==================== block 1
===== src/rtl/sb_pkg.sv =====
// Shared types, opcodes and header field positions for the sideband RX capture path.
package sb_pkg;

  localparam int unsigned CAP_DLY_DEF = 2;

  localparam logic [4:0] OP_MSG   = 5'b10010;
  localparam logic [4:0] OP_MSG_D = 5'b11011;

  localparam int OPC_LSB     = 0;
  localparam int OPC_MSB     = 4;
  localparam int MSGCODE_LSB = 14;
  localparam int MSGCODE_MSB = 21;
  localparam int SUBCODE_LSB = 32;
  localparam int SUBCODE_MSB = 39;
  localparam int INFO_LSB    = 40;
  localparam int INFO_MSB    = 55;
  localparam int DP_BIT      = 62;
  localparam int CP_BIT      = 63;

  typedef enum logic [2:0] {
    IDLE,
    HDR_WAIT,
    HDR_CAP,
    DAT_IDLE,
    DAT_WAIT,
    DAT_CAP,
    EMIT
  } sb_rx_cap_st_e;

  function automatic logic is_known_op(input logic [4:0] op);
    return (op == OP_MSG) || (op == OP_MSG_D);
  endfunction

endpackage


===== src/rtl/sb_done_edge_det.sv =====
// Rising-edge detector for the deserializer done level, with a one-deep pending
// flag for edges that arrive while the capture FSM is busy and a sticky overrun flag.
module sb_done_edge_det (
  input  logic i_clk_pll,
  input  logic i_rst_n,
  input  logic i_done,
  input  logic i_accept,
  input  logic i_clr_overrun,
  output logic o_start,
  output logic o_overrun
);

  logic prev_q, prev_d;
  logic pending_q, pending_d;
  logic overrun_q, overrun_d;
  logic rise;

  // done stays high until acked, so tracking the level keeps it from retriggering
  always_comb begin
    prev_d    = i_done;
    rise      = i_done & ~prev_q;
    o_start   = i_accept & (rise | pending_q);
    pending_d = pending_q;
    overrun_d = overrun_q & ~i_clr_overrun;
    if (i_accept) begin
      pending_d = pending_q & rise;
    end else if (rise) begin
      if (pending_q) begin
        overrun_d = 1'b1;
      end else begin
        pending_d = 1'b1;
      end
    end
  end

  always_ff @(posedge i_clk_pll or negedge i_rst_n) begin
    if (!i_rst_n) begin
      prev_q    <= 1'b0;
      pending_q <= 1'b0;
      overrun_q <= 1'b0;
    end else begin
      prev_q    <= prev_d;
      pending_q <= pending_d;
      overrun_q <= overrun_d;
    end
  end

  assign o_overrun = overrun_q;

endmodule


===== src/rtl/sb_rx_pkt_capture.sv =====
// Sideband RX packet capture: acks deserializer words, assembles header(+data) packets
// and presents decoded fields with a one-cycle valid. Optional macro: SB_RX_PARITY_CHK_EN.
module sb_rx_pkt_capture
  import sb_pkg::*;
#(
  parameter int unsigned CAP_DLY = CAP_DLY_DEF
) (
  input  logic        i_clk_pll,
  input  logic        i_rst_n,
  input  logic        i_de_ser_done,
  input  logic [63:0] i_par_data,
  output logic        o_de_ser_done_sampled,
  output logic        o_pkt_valid,
  output logic [63:0] o_hdr,
  output logic [63:0] o_data,
  output logic        o_has_data,
  output logic [4:0]  o_opcode,
  output logic [7:0]  o_msgcode,
  output logic [7:0]  o_msgsubcode,
  output logic [15:0] o_msginfo,
  output logic        o_unknown_op,
  output logic        o_parity_err
);

  localparam int unsigned CNT_W = (CAP_DLY > 1) ? $clog2(CAP_DLY) : 1;
  localparam logic [CNT_W-1:0] CNT_LOAD = CNT_W'(CAP_DLY - 1);

  sb_rx_cap_st_e    state_q, state_d;
  logic [CNT_W-1:0] cnt_q, cnt_d;
  logic [63:0]      hdr_q, hdr_d;
  logic             ack_q, ack_d;
  logic             pkt_valid_q, pkt_valid_d;
  logic [63:0]      out_hdr_q, out_hdr_d;
  logic [63:0]      out_data_q, out_data_d;
  logic             has_data_q, has_data_d;
  logic             unknown_op_q, unknown_op_d;
  logic             parity_err_q, parity_err_d;

  logic accept;
  logic start;
  logic overrun;
  logic clr_overrun;
  logic par_bad_hdr_only;
  logic par_bad_with_data;

  assign accept = (state_q == IDLE) || (state_q == DAT_IDLE);

  sb_done_edge_det u_done_edge_det (
    .i_clk_pll     (i_clk_pll),
    .i_rst_n       (i_rst_n),
    .i_done        (i_de_ser_done),
    .i_accept      (accept),
    .i_clr_overrun (clr_overrun),
    .o_start       (start),
    .o_overrun     (overrun)
  );

`ifdef SB_RX_PARITY_CHK_EN
  // CP covers header bits 61:0; DP covers the payload and must be 0 without one
  function automatic logic par_mismatch(input logic [63:0] hdr, input logic [63:0] data,
                                        input logic has_data);
    return (hdr[CP_BIT] != ^hdr[61:0]) | (hdr[DP_BIT] != (has_data ? ^data : 1'b0));
  endfunction

  assign par_bad_hdr_only  = par_mismatch(i_par_data, 64'd0, 1'b0);
  assign par_bad_with_data = par_mismatch(hdr_q, i_par_data, 1'b1);
`else
  assign par_bad_hdr_only  = 1'b0;
  assign par_bad_with_data = 1'b0;
`endif

  // Output registers load on the capture cycle so they are valid during EMIT
  always_comb begin
    state_d      = state_q;
    cnt_d        = cnt_q;
    hdr_d        = hdr_q;
    ack_d        = 1'b0;
    pkt_valid_d  = 1'b0;
    out_hdr_d    = out_hdr_q;
    out_data_d   = out_data_q;
    has_data_d   = has_data_q;
    unknown_op_d = unknown_op_q;
    parity_err_d = parity_err_q;
    clr_overrun  = 1'b0;

    unique case (state_q)
      IDLE: begin
        if (start) begin
          state_d = HDR_WAIT;
          cnt_d   = CNT_LOAD;
        end
      end
      HDR_WAIT: begin
        if (cnt_q == '0) begin
          state_d = HDR_CAP;
          ack_d   = 1'b1;
        end else begin
          cnt_d = cnt_q - CNT_W'(1);
        end
      end
      HDR_CAP: begin
        hdr_d = i_par_data;
        if (i_par_data[OPC_MSB:OPC_LSB] == OP_MSG_D) begin
          state_d = DAT_IDLE;
        end else begin
          state_d      = EMIT;
          pkt_valid_d  = 1'b1;
          out_hdr_d    = i_par_data;
          out_data_d   = 64'd0;
          has_data_d   = 1'b0;
          unknown_op_d = ~is_known_op(i_par_data[OPC_MSB:OPC_LSB]);
          parity_err_d = overrun | par_bad_hdr_only;
          clr_overrun  = 1'b1;
        end
      end
      DAT_IDLE: begin
        if (start) begin
          state_d = DAT_WAIT;
          cnt_d   = CNT_LOAD;
        end
      end
      DAT_WAIT: begin
        if (cnt_q == '0) begin
          state_d = DAT_CAP;
          ack_d   = 1'b1;
        end else begin
          cnt_d = cnt_q - CNT_W'(1);
        end
      end
      DAT_CAP: begin
        state_d      = EMIT;
        pkt_valid_d  = 1'b1;
        out_hdr_d    = hdr_q;
        out_data_d   = i_par_data;
        has_data_d   = 1'b1;
        unknown_op_d = 1'b0;
        parity_err_d = overrun | par_bad_with_data;
        clr_overrun  = 1'b1;
      end
      EMIT: begin
        state_d = IDLE;
      end
      default: begin
        state_d = IDLE;
      end
    endcase
  end

  always_ff @(posedge i_clk_pll or negedge i_rst_n) begin
    if (!i_rst_n) begin
      state_q      <= IDLE;
      cnt_q        <= '0;
      hdr_q        <= 64'd0;
      ack_q        <= 1'b0;
      pkt_valid_q  <= 1'b0;
      out_hdr_q    <= 64'd0;
      out_data_q   <= 64'd0;
      has_data_q   <= 1'b0;
      unknown_op_q <= 1'b0;
      parity_err_q <= 1'b0;
    end else begin
      state_q      <= state_d;
      cnt_q        <= cnt_d;
      hdr_q        <= hdr_d;
      ack_q        <= ack_d;
      pkt_valid_q  <= pkt_valid_d;
      out_hdr_q    <= out_hdr_d;
      out_data_q   <= out_data_d;
      has_data_q   <= has_data_d;
      unknown_op_q <= unknown_op_d;
      parity_err_q <= parity_err_d;
    end
  end

  assign o_de_ser_done_sampled = ack_q;
  assign o_pkt_valid           = pkt_valid_q;
  assign o_hdr                 = out_hdr_q;
  assign o_data                = out_data_q;
  assign o_has_data            = has_data_q;
  assign o_unknown_op          = unknown_op_q;
  assign o_parity_err          = parity_err_q;
  assign o_opcode              = out_hdr_q[OPC_MSB:OPC_LSB];
  assign o_msgcode             = out_hdr_q[MSGCODE_MSB:MSGCODE_LSB];
  assign o_msgsubcode          = out_hdr_q[SUBCODE_MSB:SUBCODE_LSB];
  assign o_msginfo             = out_hdr_q[INFO_MSB:INFO_LSB];

endmodule


===== config.mk =====
export PLATFORM = sky130hd
export DESIGN_NAME = sb_rx_pkt_capture
export DESIGN_NICKNAME = d
export VERILOG_FILES = /design/src/rtl/sb_pkg.sv /design/src/rtl/sb_done_edge_det.sv /design/src/rtl/sb_rx_pkt_capture.sv
export SDC_FILE = /design/constraint.sdc
export NUM_CORES = 1
export LEC_CHECK = 0
export CORE_ASPECT_RATIO = 1.5
export CORE_MARGIN = 1
export CORE_UTILIZATION = 45
export DETAILED_ROUTE_END_ITERATION = 10
export PLACE_DENSITY = 0.78
export SKIP_CTS_REPAIR_TIMING = 1
export SYNTH_ARGS = -nofsm -noshare
export SYNTH_HDL_FRONTEND = slang
export SYNTH_SLANG_ARGS = --single-unit

===== constraint.sdc =====
create_clock -name i_clk_pll -period 1.6 [get_ports i_clk_pll]
set_input_delay 0.24 -clock i_clk_pll [delete_from_list [all_inputs] [get_ports i_clk_pll]]
set_output_delay 0.24 -clock i_clk_pll [all_outputs]
set_load 0.005 [all_outputs]

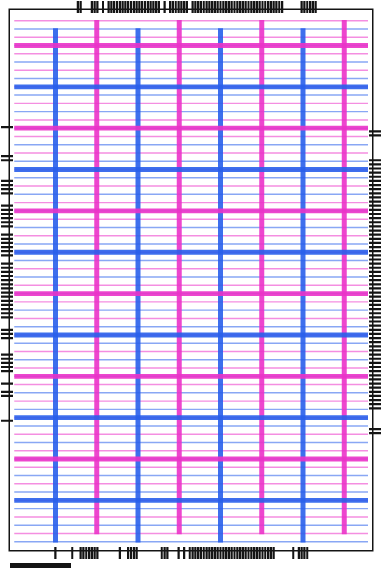
Figure 1: block 1, power grid.
Bar = 20 µm. Pins as bars on the die edge.
blue -> VSS
magenta -> VDD
met4 straps = 8
met5 straps = 12

==> job_summary.md <==
## Synthesis and layout report

| Metric | Value |
|---|---|
| Status | complete, but fails checks |
| Failing checks | negative setup slack |
| Final setup viols | 4 |
| Cell count in the Yosys report | 1014 |
| CTS tree | done |
| Yosys stat chip area | 9249 µm² |
| Final core occ | 68.18% |
| Design Power | 26060 µW |
| Seq. pwr | 9210 µW |
| Die height | 177.6 µm |
| NonClk Buf Share | 28.43% |
| CP max FO | 2 |
| Total GRT Usage | 24.33% |
| Worst setup margin | -0.03975 ns |
| Compound-Gate Fraction of Synth Area | 16.96% |
| Critical Path Stages | 1 |
| NumNets Final | 1318 |
| Post-synth EDFFs | 0 |
| Area leader, netlist | dfrtp_1 |
| Most numerous logic cell after layout | nand2_1 |
| Hold WC Path Type | primary input to async pin |
| Sw Ratio | 35.06% |

==================== block 2
Figure 2. Power grid (block 2).
Bar = 20 µm. Pins as bars on the die edge.
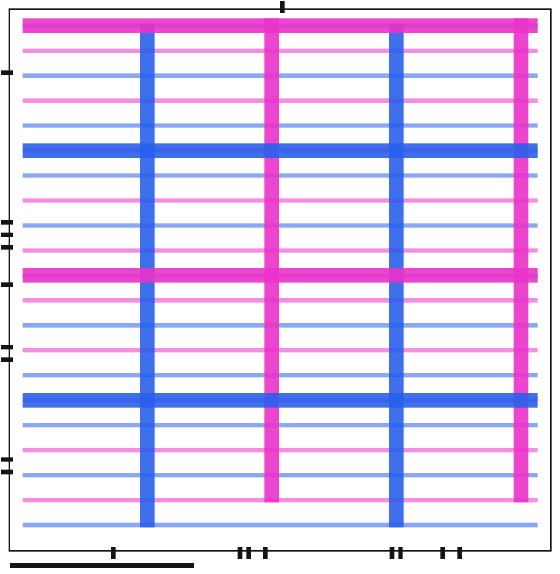
Figure 3. Cells colored by class (block 2).
Bar = 20 µm.
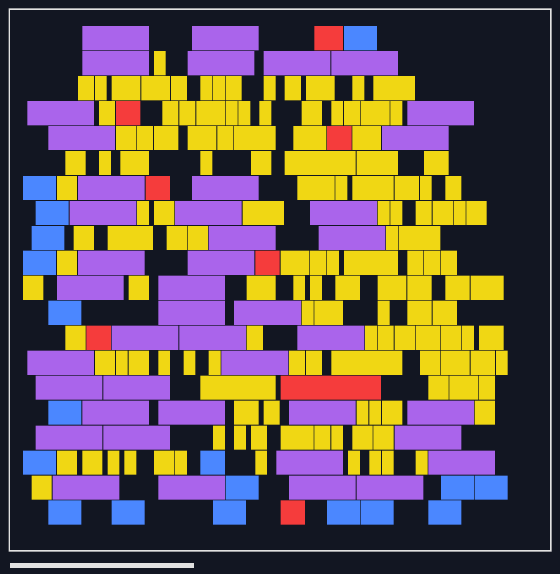
Figure 4. Clock distribution (block 2).
Bar = 20 µm.
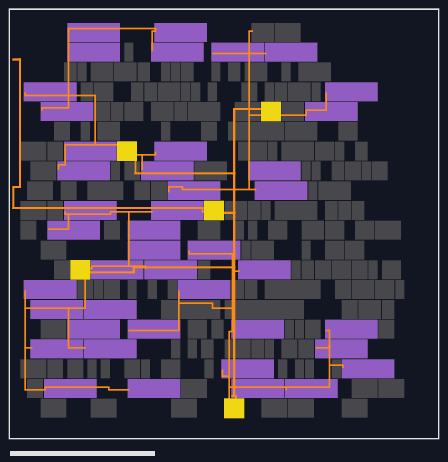
[src/rtl/uart_port_arbiter_pkg.sv]
// Shared types and constants for the host/device UART port arbiter.
// Holds the arbiter state encoding, port count and round-robin picker.
package uart_port_arbiter_pkg;

  localparam int unsigned NPORTS = 4;

  typedef logic [1:0] port_idx_t;

  typedef enum logic [1:0] {
    StIdle   = 2'd0,
    StAuto   = 2'd1,
    StForced = 2'd2
  } arb_state_t;

  // First requester at or after (last + 1) mod NPORTS.
  function automatic port_idx_t rr_pick(input logic [NPORTS-1:0] req, input port_idx_t last);
    port_idx_t idx;
    port_idx_t pick;
    logic      found;
    pick  = last;
    found = 1'b0;
    for (int unsigned i = 1; i <= NPORTS; i++) begin
      idx = port_idx_t'(last + i);
      if (!found && req[idx]) begin
        pick  = idx;
        found = 1'b1;
      end
    end
    return pick;
  endfunction

endpackage

[src/rtl/uart_line_sync.sv]
// Two-flop synchroniser for an idle-high serial line, with a registered
// falling-edge flag aligned to the cycle in which the synchronised value first reads 0.
module uart_line_sync (
  input  logic clk,
  input  logic rst,
  input  logic din,
  output logic sync,
  output logic fall
);

  logic meta;

  always_ff @(posedge clk) begin
    if (rst) begin
      meta <= 1'b1;
      sync <= 1'b1;
      fall <= 1'b0;
    end else begin
      meta <= din;
      sync <= meta;
      fall <= sync & ~meta;
    end
  end

endmodule

[src/rtl/uart_port_arbiter.sv]
// Connects one host UART to one of four device UARTs, granting on the first
// start bit seen, releasing after a period of line inactivity, with a manual override.
module uart_port_arbiter
  import uart_port_arbiter_pkg::*;
#(
  parameter int unsigned IDLE_TIMEOUT = 1024
) (
  input  logic              clk,
  input  logic              rst,
  input  logic              host_rx,
  output logic              host_tx,
  input  logic [NPORTS-1:0] dev_rx,
  output logic [NPORTS-1:0] dev_tx,
  input  logic              force_en,
  input  logic [1:0]        force_sel,
  output logic [1:0]        grant,
  output logic              grant_valid
);

  localparam int unsigned CntW = $clog2(IDLE_TIMEOUT + 1);

  logic              host_sync;
  logic              unused_host_fall;
  logic [NPORTS-1:0] dev_sync;
  logic [NPORTS-1:0] dev_fall;

  uart_line_sync u_host_sync (
    .clk  (clk),
    .rst  (rst),
    .din  (host_rx),
    .sync (host_sync),
    .fall (unused_host_fall)
  );

  for (genvar i = 0; i < NPORTS; i++) begin : g_dev_sync
    uart_line_sync u_dev_sync (
      .clk  (clk),
      .rst  (rst),
      .din  (dev_rx[i]),
      .sync (dev_sync[i]),
      .fall (dev_fall[i])
    );
  end

  // Override controls are level signals, so a plain two-flop stage suffices.
  logic [2:0] force_meta;
  logic [2:0] force_sync;

  always_ff @(posedge clk) begin
    if (rst) begin
      force_meta <= '0;
      force_sync <= '0;
    end else begin
      force_meta <= {force_en, force_sel};
      force_sync <= force_meta;
    end
  end

  logic      force_en_s;
  port_idx_t force_sel_s;
  assign force_en_s  = force_sync[2];
  assign force_sel_s = force_sync[1:0];

  arb_state_t        state_q, state_d;
  port_idx_t         grant_q, grant_d;
  port_idx_t         last_grant_q, last_grant_d;
  logic [CntW-1:0]   cnt_q, cnt_d;
  logic              grant_valid_q, grant_valid_d;
  logic              host_tx_q, host_tx_d;
  logic [NPORTS-1:0] dev_tx_q, dev_tx_d;

  always_comb begin
    state_d      = state_q;
    grant_d      = grant_q;
    last_grant_d = last_grant_q;
    cnt_d        = cnt_q;
    unique case (state_q)
      StIdle: begin
        cnt_d = '0;
        if (force_en_s) begin
          state_d = StForced;
          grant_d = force_sel_s;
        end else if (|dev_fall) begin
          state_d = StAuto;
          grant_d = rr_pick(dev_fall, last_grant_q);
        end
      end
      StAuto: begin
        if (force_en_s) begin
          state_d = StForced;
          grant_d = force_sel_s;
          cnt_d   = '0;
        end else if (cnt_q == CntW'(IDLE_TIMEOUT)) begin
          state_d      = StIdle;
          last_grant_d = grant_q;
          cnt_d        = '0;
        end else if (dev_sync[grant_q] && host_sync) begin
          cnt_d = cnt_q + 1'b1;
        end else begin
          cnt_d = '0;
        end
      end
      StForced: begin
        cnt_d = '0;
        if (!force_en_s) begin
          state_d = StIdle;
        end else begin
          grant_d = force_sel_s;
        end
      end
      default: begin
        state_d = StIdle;
        cnt_d   = '0;
      end
    endcase

    // Routing follows the next grant so the triggering start bit is forwarded.
    grant_valid_d = (state_d != StIdle);
    host_tx_d     = 1'b1;
    dev_tx_d      = '1;
    if (grant_valid_d) begin
      host_tx_d         = dev_sync[grant_d];
      dev_tx_d[grant_d] = host_sync;
    end
  end

  always_ff @(posedge clk) begin
    if (rst) begin
      state_q       <= StIdle;
      grant_q       <= '0;
      last_grant_q  <= port_idx_t'(NPORTS - 1);
      cnt_q         <= '0;
      grant_valid_q <= 1'b0;
      host_tx_q     <= 1'b1;
      dev_tx_q      <= '1;
    end else begin
      state_q       <= state_d;
      grant_q       <= grant_d;
      last_grant_q  <= last_grant_d;
      cnt_q         <= cnt_d;
      grant_valid_q <= grant_valid_d;
      host_tx_q     <= host_tx_d;
      dev_tx_q      <= dev_tx_d;
    end
  end

  assign host_tx     = host_tx_q;
  assign dev_tx      = dev_tx_q;
  assign grant       = grant_q;
  assign grant_valid = grant_valid_q;

endmodule

[config.mk]
export PLATFORM = sky130hd
export DESIGN_NAME = uart_port_arbiter
export DESIGN_NICKNAME = d
export VERILOG_FILES = /design/src/rtl/uart_port_arbiter_pkg.sv /design/src/rtl/uart_line_sync.sv /design/src/rtl/uart_port_arbiter.sv
export SDC_FILE = /design/constraint.sdc
export NUM_CORES = 1
export LEC_CHECK = 0
export CORE_UTILIZATION = 55
export CTS_BUF_LIST = sky130_fd_sc_hd__clkbuf_2 sky130_fd_sc_hd__clkbuf_4 sky130_fd_sc_hd__clkbuf_8
export DETAILED_ROUTE_END_ITERATION = 8
export HOLD_SLACK_MARGIN = 0.15
export PLACE_DENSITY = 0.77
export SLEW_MARGIN = 10
export SYNTH_ARGS = -nofsm -noshare
export SYNTH_HDL_FRONTEND = slang
export SYNTH_SLANG_ARGS = --single-unit
[constraint.sdc]
create_clock -name clk -period 3.1 [get_ports clk]
set_input_delay 0.62 -clock clk [delete_from_list [all_inputs] [get_ports clk]]
set_output_delay 0.62 -clock clk [all_outputs]
set_load 0.05 [all_outputs]
==> job_summary.md <==
## Synthesis and layout report

| Metric | Value |
|---|---|
| Final min period | 2.273 ns |
| # hold bufs at CTS | 0 |
| Yosys simple share | 25.42% |
| Worst flop-to-flop path endpoint | host_tx |
| Critical path type | register to output port |
| Fin crit share | 73.31% |
| Status | finished clean |
| Compound-Gate Fraction of Synth Area | 12.54% |
| Synth Cell Area | 1777 µm² |
| Multi-input comb cells | 125 |
| Synth cell count leaders | dfxtp_1, nor2_1, inv_1 |
| Most numerous logic cell after layout | dfxtp_1 |
| Clk ins delay skew pair | 0.36 ns |
| Combinational power | 165 µW |
| Post-Syn Instances | 187 |
| First-pass GRT wire length | 5.354 mm |
| Pin count of the biggest net entering global routing | 19 |
| Initial antenna violation count | 0 |
| Post-synth seq share | 48.45% |
Notes on Figure 2 above:
blue -> VSS
magenta -> VDD
rows = 20
signal pins = 18
met5 straps = 4

Notes on Figure 3 above:
blue -> remaining buffers and delay cells  # cells 18, share of their area 8.8%
red -> clock drivers and dummy loads  # cells 8, share of their area 4.2%
purple -> sequential cells  # cells 43, share of their area 43%
yellow -> remaining logic cells  # cells 139, share of their area 44%
core footprint: 3053 µm²
number of core rows: 20
final instance area: 2072 µm²
Seq/total area: 41.55%

Notes on Figure 4 above:
orange -> clock wires  # length 423 µm
purple -> flip-flops  # count 43
yellow -> clock-net drivers  # count 5
routed clock nets = 6
flops lie = widely spread


==================== block 3
Figure 5. Power grid (block 3).
Bar = 20 µm. Pins as bars on the die edge.
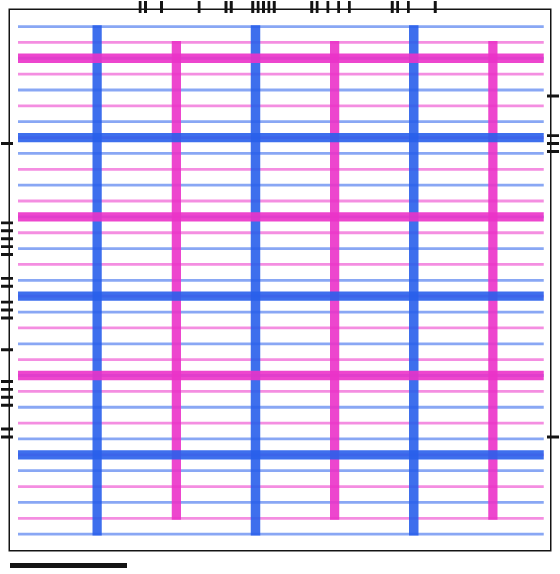
Figure 6. Cells colored by class (block 3).
Bar = 20 µm.
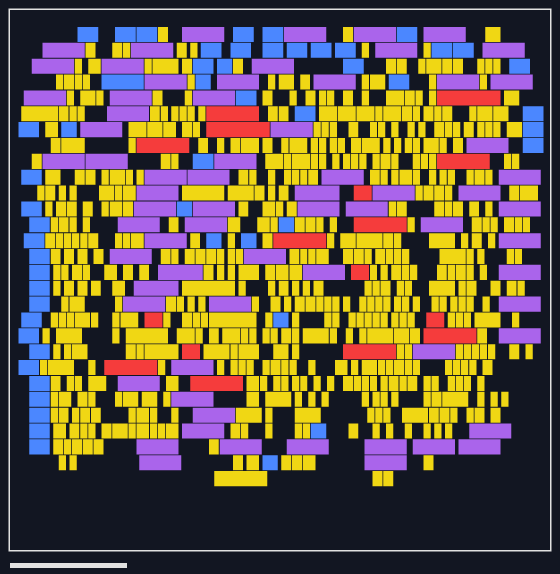
Figure 7. Clock distribution (block 3).
Bar = 20 µm.
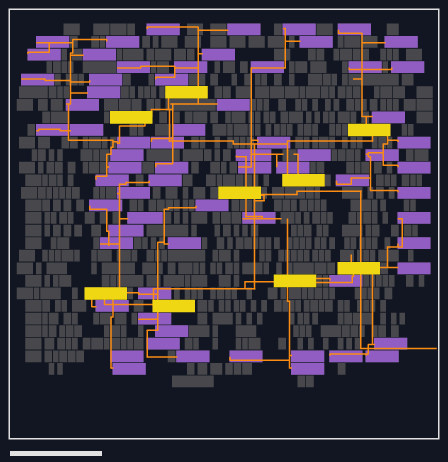
<file path="src/rtl/rpm_mult_seq.sv">
// Iterative shift-and-add (Russian-peasant) multiplier with valid/ready handshakes.
// One multiplier bit per clock; the run ends as soon as the remaining multiplier bits are zero.
module rpm_mult_seq #(
    parameter int WIDTH = 8,
    parameter int CNT_W = $clog2(WIDTH + 1)
) (
    input  logic                 clk,
    input  logic                 rst,
    input  logic                 in_valid,
    output logic                 in_ready,
    input  logic [WIDTH-1:0]     a,
    input  logic [WIDTH-1:0]     b,
    input  logic                 is_signed,
    output logic                 out_valid,
    input  logic                 out_ready,
    output logic [2*WIDTH-1:0]   product,
    output logic [CNT_W-1:0]     iter_cnt
);

    typedef enum logic [1:0] {
        IDLE = 2'd0,
        RUN  = 2'd1,
        DONE = 2'd2
    } state_t;

    localparam logic [WIDTH-1:0]   W_ONE   = {{(WIDTH-1){1'b0}}, 1'b1};
    localparam logic [2*WIDTH-1:0] ACC_ONE = {{(2*WIDTH-1){1'b0}}, 1'b1};
    localparam logic [CNT_W-1:0]   CNT_ONE = {{(CNT_W-1){1'b0}}, 1'b1};

    state_t               state_r;
    state_t               state_n;
    logic [2*WIDTH-1:0]   mc_r;
    logic [WIDTH-1:0]     mr_r;
    logic [2*WIDTH-1:0]   acc_r;
    logic                 neg_r;
    logic [CNT_W-1:0]     cnt_r;
    logic                 in_ready_r;
    logic                 out_valid_r;
    logic [2*WIDTH-1:0]   product_r;
    logic [CNT_W-1:0]     iter_cnt_r;
    logic [WIDTH-1:0]     mr_shift_s;
    logic [2*WIDTH-1:0]   acc_add_s;

    // The most negative input maps to 2^(WIDTH-1), which still fits as an unsigned WIDTH-bit value.
    function automatic logic [WIDTH-1:0] magnitude(input logic [WIDTH-1:0] v, input logic s);
        if (s && v[WIDTH-1]) begin
            magnitude = ~v + W_ONE;
        end else begin
            magnitude = v;
        end
    endfunction

    assign mr_shift_s = mr_r >> 1;
    assign acc_add_s  = mr_r[0] ? (acc_r + mc_r) : acc_r;

    assign in_ready  = in_ready_r;
    assign out_valid = out_valid_r;
    assign product   = product_r;
    assign iter_cnt  = iter_cnt_r;

    // State register.
    always_ff @(posedge clk) begin
        if (rst) begin
            state_r <= IDLE;
        end else begin
            state_r <= state_n;
        end
    end

    // Next-state logic; DONE waits for its own registered out_valid before honouring out_ready.
    always_comb begin
        state_n = state_r;
        case (state_r)
            IDLE: begin
                if (in_valid) begin
                    state_n = RUN;
                end else begin
                    state_n = IDLE;
                end
            end
            RUN: begin
                if (mr_shift_s == {WIDTH{1'b0}}) begin
                    state_n = DONE;
                end else begin
                    state_n = RUN;
                end
            end
            DONE: begin
                if (out_valid_r && out_ready) begin
                    state_n = IDLE;
                end else begin
                    state_n = DONE;
                end
            end
            default: state_n = IDLE;
        endcase
    end

    // Datapath and registered handshake outputs.
    always_ff @(posedge clk) begin
        if (rst) begin
            mc_r        <= {(2*WIDTH){1'b0}};
            mr_r        <= {WIDTH{1'b0}};
            acc_r       <= {(2*WIDTH){1'b0}};
            neg_r       <= 1'b0;
            cnt_r       <= {CNT_W{1'b0}};
            in_ready_r  <= 1'b1;
            out_valid_r <= 1'b0;
            product_r   <= {(2*WIDTH){1'b0}};
            iter_cnt_r  <= {CNT_W{1'b0}};
        end else begin
            case (state_r)
                IDLE: begin
                    if (in_valid) begin
                        mc_r       <= {{WIDTH{1'b0}}, magnitude(a, is_signed)};
                        mr_r       <= magnitude(b, is_signed);
                        acc_r      <= {(2*WIDTH){1'b0}};
                        neg_r      <= is_signed & (a[WIDTH-1] ^ b[WIDTH-1]);
                        cnt_r      <= {CNT_W{1'b0}};
                        in_ready_r <= 1'b0;
                    end else begin
                        in_ready_r <= 1'b1;
                    end
                end
                RUN: begin
                    acc_r <= acc_add_s;
                    mc_r  <= mc_r << 1;
                    mr_r  <= mr_shift_s;
                    cnt_r <= cnt_r + CNT_ONE;
                end
                DONE: begin
                    if (!out_valid_r) begin
                        product_r   <= neg_r ? (~acc_r + ACC_ONE) : acc_r;
                        iter_cnt_r  <= cnt_r;
                        out_valid_r <= 1'b1;
                    end else if (out_ready) begin
                        out_valid_r <= 1'b0;
                        in_ready_r  <= 1'b1;
                    end else begin
                        out_valid_r <= 1'b1;
                    end
                end
                default: begin
                    in_ready_r  <= 1'b1;
                    out_valid_r <= 1'b0;
                end
            endcase
        end
    end

endmodule

</file>
<file path="config.mk">
export PLATFORM = sky130hd
export DESIGN_NAME = rpm_mult_seq
export DESIGN_NICKNAME = d
export VERILOG_FILES = /design/src/rtl/rpm_mult_seq.sv
export SDC_FILE = /design/constraint.sdc
export NUM_CORES = 1
export LEC_CHECK = 0
export ABC_AREA = 1
export CORE_MARGIN = 1
export CORE_UTILIZATION = 52
export CTS_BUF_LIST = sky130_fd_sc_hd__clkbuf_16
export CTS_CLUSTER_DIAMETER = 50
export DETAILED_ROUTE_END_ITERATION = 16
export PLACE_DENSITY = 0.84
export SLEW_MARGIN = 20
export SYNTH_ARGS = -nofsm -noshare
export SYNTH_HDL_FRONTEND = slang
export SYNTH_SLANG_ARGS = --single-unit
</file>
<file path="constraint.sdc">
create_clock -name clk -period 1.85 [get_ports clk]
set_input_delay 0.185 -clock clk [delete_from_list [all_inputs] [get_ports clk]]
set_output_delay 0.185 -clock clk [all_outputs]
set_load 0.02 [all_outputs]
</file>
==> job_summary.md <==
## Synthesis and layout report

| Metric | Value |
|---|---|
| Hold Path Stages | 3 |
| Worst Reg2Reg Path Length in Cells | 10 |
| M1 GR Usage | 27.94% |
| Synth cell count leaders | nand2_1, inv_1, dfxtp_1 |
| I/O Pins | 43 |
| GR Util met3 | 7.061% |
| Critical path type | register to register |
| Die X | 92.60 µm |
| Sw Ratio | 28.27% |
| Met3 WL | 494 µm |
| Post-CTS Setup Bufs | 0 |
| Critical path launch point | mc_r[0] |
| CP max-delay cell | dfxtp_2 |
| Setup Skew | 0.009582 ns |
| Routed wire length | 10.73 mm |
| Drt wl/cell | 13.42 µm |
| Fin crit share | 95.31% |
| Initial antenna violation count | 0 |
| TritonCTS buffer count | 9 |
| WP buf/inv | 2 |
| # hold bufs at CTS | 0 |
| Xor+xnor area frac | 2.052% |
| Cell Int Power | 3052 µW |
| Startpoint class of the critical path | register |
| Worst Hold Endpoint | mc_r[0] |
| Status | finished clean |
Notes on Figure 5 above:
magenta -> VDD
blue -> VSS
met1 rails = 33
signal pins = 43
rows = 32
met4 straps = 6
core footprint: 7848 µm²
VDD IR max: 0.5946 mV

Notes on Figure 6 above:
purple -> sequential cells  # cells 69, share of their area 28%
blue -> remaining buffers and delay cells  # cells 53, share of their area 10%
red -> clock drivers and dummy loads  # cells 16, share of their area 6.5%
yellow -> remaining logic cells  # cells 559, share of their area 56%
final core occ: 65.74%
final instance area: 5159 µm²
number of core rows: 32
Seq/total area: 26.85%

Notes on Figure 7 above:
purple -> flip-flops  # count 69
yellow -> clock-net drivers  # count 9
orange -> clock wires  # length 916 µm
flops lie = widely spread


==================== block 4
Figure 8. Wiring by layer (block 4).
Two of the layers only.
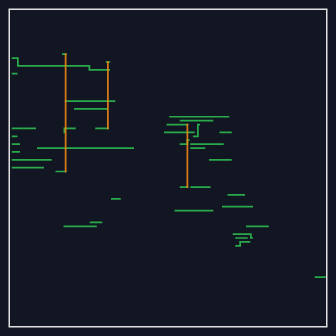
Figure 9. Clock distribution (block 4).
Bar = 20 µm.
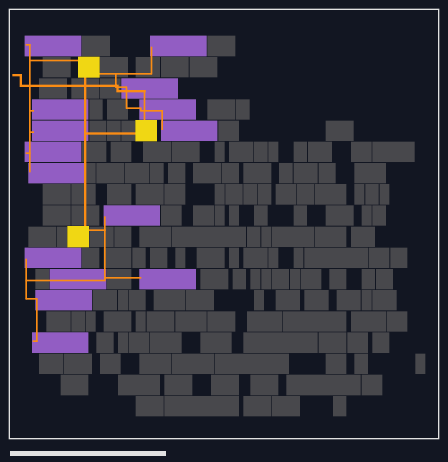
Figure 10. Cells colored by class (block 4).
Bar = 20 µm.
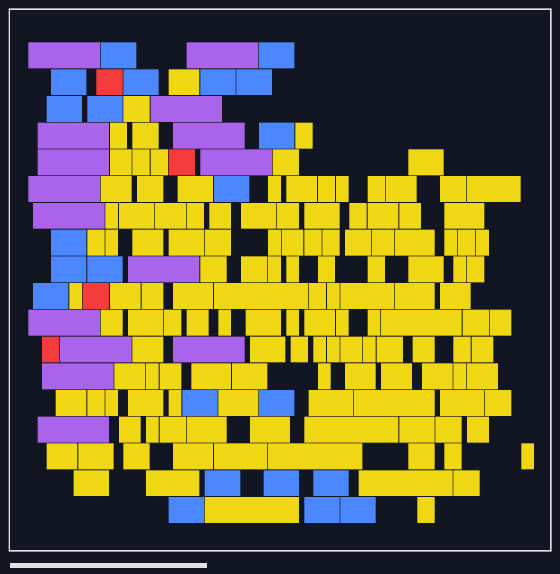
--- src/rtl/rr_grant_arbiter_8_pkg.sv ---
// Shared types and constants for the 8-way round-robin grant arbiter.
// Imported by the interface, the rr_pick8 search and the arbiter top.
package arb_pkg;

  localparam int N_REQ = 8;
  localparam int IDX_W = 3;

  typedef enum logic {
    ARB_IDLE,
    ARB_GRANT
  } arb_state_t;

  // Last-owner pointer after reset; requester 0 is searched first.
  localparam logic [IDX_W-1:0] PTR_RST = 3'd7;

  function automatic logic [N_REQ-1:0] onehot8(input logic [IDX_W-1:0] idx);
    logic [N_REQ-1:0] v;
    v      = '0;
    v[idx] = 1'b1;
    return v;
  endfunction

endpackage

--- src/rtl/rr_grant_arbiter_8_if.sv ---
// Requester-side bundle of the arbiter: request vector in, grant outputs back.
// The master modport is the requester side; the slave modport is the arbiter.
interface rr_grant_arbiter_8_if;
  import arb_pkg::*;

  logic [N_REQ-1:0] req;
  logic [N_REQ-1:0] grant;
  logic [IDX_W-1:0] grant_idx;
  logic             grant_valid;
  logic             busy;
  logic             timeout;

  modport master (
    output req,
    input  grant, grant_idx, grant_valid, busy, timeout
  );

  modport slave (
    input  req,
    output grant, grant_idx, grant_valid, busy, timeout
  );

endinterface

--- src/rtl/rr_grant_arbiter_8_pick8.sv ---
// Combinational rotate-priority search: first set request bit scanning
// upward from ptr+1, wrapping round so that ptr itself is checked last.
module rr_pick8
  import arb_pkg::*;
(
  input  logic [N_REQ-1:0] req,
  input  logic [IDX_W-1:0] ptr,
  output logic [IDX_W-1:0] win_idx,
  output logic             win_any
);

  logic [IDX_W-1:0] w_cand;

  always_comb begin
    win_idx = '0;
    win_any = 1'b0;
    w_cand  = '0;
    // k = N_REQ wraps to ptr itself, so the last owner has the lowest priority.
    for (int k = 1; k <= N_REQ; k++) begin
      w_cand = ptr + IDX_W'(k);
      if (!win_any && req[w_cand]) begin
        win_any = 1'b1;
        win_idx = w_cand;
      end
    end
  end

endmodule

--- src/rtl/rr_grant_arbiter_8.sv ---
// 8-way round-robin arbiter with a registered one-hot grant held until the owner
// drops its request. Define ARB_TIMEOUT_EN to force release after MAX_HOLD cycles.
//   state     | meaning
//   ARB_IDLE  | no owner; arbitrate the sampled request vector
//   ARB_GRANT | owner holds the grant until its request drops (or times out)
module rr_grant_arbiter_8
  import arb_pkg::*;
#(
  parameter int MAX_HOLD = 16
) (
  input logic                 clk,
  input logic                 rst_n,
  rr_grant_arbiter_8_if.slave bus
);

  if (MAX_HOLD < 2 || MAX_HOLD > 255) begin : g_bad_max_hold
    $error("MAX_HOLD must lie in 2..255");
  end

  arb_state_t       r_state, w_state_nxt;
  logic [IDX_W-1:0] r_ptr, w_ptr_nxt;
  logic [IDX_W-1:0] r_idx, w_idx_nxt;
  logic [N_REQ-1:0] r_grant;
  logic             r_valid;
  logic             r_busy;
  logic [IDX_W-1:0] w_win_idx;
  logic             w_win_any;

`ifdef ARB_TIMEOUT_EN
  logic [7:0]       r_hold, w_hold_nxt;
  logic             r_timeout, w_timeout_nxt;
`endif

  rr_pick8 u_pick (
    .req     (bus.req),
    .ptr     (r_ptr),
    .win_idx (w_win_idx),
    .win_any (w_win_any)
  );

  always_comb begin
    w_state_nxt   = r_state;
    w_ptr_nxt     = r_ptr;
    w_idx_nxt     = r_idx;
`ifdef ARB_TIMEOUT_EN
    w_hold_nxt    = r_hold;
    w_timeout_nxt = 1'b0;
`endif
    case (r_state)
      ARB_IDLE: begin
        if (w_win_any) begin
          w_state_nxt = ARB_GRANT;
          w_idx_nxt   = w_win_idx;
`ifdef ARB_TIMEOUT_EN
          w_hold_nxt  = 8'd1;
`endif
        end
      end
      ARB_GRANT: begin
        if (!bus.req[r_idx]) begin
          w_state_nxt = ARB_IDLE;
          w_ptr_nxt   = r_idx;
          w_idx_nxt   = '0;
`ifdef ARB_TIMEOUT_EN
          w_hold_nxt  = '0;
        end else if (r_hold >= 8'(MAX_HOLD)) begin
          // A request drop in the same cycle takes the branch above: no timeout.
          w_state_nxt   = ARB_IDLE;
          w_ptr_nxt     = r_idx;
          w_idx_nxt     = '0;
          w_hold_nxt    = '0;
          w_timeout_nxt = 1'b1;
        end else begin
          w_hold_nxt    = r_hold + 8'd1;
`endif
        end
      end
      default: begin
        w_state_nxt = ARB_IDLE;
        w_idx_nxt   = '0;
      end
    endcase
  end

  always_ff @(posedge clk) begin
    if (!rst_n) begin
      r_state <= ARB_IDLE;
      r_ptr   <= PTR_RST;
      r_idx   <= '0;
      r_grant <= '0;
      r_valid <= 1'b0;
      r_busy  <= 1'b0;
    end else begin
      r_state <= w_state_nxt;
      r_ptr   <= w_ptr_nxt;
      r_idx   <= w_idx_nxt;
      r_grant <= (w_state_nxt == ARB_GRANT) ? onehot8(w_idx_nxt) : '0;
      r_valid <= (w_state_nxt == ARB_GRANT);
      r_busy  <= (w_state_nxt == ARB_GRANT);
    end
  end

`ifdef ARB_TIMEOUT_EN
  always_ff @(posedge clk) begin
    if (!rst_n) begin
      r_hold    <= '0;
      r_timeout <= 1'b0;
    end else begin
      r_hold    <= w_hold_nxt;
      r_timeout <= w_timeout_nxt;
    end
  end

  assign bus.timeout = r_timeout;
`else
  assign bus.timeout = 1'b0;
`endif

  assign bus.grant       = r_grant;
  assign bus.grant_idx   = r_idx;
  assign bus.grant_valid = r_valid;
  assign bus.busy        = r_busy;

endmodule

--- src/flat_wrapper.sv ---
// flat-port wrapper written by rule: the top's interface ports become plain ports
module rr_grant_arbiter_8_flat import arb_pkg::*;
#(
  parameter int MAX_HOLD = 16
)
  (clk, rst_n, bus_req, bus_grant, bus_grant_idx, bus_grant_valid, bus_busy, bus_timeout);
  rr_grant_arbiter_8_if bus_i ();
  input logic clk;
  input logic rst_n;
  input wire logic [$bits(bus_i.req)-1:0] bus_req;
  output wire logic [$bits(bus_i.grant)-1:0] bus_grant;
  output wire logic [$bits(bus_i.grant_idx)-1:0] bus_grant_idx;
  output wire logic [$bits(bus_i.grant_valid)-1:0] bus_grant_valid;
  output wire logic [$bits(bus_i.busy)-1:0] bus_busy;
  output wire logic [$bits(bus_i.timeout)-1:0] bus_timeout;
  assign bus_i.req = bus_req;
  assign bus_grant = bus_i.grant;
  assign bus_grant_idx = bus_i.grant_idx;
  assign bus_grant_valid = bus_i.grant_valid;
  assign bus_busy = bus_i.busy;
  assign bus_timeout = bus_i.timeout;
  rr_grant_arbiter_8 #(.MAX_HOLD(MAX_HOLD)) u_core (.clk(clk), .rst_n(rst_n), .bus(bus_i));
endmodule
--- config.mk ---
export PLATFORM = sky130hd
export DESIGN_NAME = rr_grant_arbiter_8_flat
export DESIGN_NICKNAME = d
export VERILOG_FILES = /design/src/rtl/rr_grant_arbiter_8_pkg.sv /design/src/rtl/rr_grant_arbiter_8_if.sv /design/src/rtl/rr_grant_arbiter_8_pick8.sv /design/src/rtl/rr_grant_arbiter_8.sv /design/src/flat_wrapper.sv
export SDC_FILE = /design/constraint.sdc
export NUM_CORES = 1
export LEC_CHECK = 0
export CORE_MARGIN = 1.5
export CORE_UTILIZATION = 55
export DETAILED_ROUTE_END_ITERATION = 6
export GPL_ROUTABILITY_DRIVEN = 0
export PLACE_DENSITY = 0.9
export RECOVER_POWER = 50
export SYNTH_ARGS = -nofsm -noshare
export SYNTH_HDL_FRONTEND = slang
export SYNTH_HIERARCHICAL = 1
export SYNTH_SLANG_ARGS = --single-unit
--- constraint.sdc ---
create_clock -name clk -period 9.4 [get_ports clk]
set_input_delay 0.94 -clock clk [delete_from_list [all_inputs] [get_ports clk]]
set_output_delay 0.94 -clock clk [all_outputs]
set_load 0.01 [all_outputs]
==> job_summary.md <==
## Synthesis and layout report

| Metric | Value |
|---|---|
| Status | finished clean |
| I/O Pins | 24 |
| Compound-Gate Fraction of Synth Area | 23.19% |
| Die area | 3018 µm² |
| CP max FO | 17 |
| Area grow syn2layout | 14.00% |
| Synthesized registers | 15 |
| Flops | 15 |
| Worst setup margin | 4.771 ns |
| Final Hold Vio Count | 0 |
| Sw Ratio | 49.21% |
| Drt wl/cell | 17.30 µm |
| Yosys stat chip area | 1484 µm² |
| Area-dominant class | combinational gates |
| Dominant flop cell | dfxtp_1 |
| Fp_density | 58.83% |
| Pre-CTS WS | 4.611 ns |
| Total GRT Usage | 25.82% |
| Antenna-violating nets left | 0 |
| Syn_area_per_cell | 9.160 µm² |
| NonClk Buf Share | 13.02% |
| Via density | 6.870 |
| GR Util met3 | 3.495% |
| # hold bufs at CTS | 0 |
## Picture notes: Figure 8
green -> M3  # wire length 160 µm
orange -> M4  # wire length 42.8 µm

## Picture notes: Figure 9
yellow -> clock-net drivers  # count 3
purple -> flip-flops  # count 15
orange -> clock wires  # length 144 µm
routed clock nets = 4
Clock Power Share: 6.1%
clk ins delay skew pair: 0.28 ns
Clk. pwr: 35.8 µW

## Picture notes: Figure 10
red -> clock drivers and dummy loads  # cells 4, share of their area 1.7%
yellow -> remaining logic cells  # cells 136, share of their area 67%
purple -> sequential cells  # cells 15, share of their area 18%
blue -> remaining buffers and delay cells  # cells 22, share of their area 13%


==================== block 5
[src/rtl/alu_pkg.sv]
// Shared definitions for the ALU issue controller and the MIPS ALU.
//   - datapath/immediate widths
//   - ALU control codes (also decoded by the ALU itself)
//   - opcode / funct encodings understood by the controller
//   - controller state enum and immediate-extension helpers
package alu_pkg;

  localparam int DW   = 32;
  localparam int IMMW = 16;

  localparam logic [3:0] ALU_AND = 4'b0000;
  localparam logic [3:0] ALU_OR  = 4'b0001;
  localparam logic [3:0] ALU_ADD = 4'b0010;
  localparam logic [3:0] ALU_SUB = 4'b0110;
  localparam logic [3:0] ALU_SLT = 4'b0111;

  localparam logic [5:0] OP_RTYPE = 6'h00;
  localparam logic [5:0] OP_BEQ   = 6'h04;
  localparam logic [5:0] OP_ADDI  = 6'h08;
  localparam logic [5:0] OP_SLTI  = 6'h0A;
  localparam logic [5:0] OP_ANDI  = 6'h0C;
  localparam logic [5:0] OP_ORI   = 6'h0D;
  localparam logic [5:0] OP_LW    = 6'h23;
  localparam logic [5:0] OP_SW    = 6'h2B;

  localparam logic [5:0] FN_ADD = 6'h20;
  localparam logic [5:0] FN_SUB = 6'h22;
  localparam logic [5:0] FN_AND = 6'h24;
  localparam logic [5:0] FN_OR  = 6'h25;
  localparam logic [5:0] FN_SLT = 6'h2A;

  typedef enum logic [1:0] {
    IDLE   = 2'd0,
    DECODE = 2'd1,
    EXEC   = 2'd2,
    RESP   = 2'd3
  } state_e;

  function automatic logic [DW-1:0] sext_imm(input logic [IMMW-1:0] imm);
    return {{(DW-IMMW){imm[IMMW-1]}}, imm};
  endfunction

  function automatic logic [DW-1:0] zext_imm(input logic [IMMW-1:0] imm);
    return {{(DW-IMMW){1'b0}}, imm};
  endfunction

endpackage

[src/rtl/alu_issue_ctrl_if.sv]
// Request/response handshake bundle of the ALU issue controller.
//   req_*  : decoded instruction fields from register-read (valid/ready)
//   rsp_*  : captured ALU result and flags to writeback/PC-update (valid/ready)
// master = upstream/downstream pipeline side, slave = the controller.
interface alu_issue_ctrl_if import alu_pkg::*; ();

  logic            req_valid;
  logic            req_ready;
  logic [5:0]      req_opcode;
  logic [5:0]      req_funct;
  logic [DW-1:0]   req_rs_val;
  logic [DW-1:0]   req_rt_val;
  logic [IMMW-1:0] req_imm;

  logic            rsp_valid;
  logic            rsp_ready;
  logic [DW-1:0]   rsp_result;
  logic            rsp_zero;
  logic            rsp_br_taken;
  logic            rsp_illegal;

  modport master (
    output req_valid, req_opcode, req_funct, req_rs_val, req_rt_val, req_imm,
    output rsp_ready,
    input  req_ready,
    input  rsp_valid, rsp_result, rsp_zero, rsp_br_taken, rsp_illegal
  );

  modport slave (
    input  req_valid, req_opcode, req_funct, req_rs_val, req_rt_val, req_imm,
    input  rsp_ready,
    output req_ready,
    output rsp_valid, rsp_result, rsp_zero, rsp_br_taken, rsp_illegal
  );

endinterface

[src/rtl/alu_op_decode.sv]
// Combinational instruction decode for the ALU issue controller.
//   opcode_i/funct_i/rs_i/rt_i/imm_i : captured instruction fields
//   ctl_o    : 4-bit ALU control code
//   a_o/b_o  : ALU operands (B is rt or the extended immediate)
//   is_beq_o : instruction is beq (branch decision uses Zero)
//   illegal_o: opcode/funct not supported
module alu_op_decode import alu_pkg::*; (
  input  logic [5:0]      opcode_i,
  input  logic [5:0]      funct_i,
  input  logic [DW-1:0]   rs_i,
  input  logic [DW-1:0]   rt_i,
  input  logic [IMMW-1:0] imm_i,
  output logic [3:0]      ctl_o,
  output logic [DW-1:0]   a_o,
  output logic [DW-1:0]   b_o,
  output logic            is_beq_o,
  output logic            illegal_o
);

  // Opcode/funct to ALU control code and operand selection.
  always_comb begin
    ctl_o     = ALU_AND;
    a_o       = rs_i;
    b_o       = rt_i;
    is_beq_o  = 1'b0;
    illegal_o = 1'b0;
    case (opcode_i)
      OP_RTYPE: begin
        case (funct_i)
          FN_ADD:  ctl_o = ALU_ADD;
          FN_SUB:  ctl_o = ALU_SUB;
          FN_AND:  ctl_o = ALU_AND;
          FN_OR:   ctl_o = ALU_OR;
          FN_SLT:  ctl_o = ALU_SLT;
          default: illegal_o = 1'b1;
        endcase
      end
      OP_LW, OP_SW, OP_ADDI: begin
        ctl_o = ALU_ADD;
        b_o   = sext_imm(imm_i);
      end
      OP_BEQ: begin
        ctl_o    = ALU_SUB;
        is_beq_o = 1'b1;
      end
      OP_SLTI: begin
        ctl_o = ALU_SLT;
        b_o   = sext_imm(imm_i);
      end
      OP_ANDI: begin
        ctl_o = ALU_AND;
        b_o   = zext_imm(imm_i);
      end
      OP_ORI: begin
        ctl_o = ALU_OR;
        b_o   = zext_imm(imm_i);
      end
      default: illegal_o = 1'b1;
    endcase
  end

endmodule

[src/rtl/alu_issue_ctrl.sv]
// ALU issue controller: accepts one decoded instruction, drives control code
// and operands to the external ALU, captures ALUOut/Zero and returns a
// registered response.
//   clk, rst_n      : clock, synchronous active-low reset
//   bus (slave)     : req_* request handshake, rsp_* response handshake
//   alu_ctl/a/b     : registered drive to the ALU, held outside EXEC
//   alu_out/zero    : ALU result, sampled at the end of EXEC
module alu_issue_ctrl import alu_pkg::*; (
  input  logic             clk,
  input  logic             rst_n,
  alu_issue_ctrl_if.slave  bus,
  output logic [3:0]       alu_ctl,
  output logic [DW-1:0]    alu_a,
  output logic [DW-1:0]    alu_b,
  input  logic [DW-1:0]    alu_out,
  input  logic             alu_zero
);

  state_e          state_q, state_d;
  logic [5:0]      opcode_q, opcode_d, funct_q, funct_d;
  logic [DW-1:0]   rs_q, rs_d, rt_q, rt_d;
  logic [IMMW-1:0] imm_q, imm_d;
  logic            is_beq_q, is_beq_d;
  logic [3:0]      ctl_q, ctl_d;
  logic [DW-1:0]   a_q, a_d, b_q, b_d;
  logic            req_ready_q, req_ready_d;
  logic            rsp_valid_q, rsp_valid_d;
  logic [DW-1:0]   rsp_result_q, rsp_result_d;
  logic            rsp_zero_q, rsp_zero_d;
  logic            rsp_br_q, rsp_br_d;
  logic            rsp_ill_q, rsp_ill_d;

  logic [3:0]      dec_ctl_s;
  logic [DW-1:0]   dec_a_s, dec_b_s;
  logic            dec_is_beq_s, dec_illegal_s;

  alu_op_decode u_decode (
    .opcode_i  (opcode_q),
    .funct_i   (funct_q),
    .rs_i      (rs_q),
    .rt_i      (rt_q),
    .imm_i     (imm_q),
    .ctl_o     (dec_ctl_s),
    .a_o       (dec_a_s),
    .b_o       (dec_b_s),
    .is_beq_o  (dec_is_beq_s),
    .illegal_o (dec_illegal_s)
  );

  // Next-state and registered-output logic of the issue FSM.
  always_comb begin
    state_d      = state_q;
    opcode_d     = opcode_q;
    funct_d      = funct_q;
    rs_d         = rs_q;
    rt_d         = rt_q;
    imm_d        = imm_q;
    is_beq_d     = is_beq_q;
    ctl_d        = ctl_q;
    a_d          = a_q;
    b_d          = b_q;
    req_ready_d  = req_ready_q;
    rsp_valid_d  = rsp_valid_q;
    rsp_result_d = rsp_result_q;
    rsp_zero_d   = rsp_zero_q;
    rsp_br_d     = rsp_br_q;
    rsp_ill_d    = rsp_ill_q;
    case (state_q)
      IDLE: begin
        if (bus.req_valid) begin
          opcode_d    = bus.req_opcode;
          funct_d     = bus.req_funct;
          rs_d        = bus.req_rs_val;
          rt_d        = bus.req_rt_val;
          imm_d       = bus.req_imm;
          req_ready_d = 1'b0;
          state_d     = DECODE;
        end else begin
          state_d = IDLE;
        end
      end
      DECODE: begin
        // Illegal ops bypass the ALU; its drive keeps the previous values.
        if (dec_illegal_s) begin
          rsp_valid_d  = 1'b1;
          rsp_ill_d    = 1'b1;
          rsp_result_d = {DW{1'b0}};
          rsp_zero_d   = 1'b0;
          rsp_br_d     = 1'b0;
          state_d      = RESP;
        end else begin
          ctl_d    = dec_ctl_s;
          a_d      = dec_a_s;
          b_d      = dec_b_s;
          is_beq_d = dec_is_beq_s;
          state_d  = EXEC;
        end
      end
      EXEC: begin
        rsp_valid_d  = 1'b1;
        rsp_ill_d    = 1'b0;
        rsp_result_d = alu_out;
        rsp_zero_d   = alu_zero;
        rsp_br_d     = is_beq_q & alu_zero;
        state_d      = RESP;
      end
      RESP: begin
        if (bus.rsp_ready) begin
          rsp_valid_d = 1'b0;
          req_ready_d = 1'b1;
          state_d     = IDLE;
        end else begin
          state_d = RESP;
        end
      end
      default: begin
        rsp_valid_d = 1'b0;
        req_ready_d = 1'b1;
        state_d     = IDLE;
      end
    endcase
  end

  // State and output registers with synchronous active-low reset.
  always_ff @(posedge clk) begin
    if (!rst_n) begin
      state_q      <= IDLE;
      opcode_q     <= 6'h00;
      funct_q      <= 6'h00;
      rs_q         <= {DW{1'b0}};
      rt_q         <= {DW{1'b0}};
      imm_q        <= {IMMW{1'b0}};
      is_beq_q     <= 1'b0;
      ctl_q        <= 4'b0000;
      a_q          <= {DW{1'b0}};
      b_q          <= {DW{1'b0}};
      req_ready_q  <= 1'b1;
      rsp_valid_q  <= 1'b0;
      rsp_result_q <= {DW{1'b0}};
      rsp_zero_q   <= 1'b0;
      rsp_br_q     <= 1'b0;
      rsp_ill_q    <= 1'b0;
    end else begin
      state_q      <= state_d;
      opcode_q     <= opcode_d;
      funct_q      <= funct_d;
      rs_q         <= rs_d;
      rt_q         <= rt_d;
      imm_q        <= imm_d;
      is_beq_q     <= is_beq_d;
      ctl_q        <= ctl_d;
      a_q          <= a_d;
      b_q          <= b_d;
      req_ready_q  <= req_ready_d;
      rsp_valid_q  <= rsp_valid_d;
      rsp_result_q <= rsp_result_d;
      rsp_zero_q   <= rsp_zero_d;
      rsp_br_q     <= rsp_br_d;
      rsp_ill_q    <= rsp_ill_d;
    end
  end

  assign alu_ctl          = ctl_q;
  assign alu_a            = a_q;
  assign alu_b            = b_q;
  assign bus.req_ready    = req_ready_q;
  assign bus.rsp_valid    = rsp_valid_q;
  assign bus.rsp_result   = rsp_result_q;
  assign bus.rsp_zero     = rsp_zero_q;
  assign bus.rsp_br_taken = rsp_br_q;
  assign bus.rsp_illegal  = rsp_ill_q;

endmodule

[src/flat_wrapper.sv]
// flat-port wrapper written by rule: the top's interface ports become plain ports
module alu_issue_ctrl_flat import alu_pkg::*;
  (clk, rst_n, alu_ctl, alu_a, alu_b, alu_out, alu_zero, bus_req_valid, bus_req_opcode, bus_req_funct, bus_req_rs_val, bus_req_rt_val, bus_req_imm, bus_rsp_ready, bus_req_ready, bus_rsp_valid, bus_rsp_result, bus_rsp_zero, bus_rsp_br_taken, bus_rsp_illegal);
  alu_issue_ctrl_if bus_i ();
  input  logic clk;
  input  logic rst_n;
  output logic [3:0] alu_ctl;
  output logic [DW-1:0] alu_a;
  output logic [DW-1:0] alu_b;
  input  logic [DW-1:0] alu_out;
  input  logic alu_zero;
  input wire logic [$bits(bus_i.req_valid)-1:0] bus_req_valid;
  input wire logic [$bits(bus_i.req_opcode)-1:0] bus_req_opcode;
  input wire logic [$bits(bus_i.req_funct)-1:0] bus_req_funct;
  input wire logic [$bits(bus_i.req_rs_val)-1:0] bus_req_rs_val;
  input wire logic [$bits(bus_i.req_rt_val)-1:0] bus_req_rt_val;
  input wire logic [$bits(bus_i.req_imm)-1:0] bus_req_imm;
  input wire logic [$bits(bus_i.rsp_ready)-1:0] bus_rsp_ready;
  output wire logic [$bits(bus_i.req_ready)-1:0] bus_req_ready;
  output wire logic [$bits(bus_i.rsp_valid)-1:0] bus_rsp_valid;
  output wire logic [$bits(bus_i.rsp_result)-1:0] bus_rsp_result;
  output wire logic [$bits(bus_i.rsp_zero)-1:0] bus_rsp_zero;
  output wire logic [$bits(bus_i.rsp_br_taken)-1:0] bus_rsp_br_taken;
  output wire logic [$bits(bus_i.rsp_illegal)-1:0] bus_rsp_illegal;
  assign bus_i.req_valid = bus_req_valid;
  assign bus_i.req_opcode = bus_req_opcode;
  assign bus_i.req_funct = bus_req_funct;
  assign bus_i.req_rs_val = bus_req_rs_val;
  assign bus_i.req_rt_val = bus_req_rt_val;
  assign bus_i.req_imm = bus_req_imm;
  assign bus_i.rsp_ready = bus_rsp_ready;
  assign bus_req_ready = bus_i.req_ready;
  assign bus_rsp_valid = bus_i.rsp_valid;
  assign bus_rsp_result = bus_i.rsp_result;
  assign bus_rsp_zero = bus_i.rsp_zero;
  assign bus_rsp_br_taken = bus_i.rsp_br_taken;
  assign bus_rsp_illegal = bus_i.rsp_illegal;
  alu_issue_ctrl u_core (.clk(clk), .rst_n(rst_n), .bus(bus_i), .alu_ctl(alu_ctl), .alu_a(alu_a), .alu_b(alu_b), .alu_out(alu_out), .alu_zero(alu_zero));
endmodule
[config.mk]
export PLATFORM = sky130hd
export DESIGN_NAME = alu_issue_ctrl_flat
export DESIGN_NICKNAME = d
export VERILOG_FILES = /design/src/rtl/alu_pkg.sv /design/src/rtl/alu_issue_ctrl_if.sv /design/src/rtl/alu_op_decode.sv /design/src/rtl/alu_issue_ctrl.sv /design/src/flat_wrapper.sv
export SDC_FILE = /design/constraint.sdc
export NUM_CORES = 1
export LEC_CHECK = 0
export CAP_MARGIN = 20
export CORE_MARGIN = 3
export CORE_UTILIZATION = 50
export CTS_CLUSTER_DIAMETER = 40
export DETAILED_ROUTE_END_ITERATION = 8
export HOLD_SLACK_MARGIN = 0.06
export PLACE_DENSITY = 0.89
export SYNTH_ARGS = -nofsm -noshare
export SYNTH_HDL_FRONTEND = slang
export SYNTH_HIERARCHICAL = 1
export SYNTH_SLANG_ARGS = --single-unit
export TNS_END_PERCENT = 30
[constraint.sdc]
create_clock -name clk -period 4.8 [get_ports clk]
set_input_delay 0.72 -clock clk [delete_from_list [all_inputs] [get_ports clk]]
set_output_delay 0.72 -clock clk [all_outputs]
set_load 0.05 [all_outputs]
==> job_summary.md <==
## Synthesis and layout report

| Metric | Value |
|---|---|
| Status | finished clean |
| WP buf/inv | 1 |
| Yosys adder share | 0% |
| RSZ-0062 raised after global routing | false |
| Netlist cell types | 41 |
| Multi-input comb cells | 600 |
| Fmax | 362.7 MHz |
| DRT Pass-1 Iters | 5 |
| CP max-delay cell | dfxtp_1 |
| M1 GR Usage | 26.64% |
| CTS tree | done |
| Initial antenna violation count | 2 |
| Combinational power | 589 µW |
| Met3 WL | 1.439 mm |
| Pins Over Slew Limit | 0 |
| CP max FO | 34 |
| # hold bufs at CTS | 0 |
| Synthesized registers | 200 |
| IO Port Bufs | 233 |
| Clock buffers | 20 |
| Total GRT Usage | 21.70% |
| Final min period | 2.757 ns |
| Seq/total area | 37.91% |
| Post-cts sizing count | 0 |
| Most frequent logic cells in the routed design | clkdlybuf4s50_1, dfxtp_1, nand2_1, nand3_1, o21ai_0 |
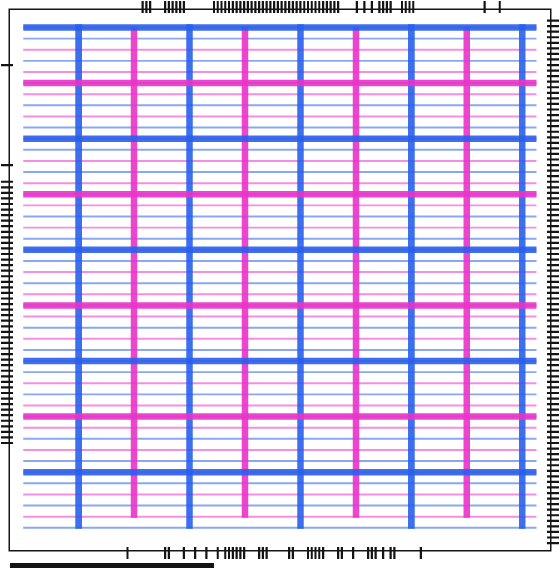
Figure 11: block 5, power grid.
Bar = 50 µm. Pins as bars on the die edge.
magenta -> VDD
blue -> VSS
rows = 45
met4 straps = 9


==================== block 6
Figure 12. Power grid (block 6).
Bar = 50 µm. Pins as bars on the die edge.
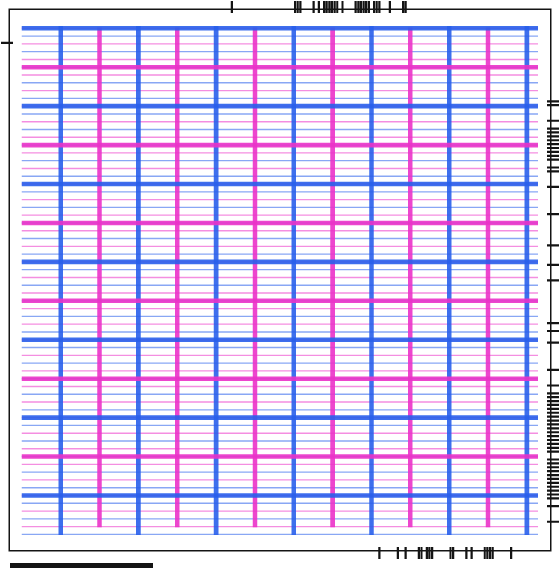
Figure 13. Cells colored by class (block 6).
Bar = 50 µm.
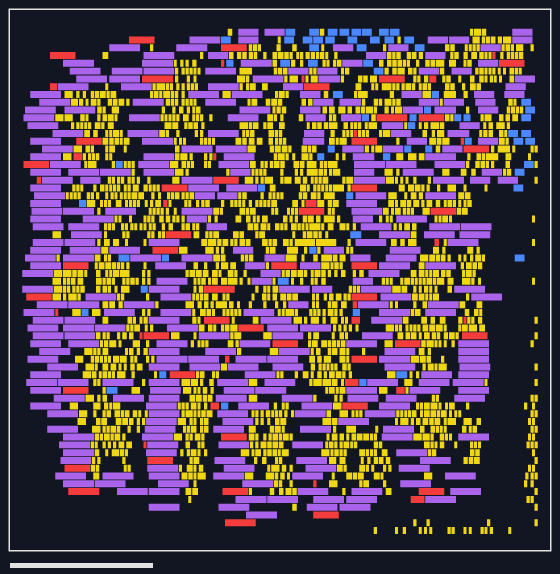
$ cat src/rtl/ndn_pkg.sv
// Shared PIT types: FSM states, table_entry layout, defaults and address helpers.
package ndn_pkg;

    localparam int unsigned DEF_TABLE_DEPTH = 16;
    localparam int unsigned DEF_REGION_SIZE = 1024;
    localparam int unsigned DEF_HOLD_CYCLES = 1026;
    localparam int unsigned HIT_BIT         = 62;
    localparam int unsigned ADDR_W          = 62;
    // Short busy window after a data miss, covering the FIB forward hand-off.
    localparam int unsigned DMISS_HOLD      = 3;

    typedef enum logic [2:0] {
        S_IDLE,
        S_HASH,
        S_LOOKUP,
        S_ISSUE,
        S_HOLD
    } pit_state_t;

    // table_entry: [63] reserved zero, [62] hit/alloc flag, [61:0] slot address.
    typedef struct packed {
        logic              rsvd;
        logic              hit;
        logic [ADDR_W-1:0] addr;
    } pit_entry_t;

    function automatic logic [ADDR_W-1:0] slot_addr(input logic [ADDR_W-1:0] base,
                                                     input int unsigned idx,
                                                     input int unsigned rsize);
        return base + ADDR_W'(idx) * ADDR_W'(rsize);
    endfunction

    function automatic pit_entry_t make_entry(input logic hit, input logic [ADDR_W-1:0] addr);
        logic [63:0] v;
        v             = '0;
        v[HIT_BIT]    = hit;
        v[ADDR_W-1:0] = addr;
        return pit_entry_t'(v);
    endfunction

endpackage

$ cat src/rtl/pit_lookup_if.sv
// Name-byte stream in, lookup results and counters out.
interface pit_lookup_if;
    logic        name_valid;
    logic [7:0]  name_byte;
    logic        name_last;
    logic        name_type;
    logic        name_ready;
    logic [63:0] table_entry;
    logic        in_bit;
    logic        out_bit;
    logic [7:0]  drop_count;
    logic [7:0]  agg_count;

    modport master (
        output name_valid, name_byte, name_last, name_type,
        input  name_ready, table_entry, in_bit, out_bit, drop_count, agg_count
    );

    modport slave (
        input  name_valid, name_byte, name_last, name_type,
        output name_ready, table_entry, in_bit, out_bit, drop_count, agg_count
    );
endinterface

$ cat src/rtl/name_hash.sv
// Rolling 16-bit name tag: rotate-left-by-one then XOR in each accepted byte.
module name_hash (
    input  logic        clk,
    input  logic        reset,
    input  logic        valid_i,
    input  logic        first_i,
    input  logic [7:0]  data_i,
    output logic [15:0] tag_o
);
    logic [15:0] h_q;
    logic [15:0] seed;
    logic [15:0] h_d;

    // The first byte of a name restarts from the all-ones seed.
    always_comb begin
        seed = first_i ? 16'hFFFF : h_q;
        h_d  = {seed[14:0], seed[15]} ^ {8'h00, data_i};
    end

    // Fold each accepted byte into the running tag.
    always_ff @(posedge clk) begin
        if (reset)        h_q <= 16'hFFFF;
        else if (valid_i) h_q <= h_d;
    end

    assign tag_o = h_q;
endmodule

$ cat src/rtl/pit_lookup.sv
// Pending Interest Table lookup: hash a name, match it against the slot tags,
// then allocate, aggregate, drop or consume an entry and report the slot address.
module pit_lookup
    import ndn_pkg::*;
#(
    parameter int unsigned       TABLE_DEPTH = DEF_TABLE_DEPTH,
    parameter int unsigned       REGION_SIZE = DEF_REGION_SIZE,
    parameter logic [ADDR_W-1:0] ADDR_BASE   = '0,
    parameter int unsigned       HOLD_CYCLES = DEF_HOLD_CYCLES
) (
    input  logic         clk,
    input  logic         reset,
    pit_lookup_if.slave  bus
);
    localparam int unsigned IW  = (TABLE_DEPTH > 1) ? $clog2(TABLE_DEPTH) : 1;
    localparam int unsigned HCW = $clog2(HOLD_CYCLES + 1) + 1;

    pit_state_t             state_q;
    logic                   ready_q;
    logic                   type_q;
    pit_entry_t             entry_q;
    logic                   in_q;
    logic                   out_q;
    logic [7:0]             drop_q;
    logic [7:0]             agg_q;
    logic [HCW-1:0]         hold_q;
    logic [TABLE_DEPTH-1:0] valid_q;
    logic [15:0]            tag_q [TABLE_DEPTH];

    logic          accept;
    logic [15:0]   tag;
    logic          hit;
    logic [IW-1:0] hit_idx;
    logic          full;
    logic [IW-1:0] free_idx;

    assign accept = bus.name_valid && ready_q;

    name_hash u_hash (
        .clk     (clk),
        .reset   (reset),
        .valid_i (accept),
        .first_i (state_q == S_IDLE),
        .data_i  (bus.name_byte),
        .tag_o   (tag)
    );

    // Single-cycle associative match; scanning downwards leaves the lowest index.
    always_comb begin
        hit      = 1'b0;
        hit_idx  = '0;
        full     = 1'b1;
        free_idx = '0;
        for (int i = TABLE_DEPTH - 1; i >= 0; i--) begin
            if (valid_q[i] && tag_q[i] == tag) begin
                hit     = 1'b1;
                hit_idx = IW'(i);
            end
            if (!valid_q[i]) begin
                full     = 1'b0;
                free_idx = IW'(i);
            end
        end
    end

    // Control FSM with registered strobes, entry, counters and slot table.
    always_ff @(posedge clk) begin
        if (reset) begin
            state_q <= S_IDLE;
            ready_q <= 1'b0;
            type_q  <= 1'b0;
            entry_q <= '0;
            in_q    <= 1'b0;
            out_q   <= 1'b0;
            drop_q  <= '0;
            agg_q   <= '0;
            hold_q  <= '0;
            valid_q <= '0;
        end else begin
            in_q  <= 1'b0;
            out_q <= 1'b0;
            case (state_q)
                S_IDLE: begin
                    ready_q <= 1'b1;
                    if (accept) begin
                        type_q <= bus.name_type;
                        if (bus.name_last) begin
                            state_q <= S_LOOKUP;
                            ready_q <= 1'b0;
                        end else begin
                            state_q <= S_HASH;
                        end
                    end
                end
                S_HASH: begin
                    if (accept && bus.name_last) begin
                        state_q <= S_LOOKUP;
                        ready_q <= 1'b0;
                    end
                end
                S_LOOKUP: begin
                    if (!type_q) begin
                        if (hit) begin
                            if (agg_q != 8'hFF) agg_q <= agg_q + 8'd1;
                            state_q <= S_IDLE;
                            ready_q <= 1'b1;
                        end else if (full) begin
                            if (drop_q != 8'hFF) drop_q <= drop_q + 8'd1;
                            state_q <= S_IDLE;
                            ready_q <= 1'b1;
                        end else begin
                            valid_q[free_idx] <= 1'b1;
                            tag_q[free_idx]   <= tag;
                            entry_q <= make_entry(1'b1, slot_addr(ADDR_BASE, 32'(free_idx), REGION_SIZE));
                            in_q    <= 1'b1;
                            hold_q  <= HCW'(HOLD_CYCLES - 1);
                            state_q <= S_ISSUE;
                        end
                    end else begin
                        out_q   <= 1'b1;
                        state_q <= S_ISSUE;
                        if (hit) begin
                            // Data satisfies the pending interest, so the slot is freed.
                            valid_q[hit_idx] <= 1'b0;
                            entry_q <= make_entry(1'b1, slot_addr(ADDR_BASE, 32'(hit_idx), REGION_SIZE));
                            hold_q  <= HCW'(HOLD_CYCLES - 1);
                        end else begin
                            entry_q <= '0;
                            hold_q  <= HCW'(DMISS_HOLD - 1);
                        end
                    end
                end
                S_ISSUE: state_q <= S_HOLD;
                S_HOLD: begin
                    if (hold_q == '0) begin
                        state_q <= S_IDLE;
                        ready_q <= 1'b1;
                    end else begin
                        hold_q <= hold_q - 1'b1;
                    end
                end
                default: state_q <= S_IDLE;
            endcase
        end
    end

    assign bus.name_ready  = ready_q;
    assign bus.table_entry = entry_q;
    assign bus.in_bit      = in_q;
    assign bus.out_bit     = out_q;
    assign bus.drop_count  = drop_q;
    assign bus.agg_count   = agg_q;
endmodule

$ cat src/flat_wrapper.sv
// flat-port wrapper written by rule: the top's interface ports become plain ports
module pit_lookup_flat import ndn_pkg::*;
#(
    parameter int unsigned       TABLE_DEPTH = DEF_TABLE_DEPTH,
    parameter int unsigned       REGION_SIZE = DEF_REGION_SIZE,
    parameter logic [ADDR_W-1:0] ADDR_BASE   = '0,
    parameter int unsigned       HOLD_CYCLES = DEF_HOLD_CYCLES
)
  (clk, reset, bus_name_valid, bus_name_byte, bus_name_last, bus_name_type, bus_name_ready, bus_table_entry, bus_in_bit, bus_out_bit, bus_drop_count, bus_agg_count);
  pit_lookup_if bus_i ();
  input  logic clk;
  input  logic reset;
  input wire logic [$bits(bus_i.name_valid)-1:0] bus_name_valid;
  input wire logic [$bits(bus_i.name_byte)-1:0] bus_name_byte;
  input wire logic [$bits(bus_i.name_last)-1:0] bus_name_last;
  input wire logic [$bits(bus_i.name_type)-1:0] bus_name_type;
  output wire logic [$bits(bus_i.name_ready)-1:0] bus_name_ready;
  output wire logic [$bits(bus_i.table_entry)-1:0] bus_table_entry;
  output wire logic [$bits(bus_i.in_bit)-1:0] bus_in_bit;
  output wire logic [$bits(bus_i.out_bit)-1:0] bus_out_bit;
  output wire logic [$bits(bus_i.drop_count)-1:0] bus_drop_count;
  output wire logic [$bits(bus_i.agg_count)-1:0] bus_agg_count;
  assign bus_i.name_valid = bus_name_valid;
  assign bus_i.name_byte = bus_name_byte;
  assign bus_i.name_last = bus_name_last;
  assign bus_i.name_type = bus_name_type;
  assign bus_name_ready = bus_i.name_ready;
  assign bus_table_entry = bus_i.table_entry;
  assign bus_in_bit = bus_i.in_bit;
  assign bus_out_bit = bus_i.out_bit;
  assign bus_drop_count = bus_i.drop_count;
  assign bus_agg_count = bus_i.agg_count;
  pit_lookup #(.TABLE_DEPTH(TABLE_DEPTH), .REGION_SIZE(REGION_SIZE), .ADDR_BASE(ADDR_BASE), .HOLD_CYCLES(HOLD_CYCLES)) u_core (.clk(clk), .reset(reset), .bus(bus_i));
endmodule
$ cat config.mk
export PLATFORM = sky130hd
export DESIGN_NAME = pit_lookup_flat
export DESIGN_NICKNAME = d
export VERILOG_FILES = /design/src/rtl/ndn_pkg.sv /design/src/rtl/pit_lookup_if.sv /design/src/rtl/name_hash.sv /design/src/rtl/pit_lookup.sv /design/src/flat_wrapper.sv
export SDC_FILE = /design/constraint.sdc
export NUM_CORES = 1
export LEC_CHECK = 0
export ABC_AREA = 1
export CAP_MARGIN = 20
export CORE_MARGIN = 4
export CORE_UTILIZATION = 55
export CTS_CLUSTER_DIAMETER = 50
export DETAILED_ROUTE_END_ITERATION = 16
export GPL_ROUTABILITY_DRIVEN = 0
export HOLD_SLACK_MARGIN = 0.03
export PLACE_DENSITY = 0.74
export SLEW_MARGIN = 5
export SYNTH_ARGS = -nofsm -noshare
export SYNTH_HDL_FRONTEND = slang
export SYNTH_SLANG_ARGS = --single-unit
$ cat constraint.sdc
create_clock -name clk -period 9.4 [get_ports clk]
set_clock_uncertainty 0.15 [all_clocks]
set_input_delay 1.41 -clock clk [delete_from_list [all_inputs] [get_ports clk]]
set_output_delay 1.41 -clock clk [all_outputs]
set_load 0.01 [all_outputs]
==> job_summary.md <==
## Synthesis and layout report

| Metric | Value |
|---|---|
| Status | finished clean |
| GRT Max-Usage Layer | met2 |
| Die X | 188.6 µm |
| Initial antenna violation count | 0 |
| Die area | 35580 µm² |
| WP buf/inv | 3 |
| Antenna diodes | 0 |
| Mux cell area share | 0% |
| Final setup viols | 0 |
| Setup_tns | 0 ns |
| NonClk Buf Share | 3.107% |
| DRT Pass-1 Iters | 8 |
| Area leader, netlist | edfxtp_1 |
| Clk. pwr | 1510 µW |
| Share of flip-flops with an asynchronous set or reset | 0% |
## Picture notes: Figure 12
blue -> VSS
magenta -> VDD
met5 straps = 13
signal pins = 96
rows = 65
met1 rails = 66
met4 straps = 13

## Picture notes: Figure 13
yellow -> remaining logic cells  # cells 1668, share of their area 42%
blue -> remaining buffers and delay cells  # cells 67, share of their area 3.2%
red -> clock drivers and dummy loads  # cells 69, share of their area 6.7%
purple -> sequential cells  # cells 328, share of their area 48%


==================== block 7
==> src/rtl/result_axis_tx.sv <==
// Captures one finished N x N result matrix from the systolic array and streams it
// row-major onto an AXI-Stream master, one element per beat, with TLAST on the last element.
module result_axis_tx #(
    parameter int N      = 4,
    parameter int DATA_W = 32,
    parameter int CNT_W  = 16
) (
    input  logic                  i_clk,
    input  logic                  i_rst_n,
    input  logic                  i_c_valid,
    input  logic [N*N*DATA_W-1:0] i_c_data,
    output logic                  o_c_ack,
    input  logic                  i_abort,
    output logic [DATA_W-1:0]     m_axis_tdata,
    output logic                  m_axis_tvalid,
    output logic                  m_axis_tlast,
    input  logic                  m_axis_tready,
    output logic                  o_busy,
    output logic [CNT_W-1:0]      o_frame_cnt
);

    localparam int BEATS = N * N;
    localparam int IDX_W = (BEATS > 1) ? $clog2(BEATS) : 1;
    localparam logic [IDX_W-1:0] LAST_IDX = IDX_W'(BEATS - 1);

    typedef enum logic {
        IDLE = 1'b0,
        SEND = 1'b1
    } state_t;

    state_t                  state_q, state_d;
    logic [IDX_W-1:0]        idx_q, idx_d;
    logic [N*N*DATA_W-1:0]   shadow_q, shadow_d;
    logic                    ack_q, ack_d;
    logic [CNT_W-1:0]        cnt_q, cnt_d;
    logic                    is_last;

    assign is_last = (idx_q == LAST_IDX);

    always_comb begin
        state_d  = state_q;
        idx_d    = idx_q;
        shadow_d = shadow_q;
        ack_d    = 1'b0;
        cnt_d    = cnt_q;
        case (state_q)
            IDLE: begin
                if (i_c_valid) begin
                    shadow_d = i_c_data;
                    idx_d    = '0;
                    ack_d    = 1'b1;
                    state_d  = SEND;
                end
            end
            SEND: begin
                // Abort wins over a coincident handshake: that beat is never counted.
                if (i_abort) begin
                    state_d = IDLE;
                    idx_d   = '0;
                end else if (m_axis_tready) begin
                    if (is_last) begin
                        cnt_d   = cnt_q + CNT_W'(1);
                        idx_d   = '0;
                        state_d = IDLE;
                    end else begin
                        idx_d = idx_q + IDX_W'(1);
                    end
                end
            end
            default: begin
                state_d = IDLE;
                idx_d   = '0;
            end
        endcase
    end

    always_ff @(posedge i_clk or negedge i_rst_n) begin
        if (!i_rst_n) begin
            state_q  <= IDLE;
            idx_q    <= '0;
            shadow_q <= '0;
            ack_q    <= 1'b0;
            cnt_q    <= '0;
        end else begin
            state_q  <= state_d;
            idx_q    <= idx_d;
            shadow_q <= shadow_d;
            ack_q    <= ack_d;
            cnt_q    <= cnt_d;
        end
    end

    // Outputs decode straight from reset-cleared flops so they drop the instant reset asserts.
    always_comb begin
        m_axis_tvalid = (state_q == SEND);
        m_axis_tlast  = m_axis_tvalid & is_last;
        m_axis_tdata  = '0;
        if (m_axis_tvalid) begin
            m_axis_tdata = shadow_q[idx_q*DATA_W +: DATA_W];
        end
    end

    assign o_c_ack     = ack_q;
    assign o_busy      = (state_q == SEND);
    assign o_frame_cnt = cnt_q;

endmodule
==> config.mk <==
export PLATFORM = sky130hd
export DESIGN_NAME = result_axis_tx
export DESIGN_NICKNAME = d
export VERILOG_FILES = /design/src/rtl/result_axis_tx.sv
export SDC_FILE = /design/constraint.sdc
export NUM_CORES = 1
export LEC_CHECK = 0
export CAP_MARGIN = 30
export CORE_AREA = 2 2 223 225
export CTS_CLUSTER_DIAMETER = 30
export DETAILED_ROUTE_END_ITERATION = 10
export DIE_AREA = 0 0 225 227
export DONT_BUFFER_PORTS = 1
export HOLD_SLACK_MARGIN = 0.06
export PLACE_DENSITY = 0.72
export SYNTH_ARGS = -nofsm -noshare
export SYNTH_HDL_FRONTEND = slang
export SYNTH_SLANG_ARGS = --single-unit
export TNS_END_PERCENT = 100
==> constraint.sdc <==
create_clock -name i_clk -period 1.6 [get_ports i_clk]
set_input_delay 0.24 -clock i_clk [delete_from_list [all_inputs] [get_ports i_clk]]
set_output_delay 0.24 -clock i_clk [all_outputs]
set_load 0.05 [all_outputs]
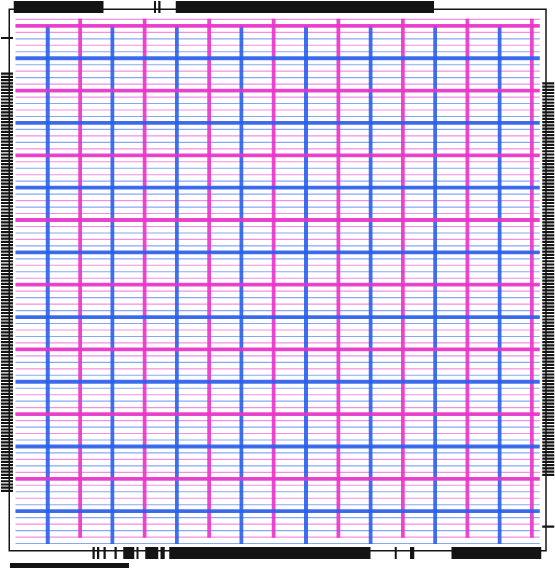
Figure 14: block 7, power grid.
Bar = 50 µm. Pins as bars on the die edge.
blue -> VSS
magenta -> VDD
met4 straps = 16
met5 straps = 16
Die X: 225 µm
core footprint: 48550 µm²
die height: 227 µm
VDD IR max: 1.460 mV

==> job_summary.md <==
## Synthesis and layout report

| Metric | Value |
|---|---|
| Status | complete, but fails checks |
| Clock buffers | 145 |
| Tool warnings | 35 |
| Top cells, area | dfrtp_1, mux2_4, mux2i_1 |
| Post-synth EDFFs | 0 |
| Initial antenna violation count | 19 |
| Final Hold Vio Count | 534 |
| Worst hold slack | -0.7628 ns |
| Via density | 6.712 |
| Hold WC Path Type | primary input to async pin |
| Pin count of the biggest net entering global routing | 535 |
| Data arrival, critical path | 3.03 ns |
| Register area | 13380 µm² |
| NumNets Final | 3033 |
| Met2 wire length | 58.64 mm |
| Final setup viols | 567 |
| First-pass GRT wire length | 155.2 mm |
| Most numerous logic cell after layout | dfrtp_1 |
| Failing checks | negative hold slack, negative setup slack |
| Worst flop-to-flop path endpoint | o_frame_cnt[8] |
| Worst setup margin | -1.672 ns |
| Rel. slew slack | 10.91% |
| Setup Skew | 0.05110 ns |
| Flops | 534 |
| Clock-pin slew on the worst setup and hold paths | 0.06 ns |
| GR Util met3 | 11.54% |
| Seq/total area | 32.39% |

==================== block 8
Figure 15. Power grid (block 8).
Bar = 50 µm. Pins as bars on the die edge.
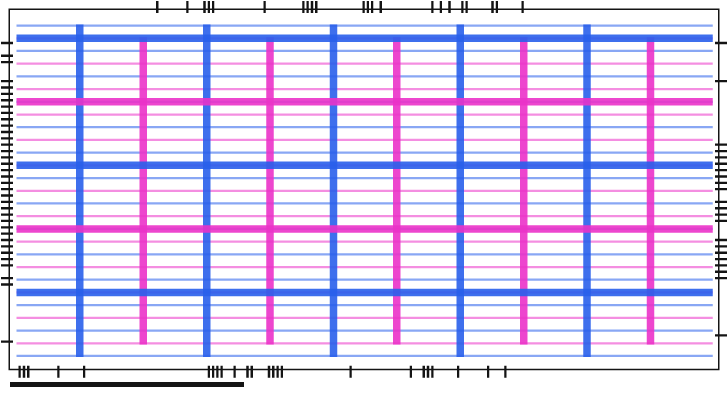
Figure 16. Cells colored by class (block 8).
Bar = 50 µm.
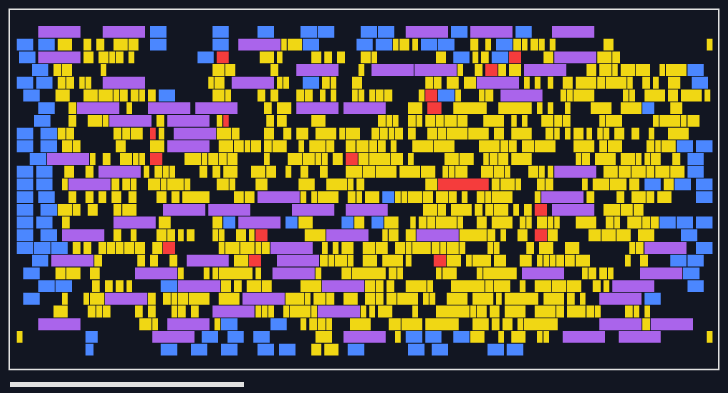
===== config.mk =====
export PLATFORM = sky130hd
export DESIGN_NAME = mm2s_rd_ctrl
export DESIGN_NICKNAME = d
export VERILOG_FILES = /design/src/rtl/mm2s_rd_ctrl.sv
export SDC_FILE = /design/constraint.sdc
export NUM_CORES = 1
export LEC_CHECK = 0
export CAP_MARGIN = 20
export CORE_ASPECT_RATIO = 0.5
export CORE_UTILIZATION = 50
export CTS_BUF_LIST = sky130_fd_sc_hd__clkbuf_4
export DETAILED_ROUTE_END_ITERATION = 12
export PLACE_DENSITY = 0.75
export SYNTH_ARGS = -nofsm -noshare
export SYNTH_HDL_FRONTEND = slang
export SYNTH_SLANG_ARGS = --single-unit

===== constraint.sdc =====
create_clock -name clk -period 14.7 [get_ports clk]
set_input_delay 2.205 -clock clk [delete_from_list [all_inputs] [get_ports clk]]
set_output_delay 2.205 -clock clk [all_outputs]
set_load 0.02 [all_outputs]

===== src/rtl/mm2s_rd_ctrl.sv =====
// MM2S read-request scheduler: splits one transfer command into 4 KB-safe bursts, issues them
// only when the data FIFO has room for every beat, and tracks returning beats to completion.
module mm2s_rd_ctrl #(
  parameter int unsigned ADDR_W     = 32,
  parameter int unsigned DATA_W     = 64,
  parameter int unsigned LEN_W      = 16,
  parameter int unsigned MAX_BURST  = 16,
  parameter int unsigned FIFO_DEPTH = 16,
  parameter int unsigned MAX_OUTST  = 4
) (
  input  logic                             clk,
  input  logic                             rst_n,
  input  logic                             cmd_valid,
  output logic                             cmd_ready,
  input  logic [ADDR_W-1:0]                cmd_addr,
  input  logic [LEN_W-1:0]                 cmd_beats,
  output logic                             ar_valid,
  input  logic                             ar_ready,
  output logic [ADDR_W-1:0]                ar_addr,
  output logic [7:0]                       ar_len,
  input  logic [$clog2(FIFO_DEPTH+1)-1:0]  fifo_level,
  input  logic                             fill_beat,
  input  logic                             fill_last,
  output logic                             busy,
  output logic                             done,
  output logic                             proto_err
);

  localparam int unsigned BYTES = DATA_W / 8;
  localparam int unsigned OFF_W = $clog2(BYTES);
  localparam int unsigned LVL_W = $clog2(FIFO_DEPTH + 1);
  localparam int unsigned OST_W = $clog2(MAX_OUTST + 1);

  localparam logic [1:0] StIdle  = 2'd0;
  localparam logic [1:0] StCalc  = 2'd1;
  localparam logic [1:0] StIssue = 2'd2;
  localparam logic [1:0] StDrain = 2'd3;

  logic [1:0]        state_q, state_d;
  logic [ADDR_W-1:0] addr_q, addr_d;
  logic [LEN_W-1:0]  remaining_q, remaining_d;
  logic [7:0]        len_m1_q, len_m1_d;
  logic [LVL_W-1:0]  inflight_q, inflight_d;
  logic [OST_W-1:0]  outst_q, outst_d;
  logic              armed_q, armed_d;
  logic              done_q, done_d;
  logic              err_q, err_d;

  logic [31:0] burst_len, page_left, calc_len, fill_sum;
  logic        credit_ok, ar_hs, beat_err, last_err, last_ok;

  assign burst_len = 32'(len_m1_q) + 32'd1;
  assign page_left = (32'd4096 - 32'(addr_q[11:0])) >> OFF_W;

  always_comb begin
    calc_len = 32'(remaining_q);
    if (calc_len > MAX_BURST) calc_len = MAX_BURST;
    if (calc_len > page_left) calc_len = page_left;
  end

  // Once raised, ar_valid is held by armed_q so a later credit drop cannot retract it.
  assign credit_ok = (burst_len + 32'(fifo_level) + 32'(inflight_q) <= FIFO_DEPTH) &&
                     (32'(outst_q) < MAX_OUTST);
  assign ar_valid  = (state_q == StIssue) && (armed_q || credit_ok);
  assign ar_hs     = ar_valid && ar_ready;
  assign ar_addr   = addr_q;
  assign ar_len    = len_m1_q;

  assign cmd_ready = rst_n && (state_q == StIdle);
  assign busy      = (state_q != StIdle);
  assign done      = done_q;
  assign proto_err = err_q;

  // A beat landing in the same cycle as a handshake is netted against the new burst.
  assign fill_sum = 32'(inflight_q) + (ar_hs ? burst_len : 32'd0);
  assign beat_err = fill_beat && (fill_sum == 32'd0);
  assign last_err = fill_beat && fill_last && (outst_q == '0);
  assign last_ok  = fill_beat && fill_last && !last_err;

  always_comb begin
    inflight_d = LVL_W'((fill_beat && !beat_err) ? fill_sum - 32'd1 : fill_sum);
    outst_d    = outst_q + OST_W'(ar_hs) - OST_W'(last_ok);
    err_d      = err_q | beat_err | last_err;
  end

  always_comb begin
    state_d     = state_q;
    addr_d      = addr_q;
    remaining_d = remaining_q;
    len_m1_d    = len_m1_q;
    armed_d     = armed_q;
    done_d      = 1'b0;
    case (state_q)
      StIdle: begin
        if (cmd_valid) begin
          addr_d      = cmd_addr & ~ADDR_W'(BYTES - 1);
          remaining_d = cmd_beats;
          state_d     = (cmd_beats != '0) ? StCalc : StDrain;
        end
      end
      StCalc: begin
        len_m1_d = 8'(calc_len - 32'd1);
        state_d  = StIssue;
      end
      StIssue: begin
        if (ar_hs) begin
          addr_d      = addr_q + ADDR_W'(burst_len << OFF_W);
          remaining_d = remaining_q - LEN_W'(burst_len);
          armed_d     = 1'b0;
          state_d     = (remaining_q == LEN_W'(burst_len)) ? StDrain : StCalc;
        end else if (ar_valid) begin
          armed_d = 1'b1;
        end
      end
      StDrain: begin
        // done is registered; the FSM lingers one cycle so busy covers the done pulse.
        if (done_q) begin
          state_d = StIdle;
        end else if ((inflight_q == '0) && (outst_q == '0)) begin
          done_d = 1'b1;
        end
      end
      default: state_d = StIdle;
    endcase
  end

  always_ff @(posedge clk or negedge rst_n) begin
    if (!rst_n) begin
      state_q     <= StIdle;
      addr_q      <= '0;
      remaining_q <= '0;
      len_m1_q    <= '0;
      inflight_q  <= '0;
      outst_q     <= '0;
      armed_q     <= 1'b0;
      done_q      <= 1'b0;
      err_q       <= 1'b0;
    end else begin
      state_q     <= state_d;
      addr_q      <= addr_d;
      remaining_q <= remaining_d;
      len_m1_q    <= len_m1_d;
      inflight_q  <= inflight_d;
      outst_q     <= outst_d;
      armed_q     <= armed_d;
      done_q      <= done_d;
      err_q       <= err_d;
    end
  end

endmodule


==> job_summary.md <==
## Synthesis and layout report

| Metric | Value |
|---|---|
| Worst hold slack | 0.4979 ns |
| Compound-Gate Fraction of Synth Area | 23.90% |
| WP buf/inv | 3 |
| GR Util met3 | 5.952% |
| Worst setup margin | 7.022 ns |
| Multi-input comb cells | 558 |
| Post-Syn Instances | 687 |
| NetSw | 948.3 µW |
| Worst Reg2Reg Path Length in Cells | 24 |
| Yosys simple share | 20.84% |
| Hold path start | ar_addr[31] |
| TritonCTS buffer count | 9 |
| Logic pwr share | 72.0% |
| Met2 GRT Util | 41.96% |
| GR Overflow Total | 0 |
| CTS sink cnt | 66 |
| Status | finished clean |
| Final RePlAce weighted congestion | 0.9082 |
| Initial antenna violation count | 0 |
Notes on Figure 15 above:
blue -> VSS
magenta -> VDD
met5 straps = 5
met1 rails = 27
rows = 26
met4 straps = 10
core footprint: 10540 µm²
Die X: 151.5 µm
VDD IR max: 0.1051 mV
die height: 76.77 µm

Notes on Figure 16 above:
blue -> remaining buffers and delay cells  # cells 104, share of their area 15%
red -> clock drivers and dummy loads  # cells 16, share of their area 2.1%
yellow -> remaining logic cells  # cells 601, share of their area 58%
purple -> sequential cells  # cells 66, share of their area 25%
Seq/total area: 24.23%
final core occ: 64.67%
final instance area: 6817 µm²
number of core rows: 26


==================== block 9
Figure 17. Power grid (block 9).
Bar = 50 µm. Pins as bars on the die edge.
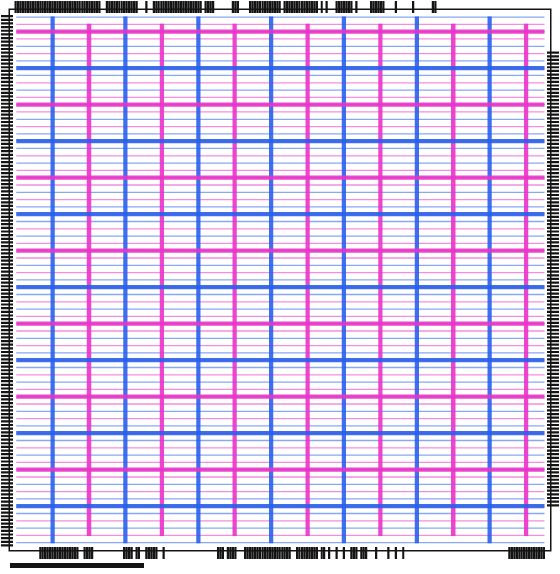
Figure 18. Cells colored by class (block 9).
Bar = 50 µm.
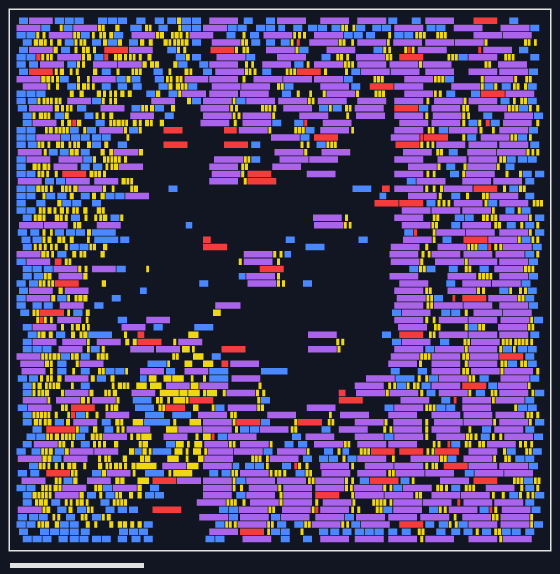
Figure 19. Clock distribution (block 9).
Bar = 50 µm.
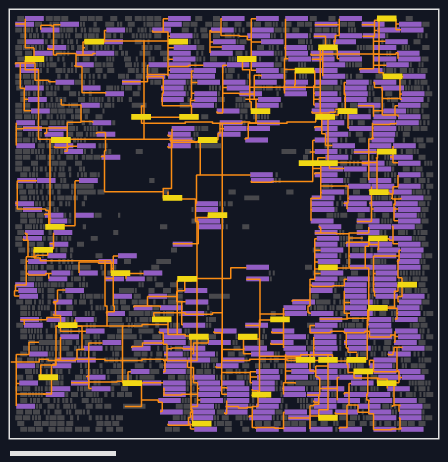
### src/rtl/invsqrt_mul_pkg.sv
// -----------------------------------------------------------------------------
// invsqrt_mul_pkg
// Shared defaults and types for the two-requester multiplier arbiter.
//   ASIZE_DEF / BSIZE_DEF : default operand widths (unsigned)
//   MUL_LAT_DEF           : default external multiplier latency in cycles
//   RSP_DEPTH_DEF         : default response buffer depth per requester
//   req_id_t              : requester identifier
//   tag_t                 : one stage of the tag pipe {valid, requester id}
// -----------------------------------------------------------------------------
package invsqrt_mul_pkg;

    localparam int ASIZE_DEF     = 33;
    localparam int BSIZE_DEF     = 47;
    localparam int MUL_LAT_DEF   = 2;
    localparam int RSP_DEPTH_DEF = 2;

    typedef enum logic {
        REQ0 = 1'b0,
        REQ1 = 1'b1
    } req_id_t;

    typedef struct packed {
        logic    valid;
        req_id_t id;
    } tag_t;

endpackage

### src/rtl/invsqrt_mul_rspfifo.sv
// -----------------------------------------------------------------------------
// invsqrt_mul_rspfifo
// First-word-fall-through FIFO holding products for one requester.
//   clk, rst_n : clock, asynchronous active-low reset
//   wr_en      : push wr_data (must never be asserted while full)
//   wr_data    : product to store
//   rd_en      : consumer takes the head entry; ignored when empty
//   rd_data    : head entry, valid whenever empty is low
//   empty      : no entries stored
//   count      : number of entries stored
// -----------------------------------------------------------------------------
module invsqrt_mul_rspfifo #(
    parameter int WIDTH = 80,
    parameter int DEPTH = 2
) (
    input  logic                             clk,
    input  logic                             rst_n,
    input  logic                             wr_en,
    input  logic [WIDTH-1:0]                 wr_data,
    input  logic                             rd_en,
    output logic [WIDTH-1:0]                 rd_data,
    output logic                             empty,
    output logic [$clog2(DEPTH+1)-1:0]       count
);

    localparam int CW = $clog2(DEPTH + 1);
    localparam int AW = (DEPTH > 1) ? $clog2(DEPTH) : 1;

    logic [WIDTH-1:0] mem [DEPTH];
    logic [AW-1:0]    wr_ptr;
    logic [AW-1:0]    rd_ptr;
    logic             do_rd;

    function automatic logic [AW-1:0] next_ptr(input logic [AW-1:0] ptr);
        return (ptr == AW'(DEPTH - 1)) ? '0 : ptr + AW'(1);
    endfunction

    assign empty   = (count == '0);
    assign do_rd   = rd_en && !empty;
    assign rd_data = mem[rd_ptr];

    // NOTE: sequential state is updated with non-blocking assignments so every
    // register samples the pre-edge values regardless of statement order.
    always_ff @(posedge clk or negedge rst_n) begin
        if (!rst_n) begin
            wr_ptr <= '0;
            rd_ptr <= '0;
            count  <= '0;
        end else begin
            if (wr_en) wr_ptr <= next_ptr(wr_ptr);
            if (do_rd) rd_ptr <= next_ptr(rd_ptr);
            count <= count + CW'(wr_en) - CW'(do_rd);
        end
    end

    // NOTE: storage has no reset; an entry is only observable after it has
    // been written, and leaving it unreset lets it map onto plain RAM/flops.
    always_ff @(posedge clk) begin
        if (wr_en) mem[wr_ptr] <= wr_data;
    end

    // The credit scheme upstream must make this impossible.
    assert property (@(posedge clk) disable iff (!rst_n)
                     !(wr_en && (count == CW'(DEPTH))));

endmodule

### src/rtl/invsqrt_mul_arb.sv
// -----------------------------------------------------------------------------
// invsqrt_mul_arb
// Shares one pipelined external multiplier between two requesters. Issues are
// granted round-robin, gated by per-requester credit so that every product
// has a guaranteed slot in that requester's response FIFO.
//   clk, rst_n               : clock, asynchronous active-low reset
//   reqN_valid/ready/a/b     : operand handshake per requester (N = 0, 1)
//   rspN_valid/ready/p       : product handshake per requester
//   mul_ce, mul_a, mul_b     : multiplier enable and operands
//   mul_p                    : multiplier product, MUL_LAT cycles after issue
// -----------------------------------------------------------------------------
module invsqrt_mul_arb
    import invsqrt_mul_pkg::*;
#(
    parameter int ASIZE     = ASIZE_DEF,
    parameter int BSIZE     = BSIZE_DEF,
    parameter int MUL_LAT   = MUL_LAT_DEF,
    parameter int RSP_DEPTH = RSP_DEPTH_DEF
) (
    input  logic                   clk,
    input  logic                   rst_n,
    input  logic                   req0_valid,
    output logic                   req0_ready,
    input  logic [ASIZE-1:0]       req0_a,
    input  logic [BSIZE-1:0]       req0_b,
    input  logic                   req1_valid,
    output logic                   req1_ready,
    input  logic [ASIZE-1:0]       req1_a,
    input  logic [BSIZE-1:0]       req1_b,
    output logic                   rsp0_valid,
    input  logic                   rsp0_ready,
    output logic [ASIZE+BSIZE-1:0] rsp0_p,
    output logic                   rsp1_valid,
    input  logic                   rsp1_ready,
    output logic [ASIZE+BSIZE-1:0] rsp1_p,
    output logic                   mul_ce,
    output logic [ASIZE-1:0]       mul_a,
    output logic [BSIZE-1:0]       mul_b,
    input  logic [ASIZE+BSIZE-1:0] mul_p
);

    localparam int CW = $clog2(RSP_DEPTH + 1);
    localparam int UW = CW + 1;

    logic [CW-1:0]    inflight0, inflight1;
    logic [CW-1:0]    count0, count1;
    logic             empty0, empty1;
    logic             has_credit0, has_credit1;
    logic             elig0, elig1;
    req_id_t          win;
    req_id_t          rr_ptr;
    logic             issue;
    logic [ASIZE-1:0] issue_a, hold_a;
    logic [BSIZE-1:0] issue_b, hold_b;
    tag_t             tag_q [MUL_LAT];
    tag_t             tag_out;
    logic             wr0, wr1;

    // Credit only looks at registered occupancy, so rspN_ready never reaches
    // reqN_ready combinationally.
    assign has_credit0 = ({1'b0, inflight0} + {1'b0, count0}) < UW'(RSP_DEPTH);
    assign has_credit1 = ({1'b0, inflight1} + {1'b0, count1}) < UW'(RSP_DEPTH);
    assign elig0       = req0_valid && has_credit0;
    assign elig1       = req1_valid && has_credit1;

    // NOTE: every branch of this always_comb assigns win, so no latch forms.
    always_comb begin
        if (elig0 && elig1) win = rr_ptr;
        else if (elig1)     win = REQ1;
        else if (elig0)     win = REQ0;
        else                win = rr_ptr;
    end

    // rst_n gates the handshake and enable directly so nothing is accepted
    // while reset is held, yet the very first edge after release can issue.
    assign req0_ready = rst_n && has_credit0 && (win == REQ0);
    assign req1_ready = rst_n && has_credit1 && (win == REQ1);
    assign issue      = (win == REQ0) ? (req0_valid && req0_ready)
                                      : (req1_valid && req1_ready);
    assign issue_a    = (win == REQ0) ? req0_a : req1_a;
    assign issue_b    = (win == REQ0) ? req0_b : req1_b;
    assign mul_a      = issue ? issue_a : hold_a;
    assign mul_b      = issue ? issue_b : hold_b;
    assign mul_ce     = rst_n;

    assign tag_out = tag_q[MUL_LAT-1];
    assign wr0     = tag_out.valid && (tag_out.id == REQ0);
    assign wr1     = tag_out.valid && (tag_out.id == REQ1);

    always_ff @(posedge clk or negedge rst_n) begin
        if (!rst_n) begin
            rr_ptr    <= REQ0;
            hold_a    <= '0;
            hold_b    <= '0;
            inflight0 <= '0;
            inflight1 <= '0;
            for (int i = 0; i < MUL_LAT; i++) tag_q[i] <= '0;
        end else begin
            if (issue) begin
                rr_ptr <= (win == REQ0) ? REQ1 : REQ0;
                hold_a <= issue_a;
                hold_b <= issue_b;
            end
            // Tag pipe mirrors the multiplier stages so the tag leaving the
            // last stage lines up with its product on mul_p.
            tag_q[0] <= '{valid: issue, id: win};
            for (int i = 1; i < MUL_LAT; i++) tag_q[i] <= tag_q[i-1];
            inflight0 <= inflight0 + CW'(issue && (win == REQ0)) - CW'(wr0);
            inflight1 <= inflight1 + CW'(issue && (win == REQ1)) - CW'(wr1);
        end
    end

    invsqrt_mul_rspfifo #(
        .WIDTH (ASIZE + BSIZE),
        .DEPTH (RSP_DEPTH)
    ) u_rsp0 (
        .clk     (clk),
        .rst_n   (rst_n),
        .wr_en   (wr0),
        .wr_data (mul_p),
        .rd_en   (rsp0_ready),
        .rd_data (rsp0_p),
        .empty   (empty0),
        .count   (count0)
    );

    invsqrt_mul_rspfifo #(
        .WIDTH (ASIZE + BSIZE),
        .DEPTH (RSP_DEPTH)
    ) u_rsp1 (
        .clk     (clk),
        .rst_n   (rst_n),
        .wr_en   (wr1),
        .wr_data (mul_p),
        .rd_en   (rsp1_ready),
        .rd_data (rsp1_p),
        .empty   (empty1),
        .count   (count1)
    );

    assign rsp0_valid = !empty0;
    assign rsp1_valid = !empty1;

endmodule

### config.mk
export PLATFORM = sky130hd
export DESIGN_NAME = invsqrt_mul_arb
export DESIGN_NICKNAME = d
export VERILOG_FILES = /design/src/rtl/invsqrt_mul_pkg.sv /design/src/rtl/invsqrt_mul_rspfifo.sv /design/src/rtl/invsqrt_mul_arb.sv
export SDC_FILE = /design/constraint.sdc
export NUM_CORES = 1
export LEC_CHECK = 0
export ABC_AREA = 1
export CORE_MARGIN = 2
export CORE_UTILIZATION = 43
export CTS_CLUSTER_SIZE = 20
export DETAILED_ROUTE_END_ITERATION = 8
export GPL_ROUTABILITY_DRIVEN = 0
export PLACE_DENSITY = 0.77
export SLEW_MARGIN = 20
export SYNTH_ARGS = -nofsm -noshare
export SYNTH_HDL_FRONTEND = slang
export SYNTH_SLANG_ARGS = --single-unit
export TNS_END_PERCENT = 100
### constraint.sdc
create_clock -name clk -period 4.2 [get_ports clk]
set_input_delay 0.63 -clock clk [delete_from_list [all_inputs] [get_ports clk]]
set_output_delay 0.63 -clock clk [all_outputs]
set_load 0.005 [all_outputs]
==> job_summary.md <==
## Synthesis and layout report

| Metric | Value |
|---|---|
| Status | finished clean |
| Post-synth seq share | 71.98% |
| Multi-input comb cells | 1011 |
| Worst Max-Slew Pin Slew | 0.8437 ns |
| Dominant flop cell | edfxtp_1 |
| Max_cap viols | 0 |
| CTS sink cnt | 417 |
| Hold WC Path Type | primary input to async pin |
| Highest-power group | combinational cells |
| Clock buffers | 56 |
| Area grow syn2layout | 42.57% |
| Final min period | 3.995 ns |
| Final instance area | 23840 µm² |
| Area-dominant class | registers |
| Most numerous logic cell after layout | nand2_1 |
| Sw Ratio | 35.67% |
| Pin count of the biggest net entering global routing | 84 |
| RSZ-0062 raised after global routing | false |
| Combinational power | 7920 µW |
| Non-Filler Instances | 2572 |
| Sequential power share | 31.0% |
| Post-synth EDFFs | 320 |
| M1 GR Usage | 30.01% |
About Figure 17:
magenta -> VDD
blue -> VSS
met5 straps = 14
met4 straps = 14
rows = 72
signal pins = 491
met1 rails = 73
die height: 201.2 µm
Die X: 201.2 µm

About Figure 18:
yellow -> remaining logic cells  # cells 1032, share of their area 19%
red -> clock drivers and dummy loads  # cells 79, share of their area 6.2%
purple -> sequential cells  # cells 417, share of their area 52%
blue -> remaining buffers and delay cells  # cells 517, share of their area 23%

About Figure 19:
orange -> clock wires  # length 4810 µm
purple -> flip-flops  # count 417
yellow -> clock-net drivers  # count 44
flops lie = widely spread


==================== block 10
Figure 20. Power grid (block 10).
Bar = 20 µm. Pins as bars on the die edge.
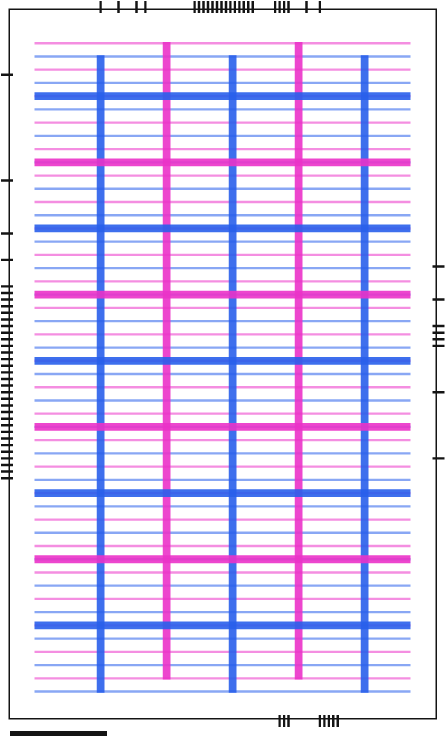
Figure 21. Clock distribution (block 10).
Bar = 20 µm.
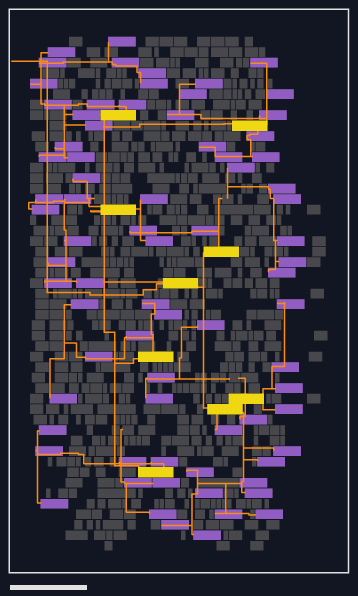
<file path="config.mk">
export PLATFORM = sky130hd
export DESIGN_NAME = ika2151_acc_mixer
export DESIGN_NICKNAME = d
export VERILOG_FILES = /design/src/rtl/ika2151_acc_mixer.sv
export SDC_FILE = /design/constraint.sdc
export NUM_CORES = 1
export LEC_CHECK = 0
export CORE_ASPECT_RATIO = 1.75
export CORE_MARGIN = 5
export CORE_UTILIZATION = 51
export DETAILED_ROUTE_END_ITERATION = 10
export PLACE_DENSITY = 0.81
export SLEW_MARGIN = 40
export SYNTH_ARGS = -nofsm -noshare
export SYNTH_HDL_FRONTEND = slang
export SYNTH_SLANG_ARGS = --single-unit
export TNS_END_PERCENT = 30
</file>
<file path="constraint.sdc">
create_clock -name i_EMUCLK -period 7.3 [get_ports i_EMUCLK]
set_input_delay 1.46 -clock i_EMUCLK [delete_from_list [all_inputs] [get_ports i_EMUCLK]]
set_output_delay 1.46 -clock i_EMUCLK [all_outputs]
set_load 0.02 [all_outputs]
</file>
<file path="src/rtl/ika2151_acc_mixer.sv">
// Per-sample output accumulator: sums carrier outputs of all 32 slots into
// left/right sums, substitutes the noise sample on slot 31 when enabled, and
// once per frame latches the saturated (or truncated) sums with a strobe.
module ika2151_acc_mixer #(
  parameter int ACC_W  = 19,
  parameter int OUT_W  = 16,
  parameter bit SAT_EN = 1'b1
) (
  input  logic                    i_EMUCLK,
  input  logic                    i_MRST,
  input  logic                    i_phi1_NCEN_n,
  input  logic                    i_SYNC,
  input  logic signed [13:0]      i_OP_DATA,
  input  logic                    i_ACC_EN,
  input  logic [1:0]              i_RL,
  input  logic                    i_NE,
  input  logic signed [13:0]      i_NOISE,
  output logic signed [OUT_W-1:0] o_ACC_L,
  output logic signed [OUT_W-1:0] o_ACC_R,
  output logic                    o_SAMPLE_STB,
  output logic [4:0]              o_SLOT
);

  localparam logic [4:0] LAST_SLOT = 5'd31;
  localparam logic signed [ACC_W-1:0] OUT_MAX = ACC_W'(2 ** (OUT_W - 1) - 1);
  // Two's complement: bitwise inverse of the maximum is the minimum.
  localparam logic signed [ACC_W-1:0] OUT_MIN = ~OUT_MAX;

  logic [4:0]              counter;
  logic [4:0]              slot;
  logic                    enable;
  logic                    last_slot;
  logic signed [13:0]      src;
  logic signed [ACC_W-1:0] src_ext;
  logic signed [ACC_W-1:0] contrib_l, contrib_r;
  logic signed [ACC_W-1:0] acc_l, acc_r;
  logic signed [ACC_W-1:0] sum_l, sum_r;

  // Clamp to the output range, or keep the low bits when saturation is off.
  function automatic logic signed [OUT_W-1:0] clip(input logic signed [ACC_W-1:0] v);
    if (!SAT_EN)      return v[OUT_W-1:0];
    if (v > OUT_MAX)  return OUT_MAX[OUT_W-1:0];
    if (v < OUT_MIN)  return OUT_MIN[OUT_W-1:0];
    return v[OUT_W-1:0];
  endfunction

  // Slot decode, source selection and next partial sums.
  always_comb begin
    enable    = ~i_phi1_NCEN_n;
    slot      = i_SYNC ? 5'd0 : counter;
    last_slot = (slot == LAST_SLOT);
    src       = (last_slot && i_NE) ? i_NOISE : i_OP_DATA;
    src_ext   = {{(ACC_W - 14){src[13]}}, src};
    contrib_l = (i_ACC_EN && i_RL[0]) ? src_ext : '0;
    contrib_r = (i_ACC_EN && i_RL[1]) ? src_ext : '0;
    // Slot 0 starts a fresh frame, discarding any stale partial sum.
    sum_l     = ((slot == 5'd0) ? '0 : acc_l) + contrib_l;
    sum_r     = ((slot == 5'd0) ? '0 : acc_r) + contrib_r;
  end

  // Slot counter, accumulators, output latch and strobe.
  always_ff @(posedge i_EMUCLK) begin
    if (i_MRST) begin
      counter      <= '0;
      acc_l        <= '0;
      acc_r        <= '0;
      o_ACC_L      <= '0;
      o_ACC_R      <= '0;
      o_SAMPLE_STB <= 1'b0;
    end else begin
      // NOTE: non-blocking assignments throughout, so every read above sees
      // the pre-edge value; the strobe default makes it exactly one clock wide.
      o_SAMPLE_STB <= 1'b0;
      if (enable) begin
        counter <= slot + 5'd1;
        if (last_slot) begin
          o_ACC_L      <= clip(sum_l);
          o_ACC_R      <= clip(sum_r);
          acc_l        <= '0;
          acc_r        <= '0;
          o_SAMPLE_STB <= 1'b1;
        end else begin
          acc_l <= sum_l;
          acc_r <= sum_r;
        end
      end
    end
  end

  assign o_SLOT = counter;

endmodule

</file>
==> job_summary.md <==
## Synthesis and layout report

| Metric | Value |
|---|---|
| Yosys stat chip area | 5355 µm² |
| GR Overflow Total | 0 |
| Clock-pin slew on the worst setup and hold paths | 0.06 ns |
| Seq/total area | 23.52% |
| Critical path destination | o_ACC_L[2] |
| Post-synth EDFFs | 0 |
| Post-Syn Instances | 645 |
| H-tree Lvls | 3 |
| Die area | 12730 µm² |
| Clock Path Buffers | 2 |
| Pins Over Slew Limit | 0 |
| Xor+xnor area frac | 5.374% |
| Top cells, area | dfxtp_1, ha_1, nor2_1 |
| Status | finished clean |
| GR Util met3 | 3.626% |
| Die X | 87.46 µm |
| TritonCTS buffer count | 9 |
| Worst hold slack | 0.4561 ns |
| Worst Reg2Reg Path Length in Cells | 20 |
| Post-CTS Setup Bufs | 0 |
| Layout cells sized above 1 | 9.815% |
| Final Hold Vio Count | 0 |
About Figure 20:
blue -> VSS
magenta -> VDD
signal pins = 74
rows = 49

About Figure 21:
purple -> flip-flops  # count 76
orange -> clock wires  # length 1110 µm
yellow -> clock-net drivers  # count 9
flops lie = widely spread
routed clock nets = 10
Clk. pwr: 471 µW
clk ins delay skew pair: 0.35 ns
Clock Power Share: 46.4%
Setup Skew: 0.003537 ns


==================== block 11
Figure 22. Power grid (block 11).
Bar = 50 µm. Pins as bars on the die edge.
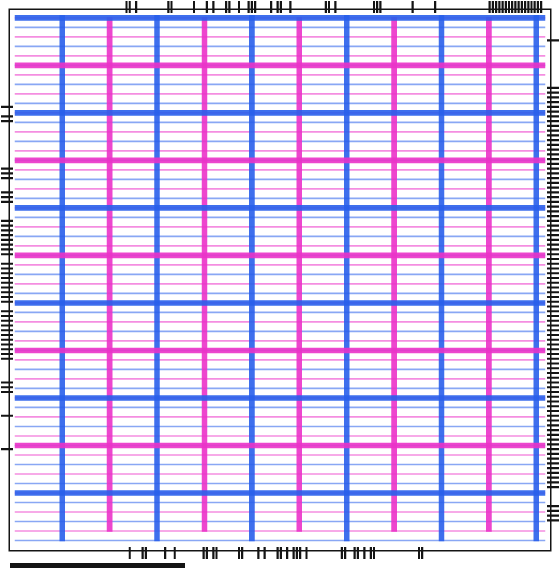
`src/rtl/min_queue_pkg.sv`:
```
// min_queue_pkg: shared record width, record type and scheduler FSM encoding.
package min_queue_pkg;

    localparam int REC_WD = 48;

    typedef logic [REC_WD-1:0] rec_t;

    typedef enum logic [1:0] {
        IDLE      = 2'd0,
        PUSH_BUSY = 2'd1,
        POP_BUSY  = 2'd2
    } state_t;

endpackage

```
`src/rtl/min_queue_sched_fifo.sv`:
```
// sched_fifo: first-word-fall-through buffer holding pushed records until ram_manager takes them.
module sched_fifo
    import min_queue_pkg::*;
#(
    parameter int DEPTH = 4,
    parameter int WD = REC_WD,
    localparam int AW = $clog2(DEPTH)
) (
    input  logic          clk,
    input  logic          rst_b,
    input  logic          wr_en,
    input  logic          rd_en,
    input  logic [WD-1:0] din,
    output logic [WD-1:0] dout,
    output logic [AW:0]   count,
    output logic          fifo_empty,
    output logic          fifo_full
);

    localparam logic [AW:0] FULL_CNT = (AW+1)'(DEPTH);

    logic [WD-1:0] r_mem [DEPTH];
    logic [AW-1:0] r_wr_ptr;
    logic [AW-1:0] r_rd_ptr;
    logic [AW:0]   r_count;
    logic          w_wr;
    logic          w_rd;

    assign w_wr       = wr_en & ~fifo_full;
    assign w_rd       = rd_en & ~fifo_empty;
    assign dout       = r_mem[r_rd_ptr];
    assign count      = r_count;
    assign fifo_empty = (r_count == '0);
    assign fifo_full  = (r_count == FULL_CNT);

    always_ff @(posedge clk) begin
        if (w_wr) r_mem[r_wr_ptr] <= din;
    end

    always_ff @(posedge clk) begin
        if (!rst_b) begin
            r_wr_ptr <= '0;
            r_rd_ptr <= '0;
            r_count  <= '0;
        end else begin
            r_wr_ptr <= w_wr ? r_wr_ptr + 1'b1 : r_wr_ptr;
            r_rd_ptr <= w_rd ? r_rd_ptr + 1'b1 : r_rd_ptr;
            r_count  <= r_count + {{AW{1'b0}}, w_wr} - {{AW{1'b0}}, w_rd};
        end
    end

endmodule

```
`src/rtl/min_queue_sched.sv`:
```
// min_queue_sched: buffers pushes, serialises push/pop operations to ram_manager, owns the queue flags.
module min_queue_sched
    import min_queue_pkg::*;
#(
    parameter int q_depth    = 1024,
    parameter int ptr_wd     = 10,
    parameter int fifo_depth = 4
) (
    input  logic              clk,
    input  logic              rst_b,
    input  logic              push,
    input  logic [REC_WD-1:0] push_record,
    output logic              full,
    output logic              push_wait,
    input  logic              pop,
    output logic [REC_WD-1:0] pop_record,
    output logic              empty,
    output logic              min_valid,
    output logic              op_start,
    output logic              op_pop,
    output logic [REC_WD-1:0] op_record,
    input  logic              ram_done,
    input  logic              ram_min_valid,
    input  logic [REC_WD-1:0] ram_min_record
);

    localparam int FW = $clog2(fifo_depth);
    localparam logic [ptr_wd:0] QD = (ptr_wd+1)'(q_depth);
    localparam logic [FW:0] FIFO_FULL_CNT = (FW+1)'(fifo_depth);

    state_t            r_state;
    state_t            w_state_nxt;
    logic [ptr_wd:0]   r_cnt;
    logic [ptr_wd:0]   w_cnt_nxt;
    logic              r_full;
    logic              r_empty;
    logic              r_pop_start;
    logic              w_push_acc;
    logic              w_pop_acc;
    logic              w_push_go;
    logic [REC_WD-1:0] w_head;
    logic [FW:0]       w_fifo_count;
    logic              w_fifo_empty;
    logic              w_fifo_full;

    sched_fifo #(
        .DEPTH (fifo_depth),
        .WD    (REC_WD)
    ) u_fifo (
        .clk        (clk),
        .rst_b      (rst_b),
        .wr_en      (w_push_acc),
        .rd_en      (w_push_go),
        .din        (push_record),
        .dout       (w_head),
        .count      (w_fifo_count),
        .fifo_empty (w_fifo_empty),
        .fifo_full  (w_fifo_full)
    );

    assign w_push_acc = push & ~r_full & ~w_fifo_full;
    assign w_pop_acc  = pop & min_valid;
    assign min_valid  = (r_state == IDLE) & w_fifo_empty & ram_min_valid & ~r_empty;
    // A granted pop implies an empty FIFO, so the pop needs no priority term here.
    assign w_push_go  = (r_state == IDLE) & ~w_fifo_empty;

    assign full       = r_full;
    assign empty      = r_empty;
    assign push_wait  = (w_fifo_count == FIFO_FULL_CNT);
    assign pop_record = ram_min_record;
    assign op_start   = w_push_go | r_pop_start;
    assign op_pop     = r_pop_start;
    assign op_record  = w_push_go ? w_head : '0;

    assign w_cnt_nxt = (w_push_acc & ~w_pop_acc) ? r_cnt + 1'b1 :
                       (w_pop_acc & ~w_push_acc) ? r_cnt - 1'b1 : r_cnt;

    always_comb begin
        w_state_nxt = r_state;
        case (r_state)
            IDLE:                w_state_nxt = w_pop_acc ? POP_BUSY : w_push_go ? PUSH_BUSY : IDLE;
            PUSH_BUSY, POP_BUSY: w_state_nxt = ram_done ? IDLE : r_state;
            default:             w_state_nxt = IDLE;
        endcase
    end

    always_ff @(posedge clk) begin
        if (!rst_b) begin
            r_state     <= IDLE;
            r_cnt       <= '0;
            r_full      <= 1'b0;
            r_empty     <= 1'b1;
            r_pop_start <= 1'b0;
        end else begin
            r_state     <= w_state_nxt;
            r_cnt       <= w_cnt_nxt;
            r_full      <= (w_cnt_nxt == QD);
            r_empty     <= (w_cnt_nxt == '0);
            r_pop_start <= w_pop_acc;
        end
    end

endmodule

```
`config.mk`:
```
export PLATFORM = sky130hd
export DESIGN_NAME = min_queue_sched
export DESIGN_NICKNAME = d
export VERILOG_FILES = /design/src/rtl/min_queue_pkg.sv /design/src/rtl/min_queue_sched_fifo.sv /design/src/rtl/min_queue_sched.sv
export SDC_FILE = /design/constraint.sdc
export NUM_CORES = 1
export LEC_CHECK = 0
export CELL_PAD_IN_SITES_DETAIL_PLACEMENT = 0
export CELL_PAD_IN_SITES_GLOBAL_PLACEMENT = 2
export CORE_UTILIZATION = 39
export DETAILED_ROUTE_END_ITERATION = 8
export PLACE_DENSITY = 0.89
export SETUP_SLACK_MARGIN = 0.5
export SYNTH_ARGS = -nofsm -noshare
export SYNTH_HDL_FRONTEND = slang
export SYNTH_SLANG_ARGS = --single-unit
export TNS_END_PERCENT = 1
```
`constraint.sdc`:
```
create_clock -name clk -period 6.7 [get_ports clk]
set_input_delay 1.005 -clock clk [delete_from_list [all_inputs] [get_ports clk]]
set_output_delay 1.005 -clock clk [all_outputs]
set_load 0.02 [all_outputs]
```
==> job_summary.md <==
## Synthesis and layout report

| Metric | Value |
|---|---|
| Post-synth EDFFs | 192 |
| Area leader, netlist | edfxtp_1 |
| Met2 wire length | 8.987 mm |
| Logic pwr share | 35.1% |
| Top cells, area | edfxtp_1, mux4_2, dfxtp_1 |
| Rel. slew slack | 32.22% |
| Worst setup margin | 2.604 ns |
| Setup Skew | 0.01952 ns |
| Tool warnings | 30 |
| Root Buffer | clkbuf_16 |
| Layout cells sized above 1 | 15.65% |
| Dpl cells | 854 |
| Flop-to-flop setup slack | 3.51 ns |
| Critical Path Stages | 4 |
| Hold WC Path Type | register to register |
| Placement Cell Area | 10080 µm² |
| RR Startpoint | u_fifo.count[1] |
| I/O Pins | 204 |
| Post-CTS Setup Bufs | 0 |
| Sequential power share | 40.1% |
| M1 WL | 7.601 mm |
| Post-synth seq share | 69.03% |
| Critical path type | register to output port |
| Design Power | 4414 µW |
| Status | finished clean |
Notes on Figure 22 above:
blue -> VSS
magenta -> VDD
met1 rails = 56
signal pins = 204
die height: 154.6 µm
core footprint: 22710 µm²


==================== block 12
--- src/rtl/drv_7seg_mux.sv ---
// Time-multiplexed common-cathode 7-segment driver with lamp test, blanking and frame-synced updates.
// Optional brightness PWM is enabled by defining DRV_7SEG_MUX_PWM_EN.
module drv_7seg_mux #(
  parameter int unsigned DIGITS = 4,
  parameter int unsigned DIV    = 1024
) (
  input  logic                  clk,
  input  logic                  rst,
  input  logic                  en,
  input  logic                  lt,
  input  logic [DIGITS-1:0]     blank,
  input  logic                  load,
  input  logic [8*DIGITS-1:0]   inbus,
`ifdef DRV_7SEG_MUX_PWM_EN
  input  logic [3:0]            bright,
`endif
  output logic [7:0]            outbus,
  output logic [DIGITS-1:0]     dig_sel,
  output logic                  frame
);

  localparam int unsigned PW = $clog2(DIV);
  localparam int unsigned IW = $clog2(DIGITS);
  localparam logic [PW-1:0] PcntLast = PW'(DIV - 1);
  localparam logic [IW-1:0] IdxLast  = IW'(DIGITS - 1);

  logic [PW-1:0]         pcnt_q, pcnt_d;
  logic [IW-1:0]         idx_q, idx_d;
  logic [8*DIGITS-1:0]   pending_q, pending_d;
  logic [8*DIGITS-1:0]   display_q, display_d;
  logic [7:0]            outbus_q, outbus_d;
  logic [DIGITS-1:0]     dig_sel_q, dig_sel_d;
  logic                  frame_q, frame_d;

  logic                  slot_end;
  logic                  frame_end;
  logic [DIGITS-1:0]     digit_onehot;
  logic [7:0]            digit_byte;
  logic                  digit_blank;
  logic                  pwm_on;

  // Slot prescaler and digit index; both freeze while en is low.
  always_comb begin
    slot_end  = en && (pcnt_q == PcntLast);
    frame_end = slot_end && (idx_q == IdxLast);
    pcnt_d    = pcnt_q;
    idx_d     = idx_q;
    if (en) begin
      pcnt_d = slot_end ? '0 : pcnt_q + 1'b1;
      if (slot_end) begin
        idx_d = (idx_q == IdxLast) ? '0 : idx_q + 1'b1;
      end
    end
  end

  // Display only changes at the frame boundary; a coincident load goes straight through.
  always_comb begin
    pending_d = load ? inbus : pending_q;
    display_d = frame_end ? pending_d : display_q;
  end

  always_comb begin
    digit_onehot = '0;
    digit_byte   = '0;
    for (int unsigned i = 0; i < DIGITS; i++) begin
      if (idx_q == IW'(i)) begin
        digit_onehot[i] = 1'b1;
        digit_byte      = display_q[8*i +: 8];
      end
    end
    digit_blank = |(blank & digit_onehot);
  end

`ifdef DRV_7SEG_MUX_PWM_EN
  logic [PW:0] pwm_limit;

  // On-window is (bright+1)/16 of the slot, measured from the start of the slot.
  always_comb begin
    pwm_limit = (PW+1)'(({1'b0, bright} + 5'd1) * (DIV / 16));
    pwm_on    = ({1'b0, pcnt_q} < pwm_limit);
  end
`else
  always_comb pwm_on = 1'b1;
`endif

  always_comb begin
    outbus_d  = '0;
    dig_sel_d = '0;
    frame_d   = frame_end;
    if (en) begin
      if (lt) begin
        outbus_d  = 8'hFF;
        dig_sel_d = digit_onehot;
      end else if (!digit_blank && pwm_on) begin
        outbus_d  = digit_byte;
        dig_sel_d = digit_onehot;
      end
    end
  end

  always_ff @(posedge clk) begin
    if (rst) begin
      pcnt_q    <= '0;
      idx_q     <= '0;
      pending_q <= '0;
      display_q <= '0;
      outbus_q  <= '0;
      dig_sel_q <= '0;
      frame_q   <= 1'b0;
    end else begin
      pcnt_q    <= pcnt_d;
      idx_q     <= idx_d;
      pending_q <= pending_d;
      display_q <= display_d;
      outbus_q  <= outbus_d;
      dig_sel_q <= dig_sel_d;
      frame_q   <= frame_d;
    end
  end

  assign outbus  = outbus_q;
  assign dig_sel = dig_sel_q;
  assign frame   = frame_q;

endmodule

--- config.mk ---
export PLATFORM = sky130hd
export DESIGN_NAME = drv_7seg_mux
export DESIGN_NICKNAME = d
export VERILOG_FILES = /design/src/rtl/drv_7seg_mux.sv
export SDC_FILE = /design/constraint.sdc
export NUM_CORES = 1
export LEC_CHECK = 0
export ABC_AREA = 1
export CAP_MARGIN = 20
export CORE_MARGIN = 4
export CORE_UTILIZATION = 54
export CTS_CLUSTER_DIAMETER = 50
export CTS_CLUSTER_SIZE = 40
export DETAILED_ROUTE_END_ITERATION = 10
export PLACE_DENSITY_LB_ADDON = 0.08
export SYNTH_ARGS = -nofsm -noshare
export SYNTH_HDL_FRONTEND = slang
export SYNTH_SLANG_ARGS = --single-unit
--- constraint.sdc ---
create_clock -name clk -period 1.74 [get_ports clk]
set_input_delay 0.435 -clock clk [delete_from_list [all_inputs] [get_ports clk]]
set_output_delay 0.435 -clock clk [all_outputs]
set_load 0.01 [all_outputs]
==> job_summary.md <==
## Synthesis and layout report

| Metric | Value |
|---|---|
| Status | finished clean |
| NetSw | 932.8 µW |
| Final min period | 1.655 ns |
| Net count after synthesis | 586 |
| WP buf/inv | 3 |
| Post-synth seq share | 46.52% |
| Antenna diodes | 0 |
| Post-CTS Setup Bufs | 0 |
| Worst setup margin | 0.08484 ns |
| Setup Skew | 0.007493 ns |
| NumNets Final | 640 |
| CP max FO | 7 |
| Design Power | 3871 µW |
| Worst Hold Endpoint | pcnt_q[0] |
| Most numerous logic cell after layout | dfxtp_1 |
| CTS tree | done |
| Post-synth EDFFs | 0 |
| IO Port Bufs | 53 |
| Yosys stat chip area | 3830 µm² |
| Startpoint class of the critical path | register |
| Pre-CTS WS | -0.2143 ns |
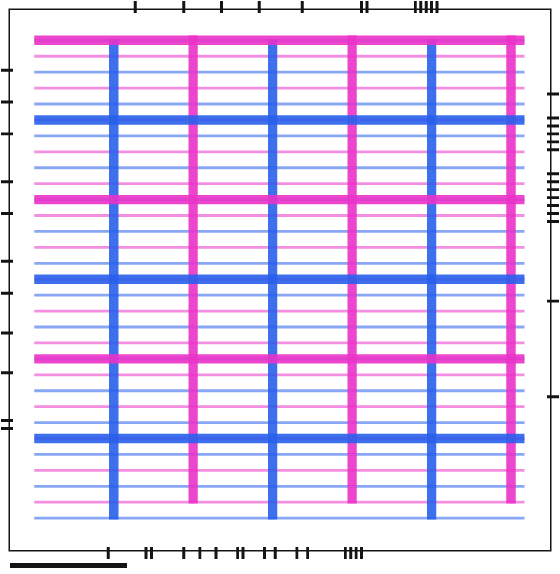
Figure 23: block 12, power grid.
Bar = 20 µm. Pins as bars on the die edge.
blue -> VSS
magenta -> VDD
signal pins = 54
met1 rails = 31
core footprint: 6832 µm²
die height: 92.22 µm
VDD IR max: 0.5755 mV

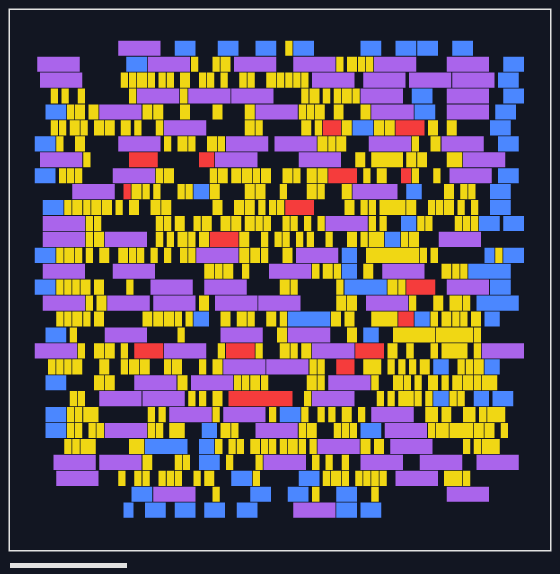
Figure 24: block 12, cells colored by class.
Bar = 20 µm.
blue -> remaining buffers and delay cells  # cells 74, share of their area 16%
red -> clock drivers and dummy loads  # cells 16, share of their area 4.2%
yellow -> remaining logic cells  # cells 420, share of their area 41%
purple -> sequential cells  # cells 89, share of their area 38%

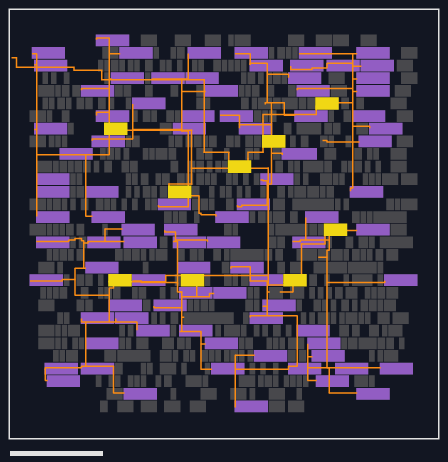
Figure 25: block 12, clock distribution.
Bar = 20 µm.
yellow -> clock-net drivers  # count 9
orange -> clock wires  # length 994 µm
purple -> flip-flops  # count 89
routed clock nets = 10
flops lie = widely spread



==> notes/layouts.md <==
Pictures saved along the way, in no particular order.

Cells colored by class.
picture 1
Bar = 20 µm.
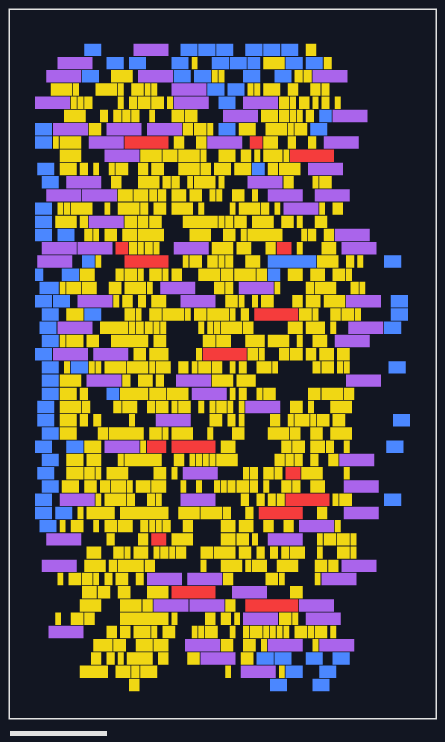
picture 2
Bar = 50 µm.
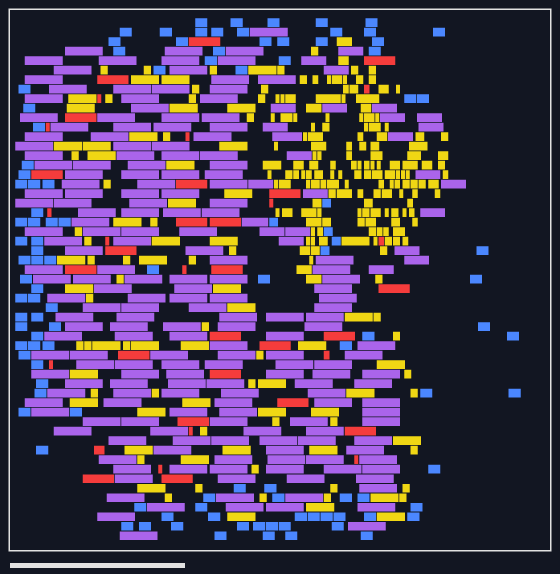
picture 3
Bar = 50 µm.
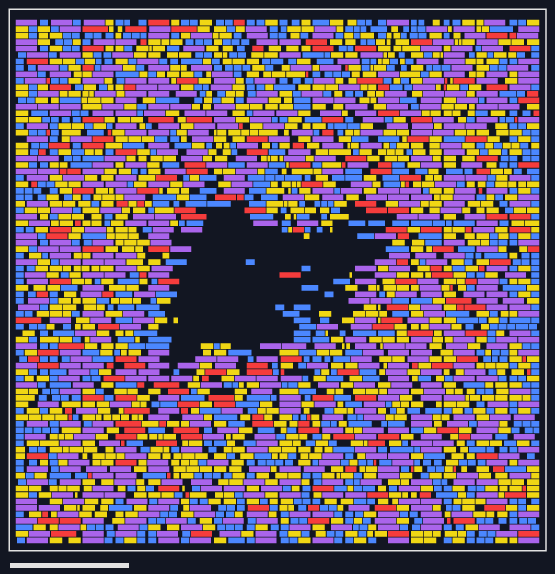
picture 4
Bar = 20 µm.
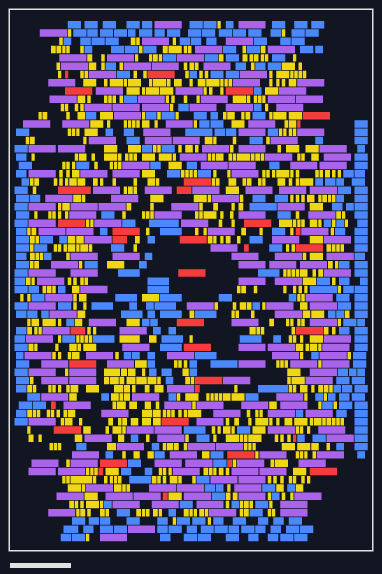
picture 5
Bar = 50 µm.
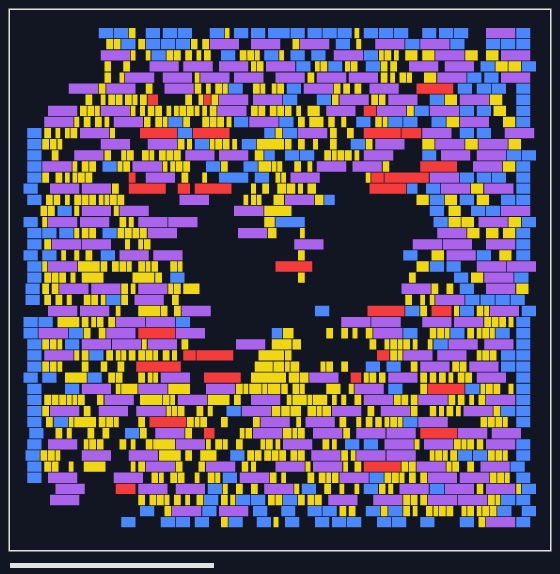
The one with the fewest sequential cells is picture 1.
picture 5 -> block 5
picture 3 -> block 7
picture 2 -> block 11
picture 1 -> block 10
picture 4 -> block 1

Key to picture 5:
blue -> remaining buffers and delay cells  # cells 240, share of their area 23%
red -> clock drivers and dummy loads  # cells 32, share of their area 5.9%
yellow -> remaining logic cells  # cells 620, share of their area 32%
purple -> sequential cells  # cells 200, share of their area 39%


==> gallery <==
Clock distribution.
Plate I
Bar = 50 µm.
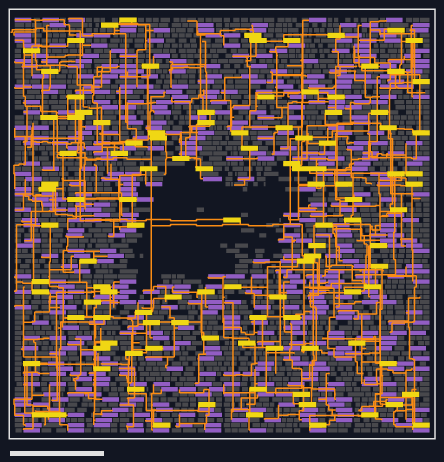
Plate II
Bar = 50 µm.
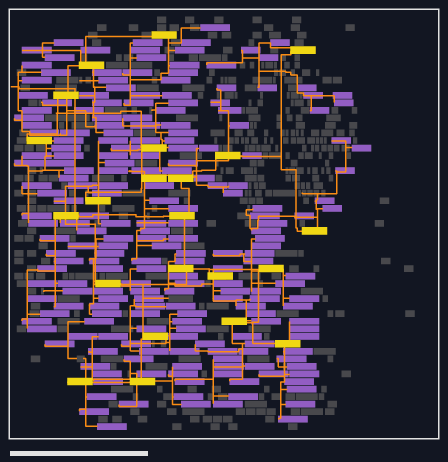
Plate III
Bar = 50 µm.
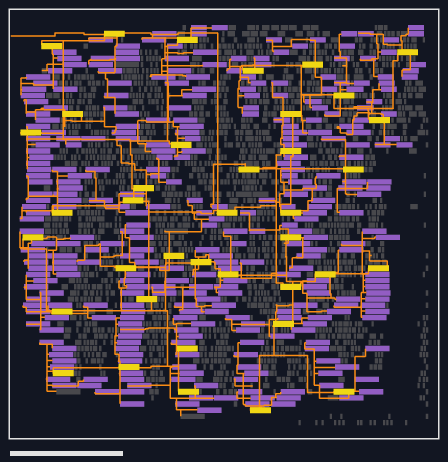
Plate IV
Bar = 20 µm.
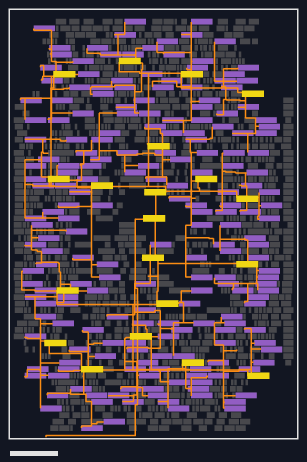
Plate V
Bar = 50 µm.
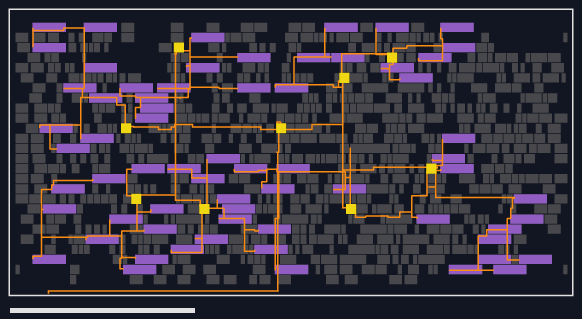
Plate VI
Bar = 50 µm.
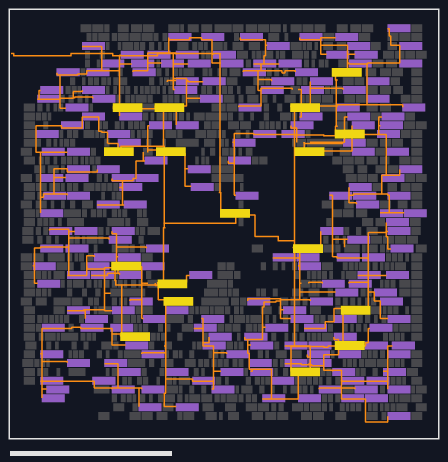
- most sequential cells: Plate I
- fewest sequential cells: Plate V
Plate III comes from block 6.
Plate VI comes from block 5.
Plate I comes from block 7.
Plate V comes from block 8.
Plate II comes from block 11.
Plate IV comes from block 1.

Power is estimated from default activity; no workload was simulated.
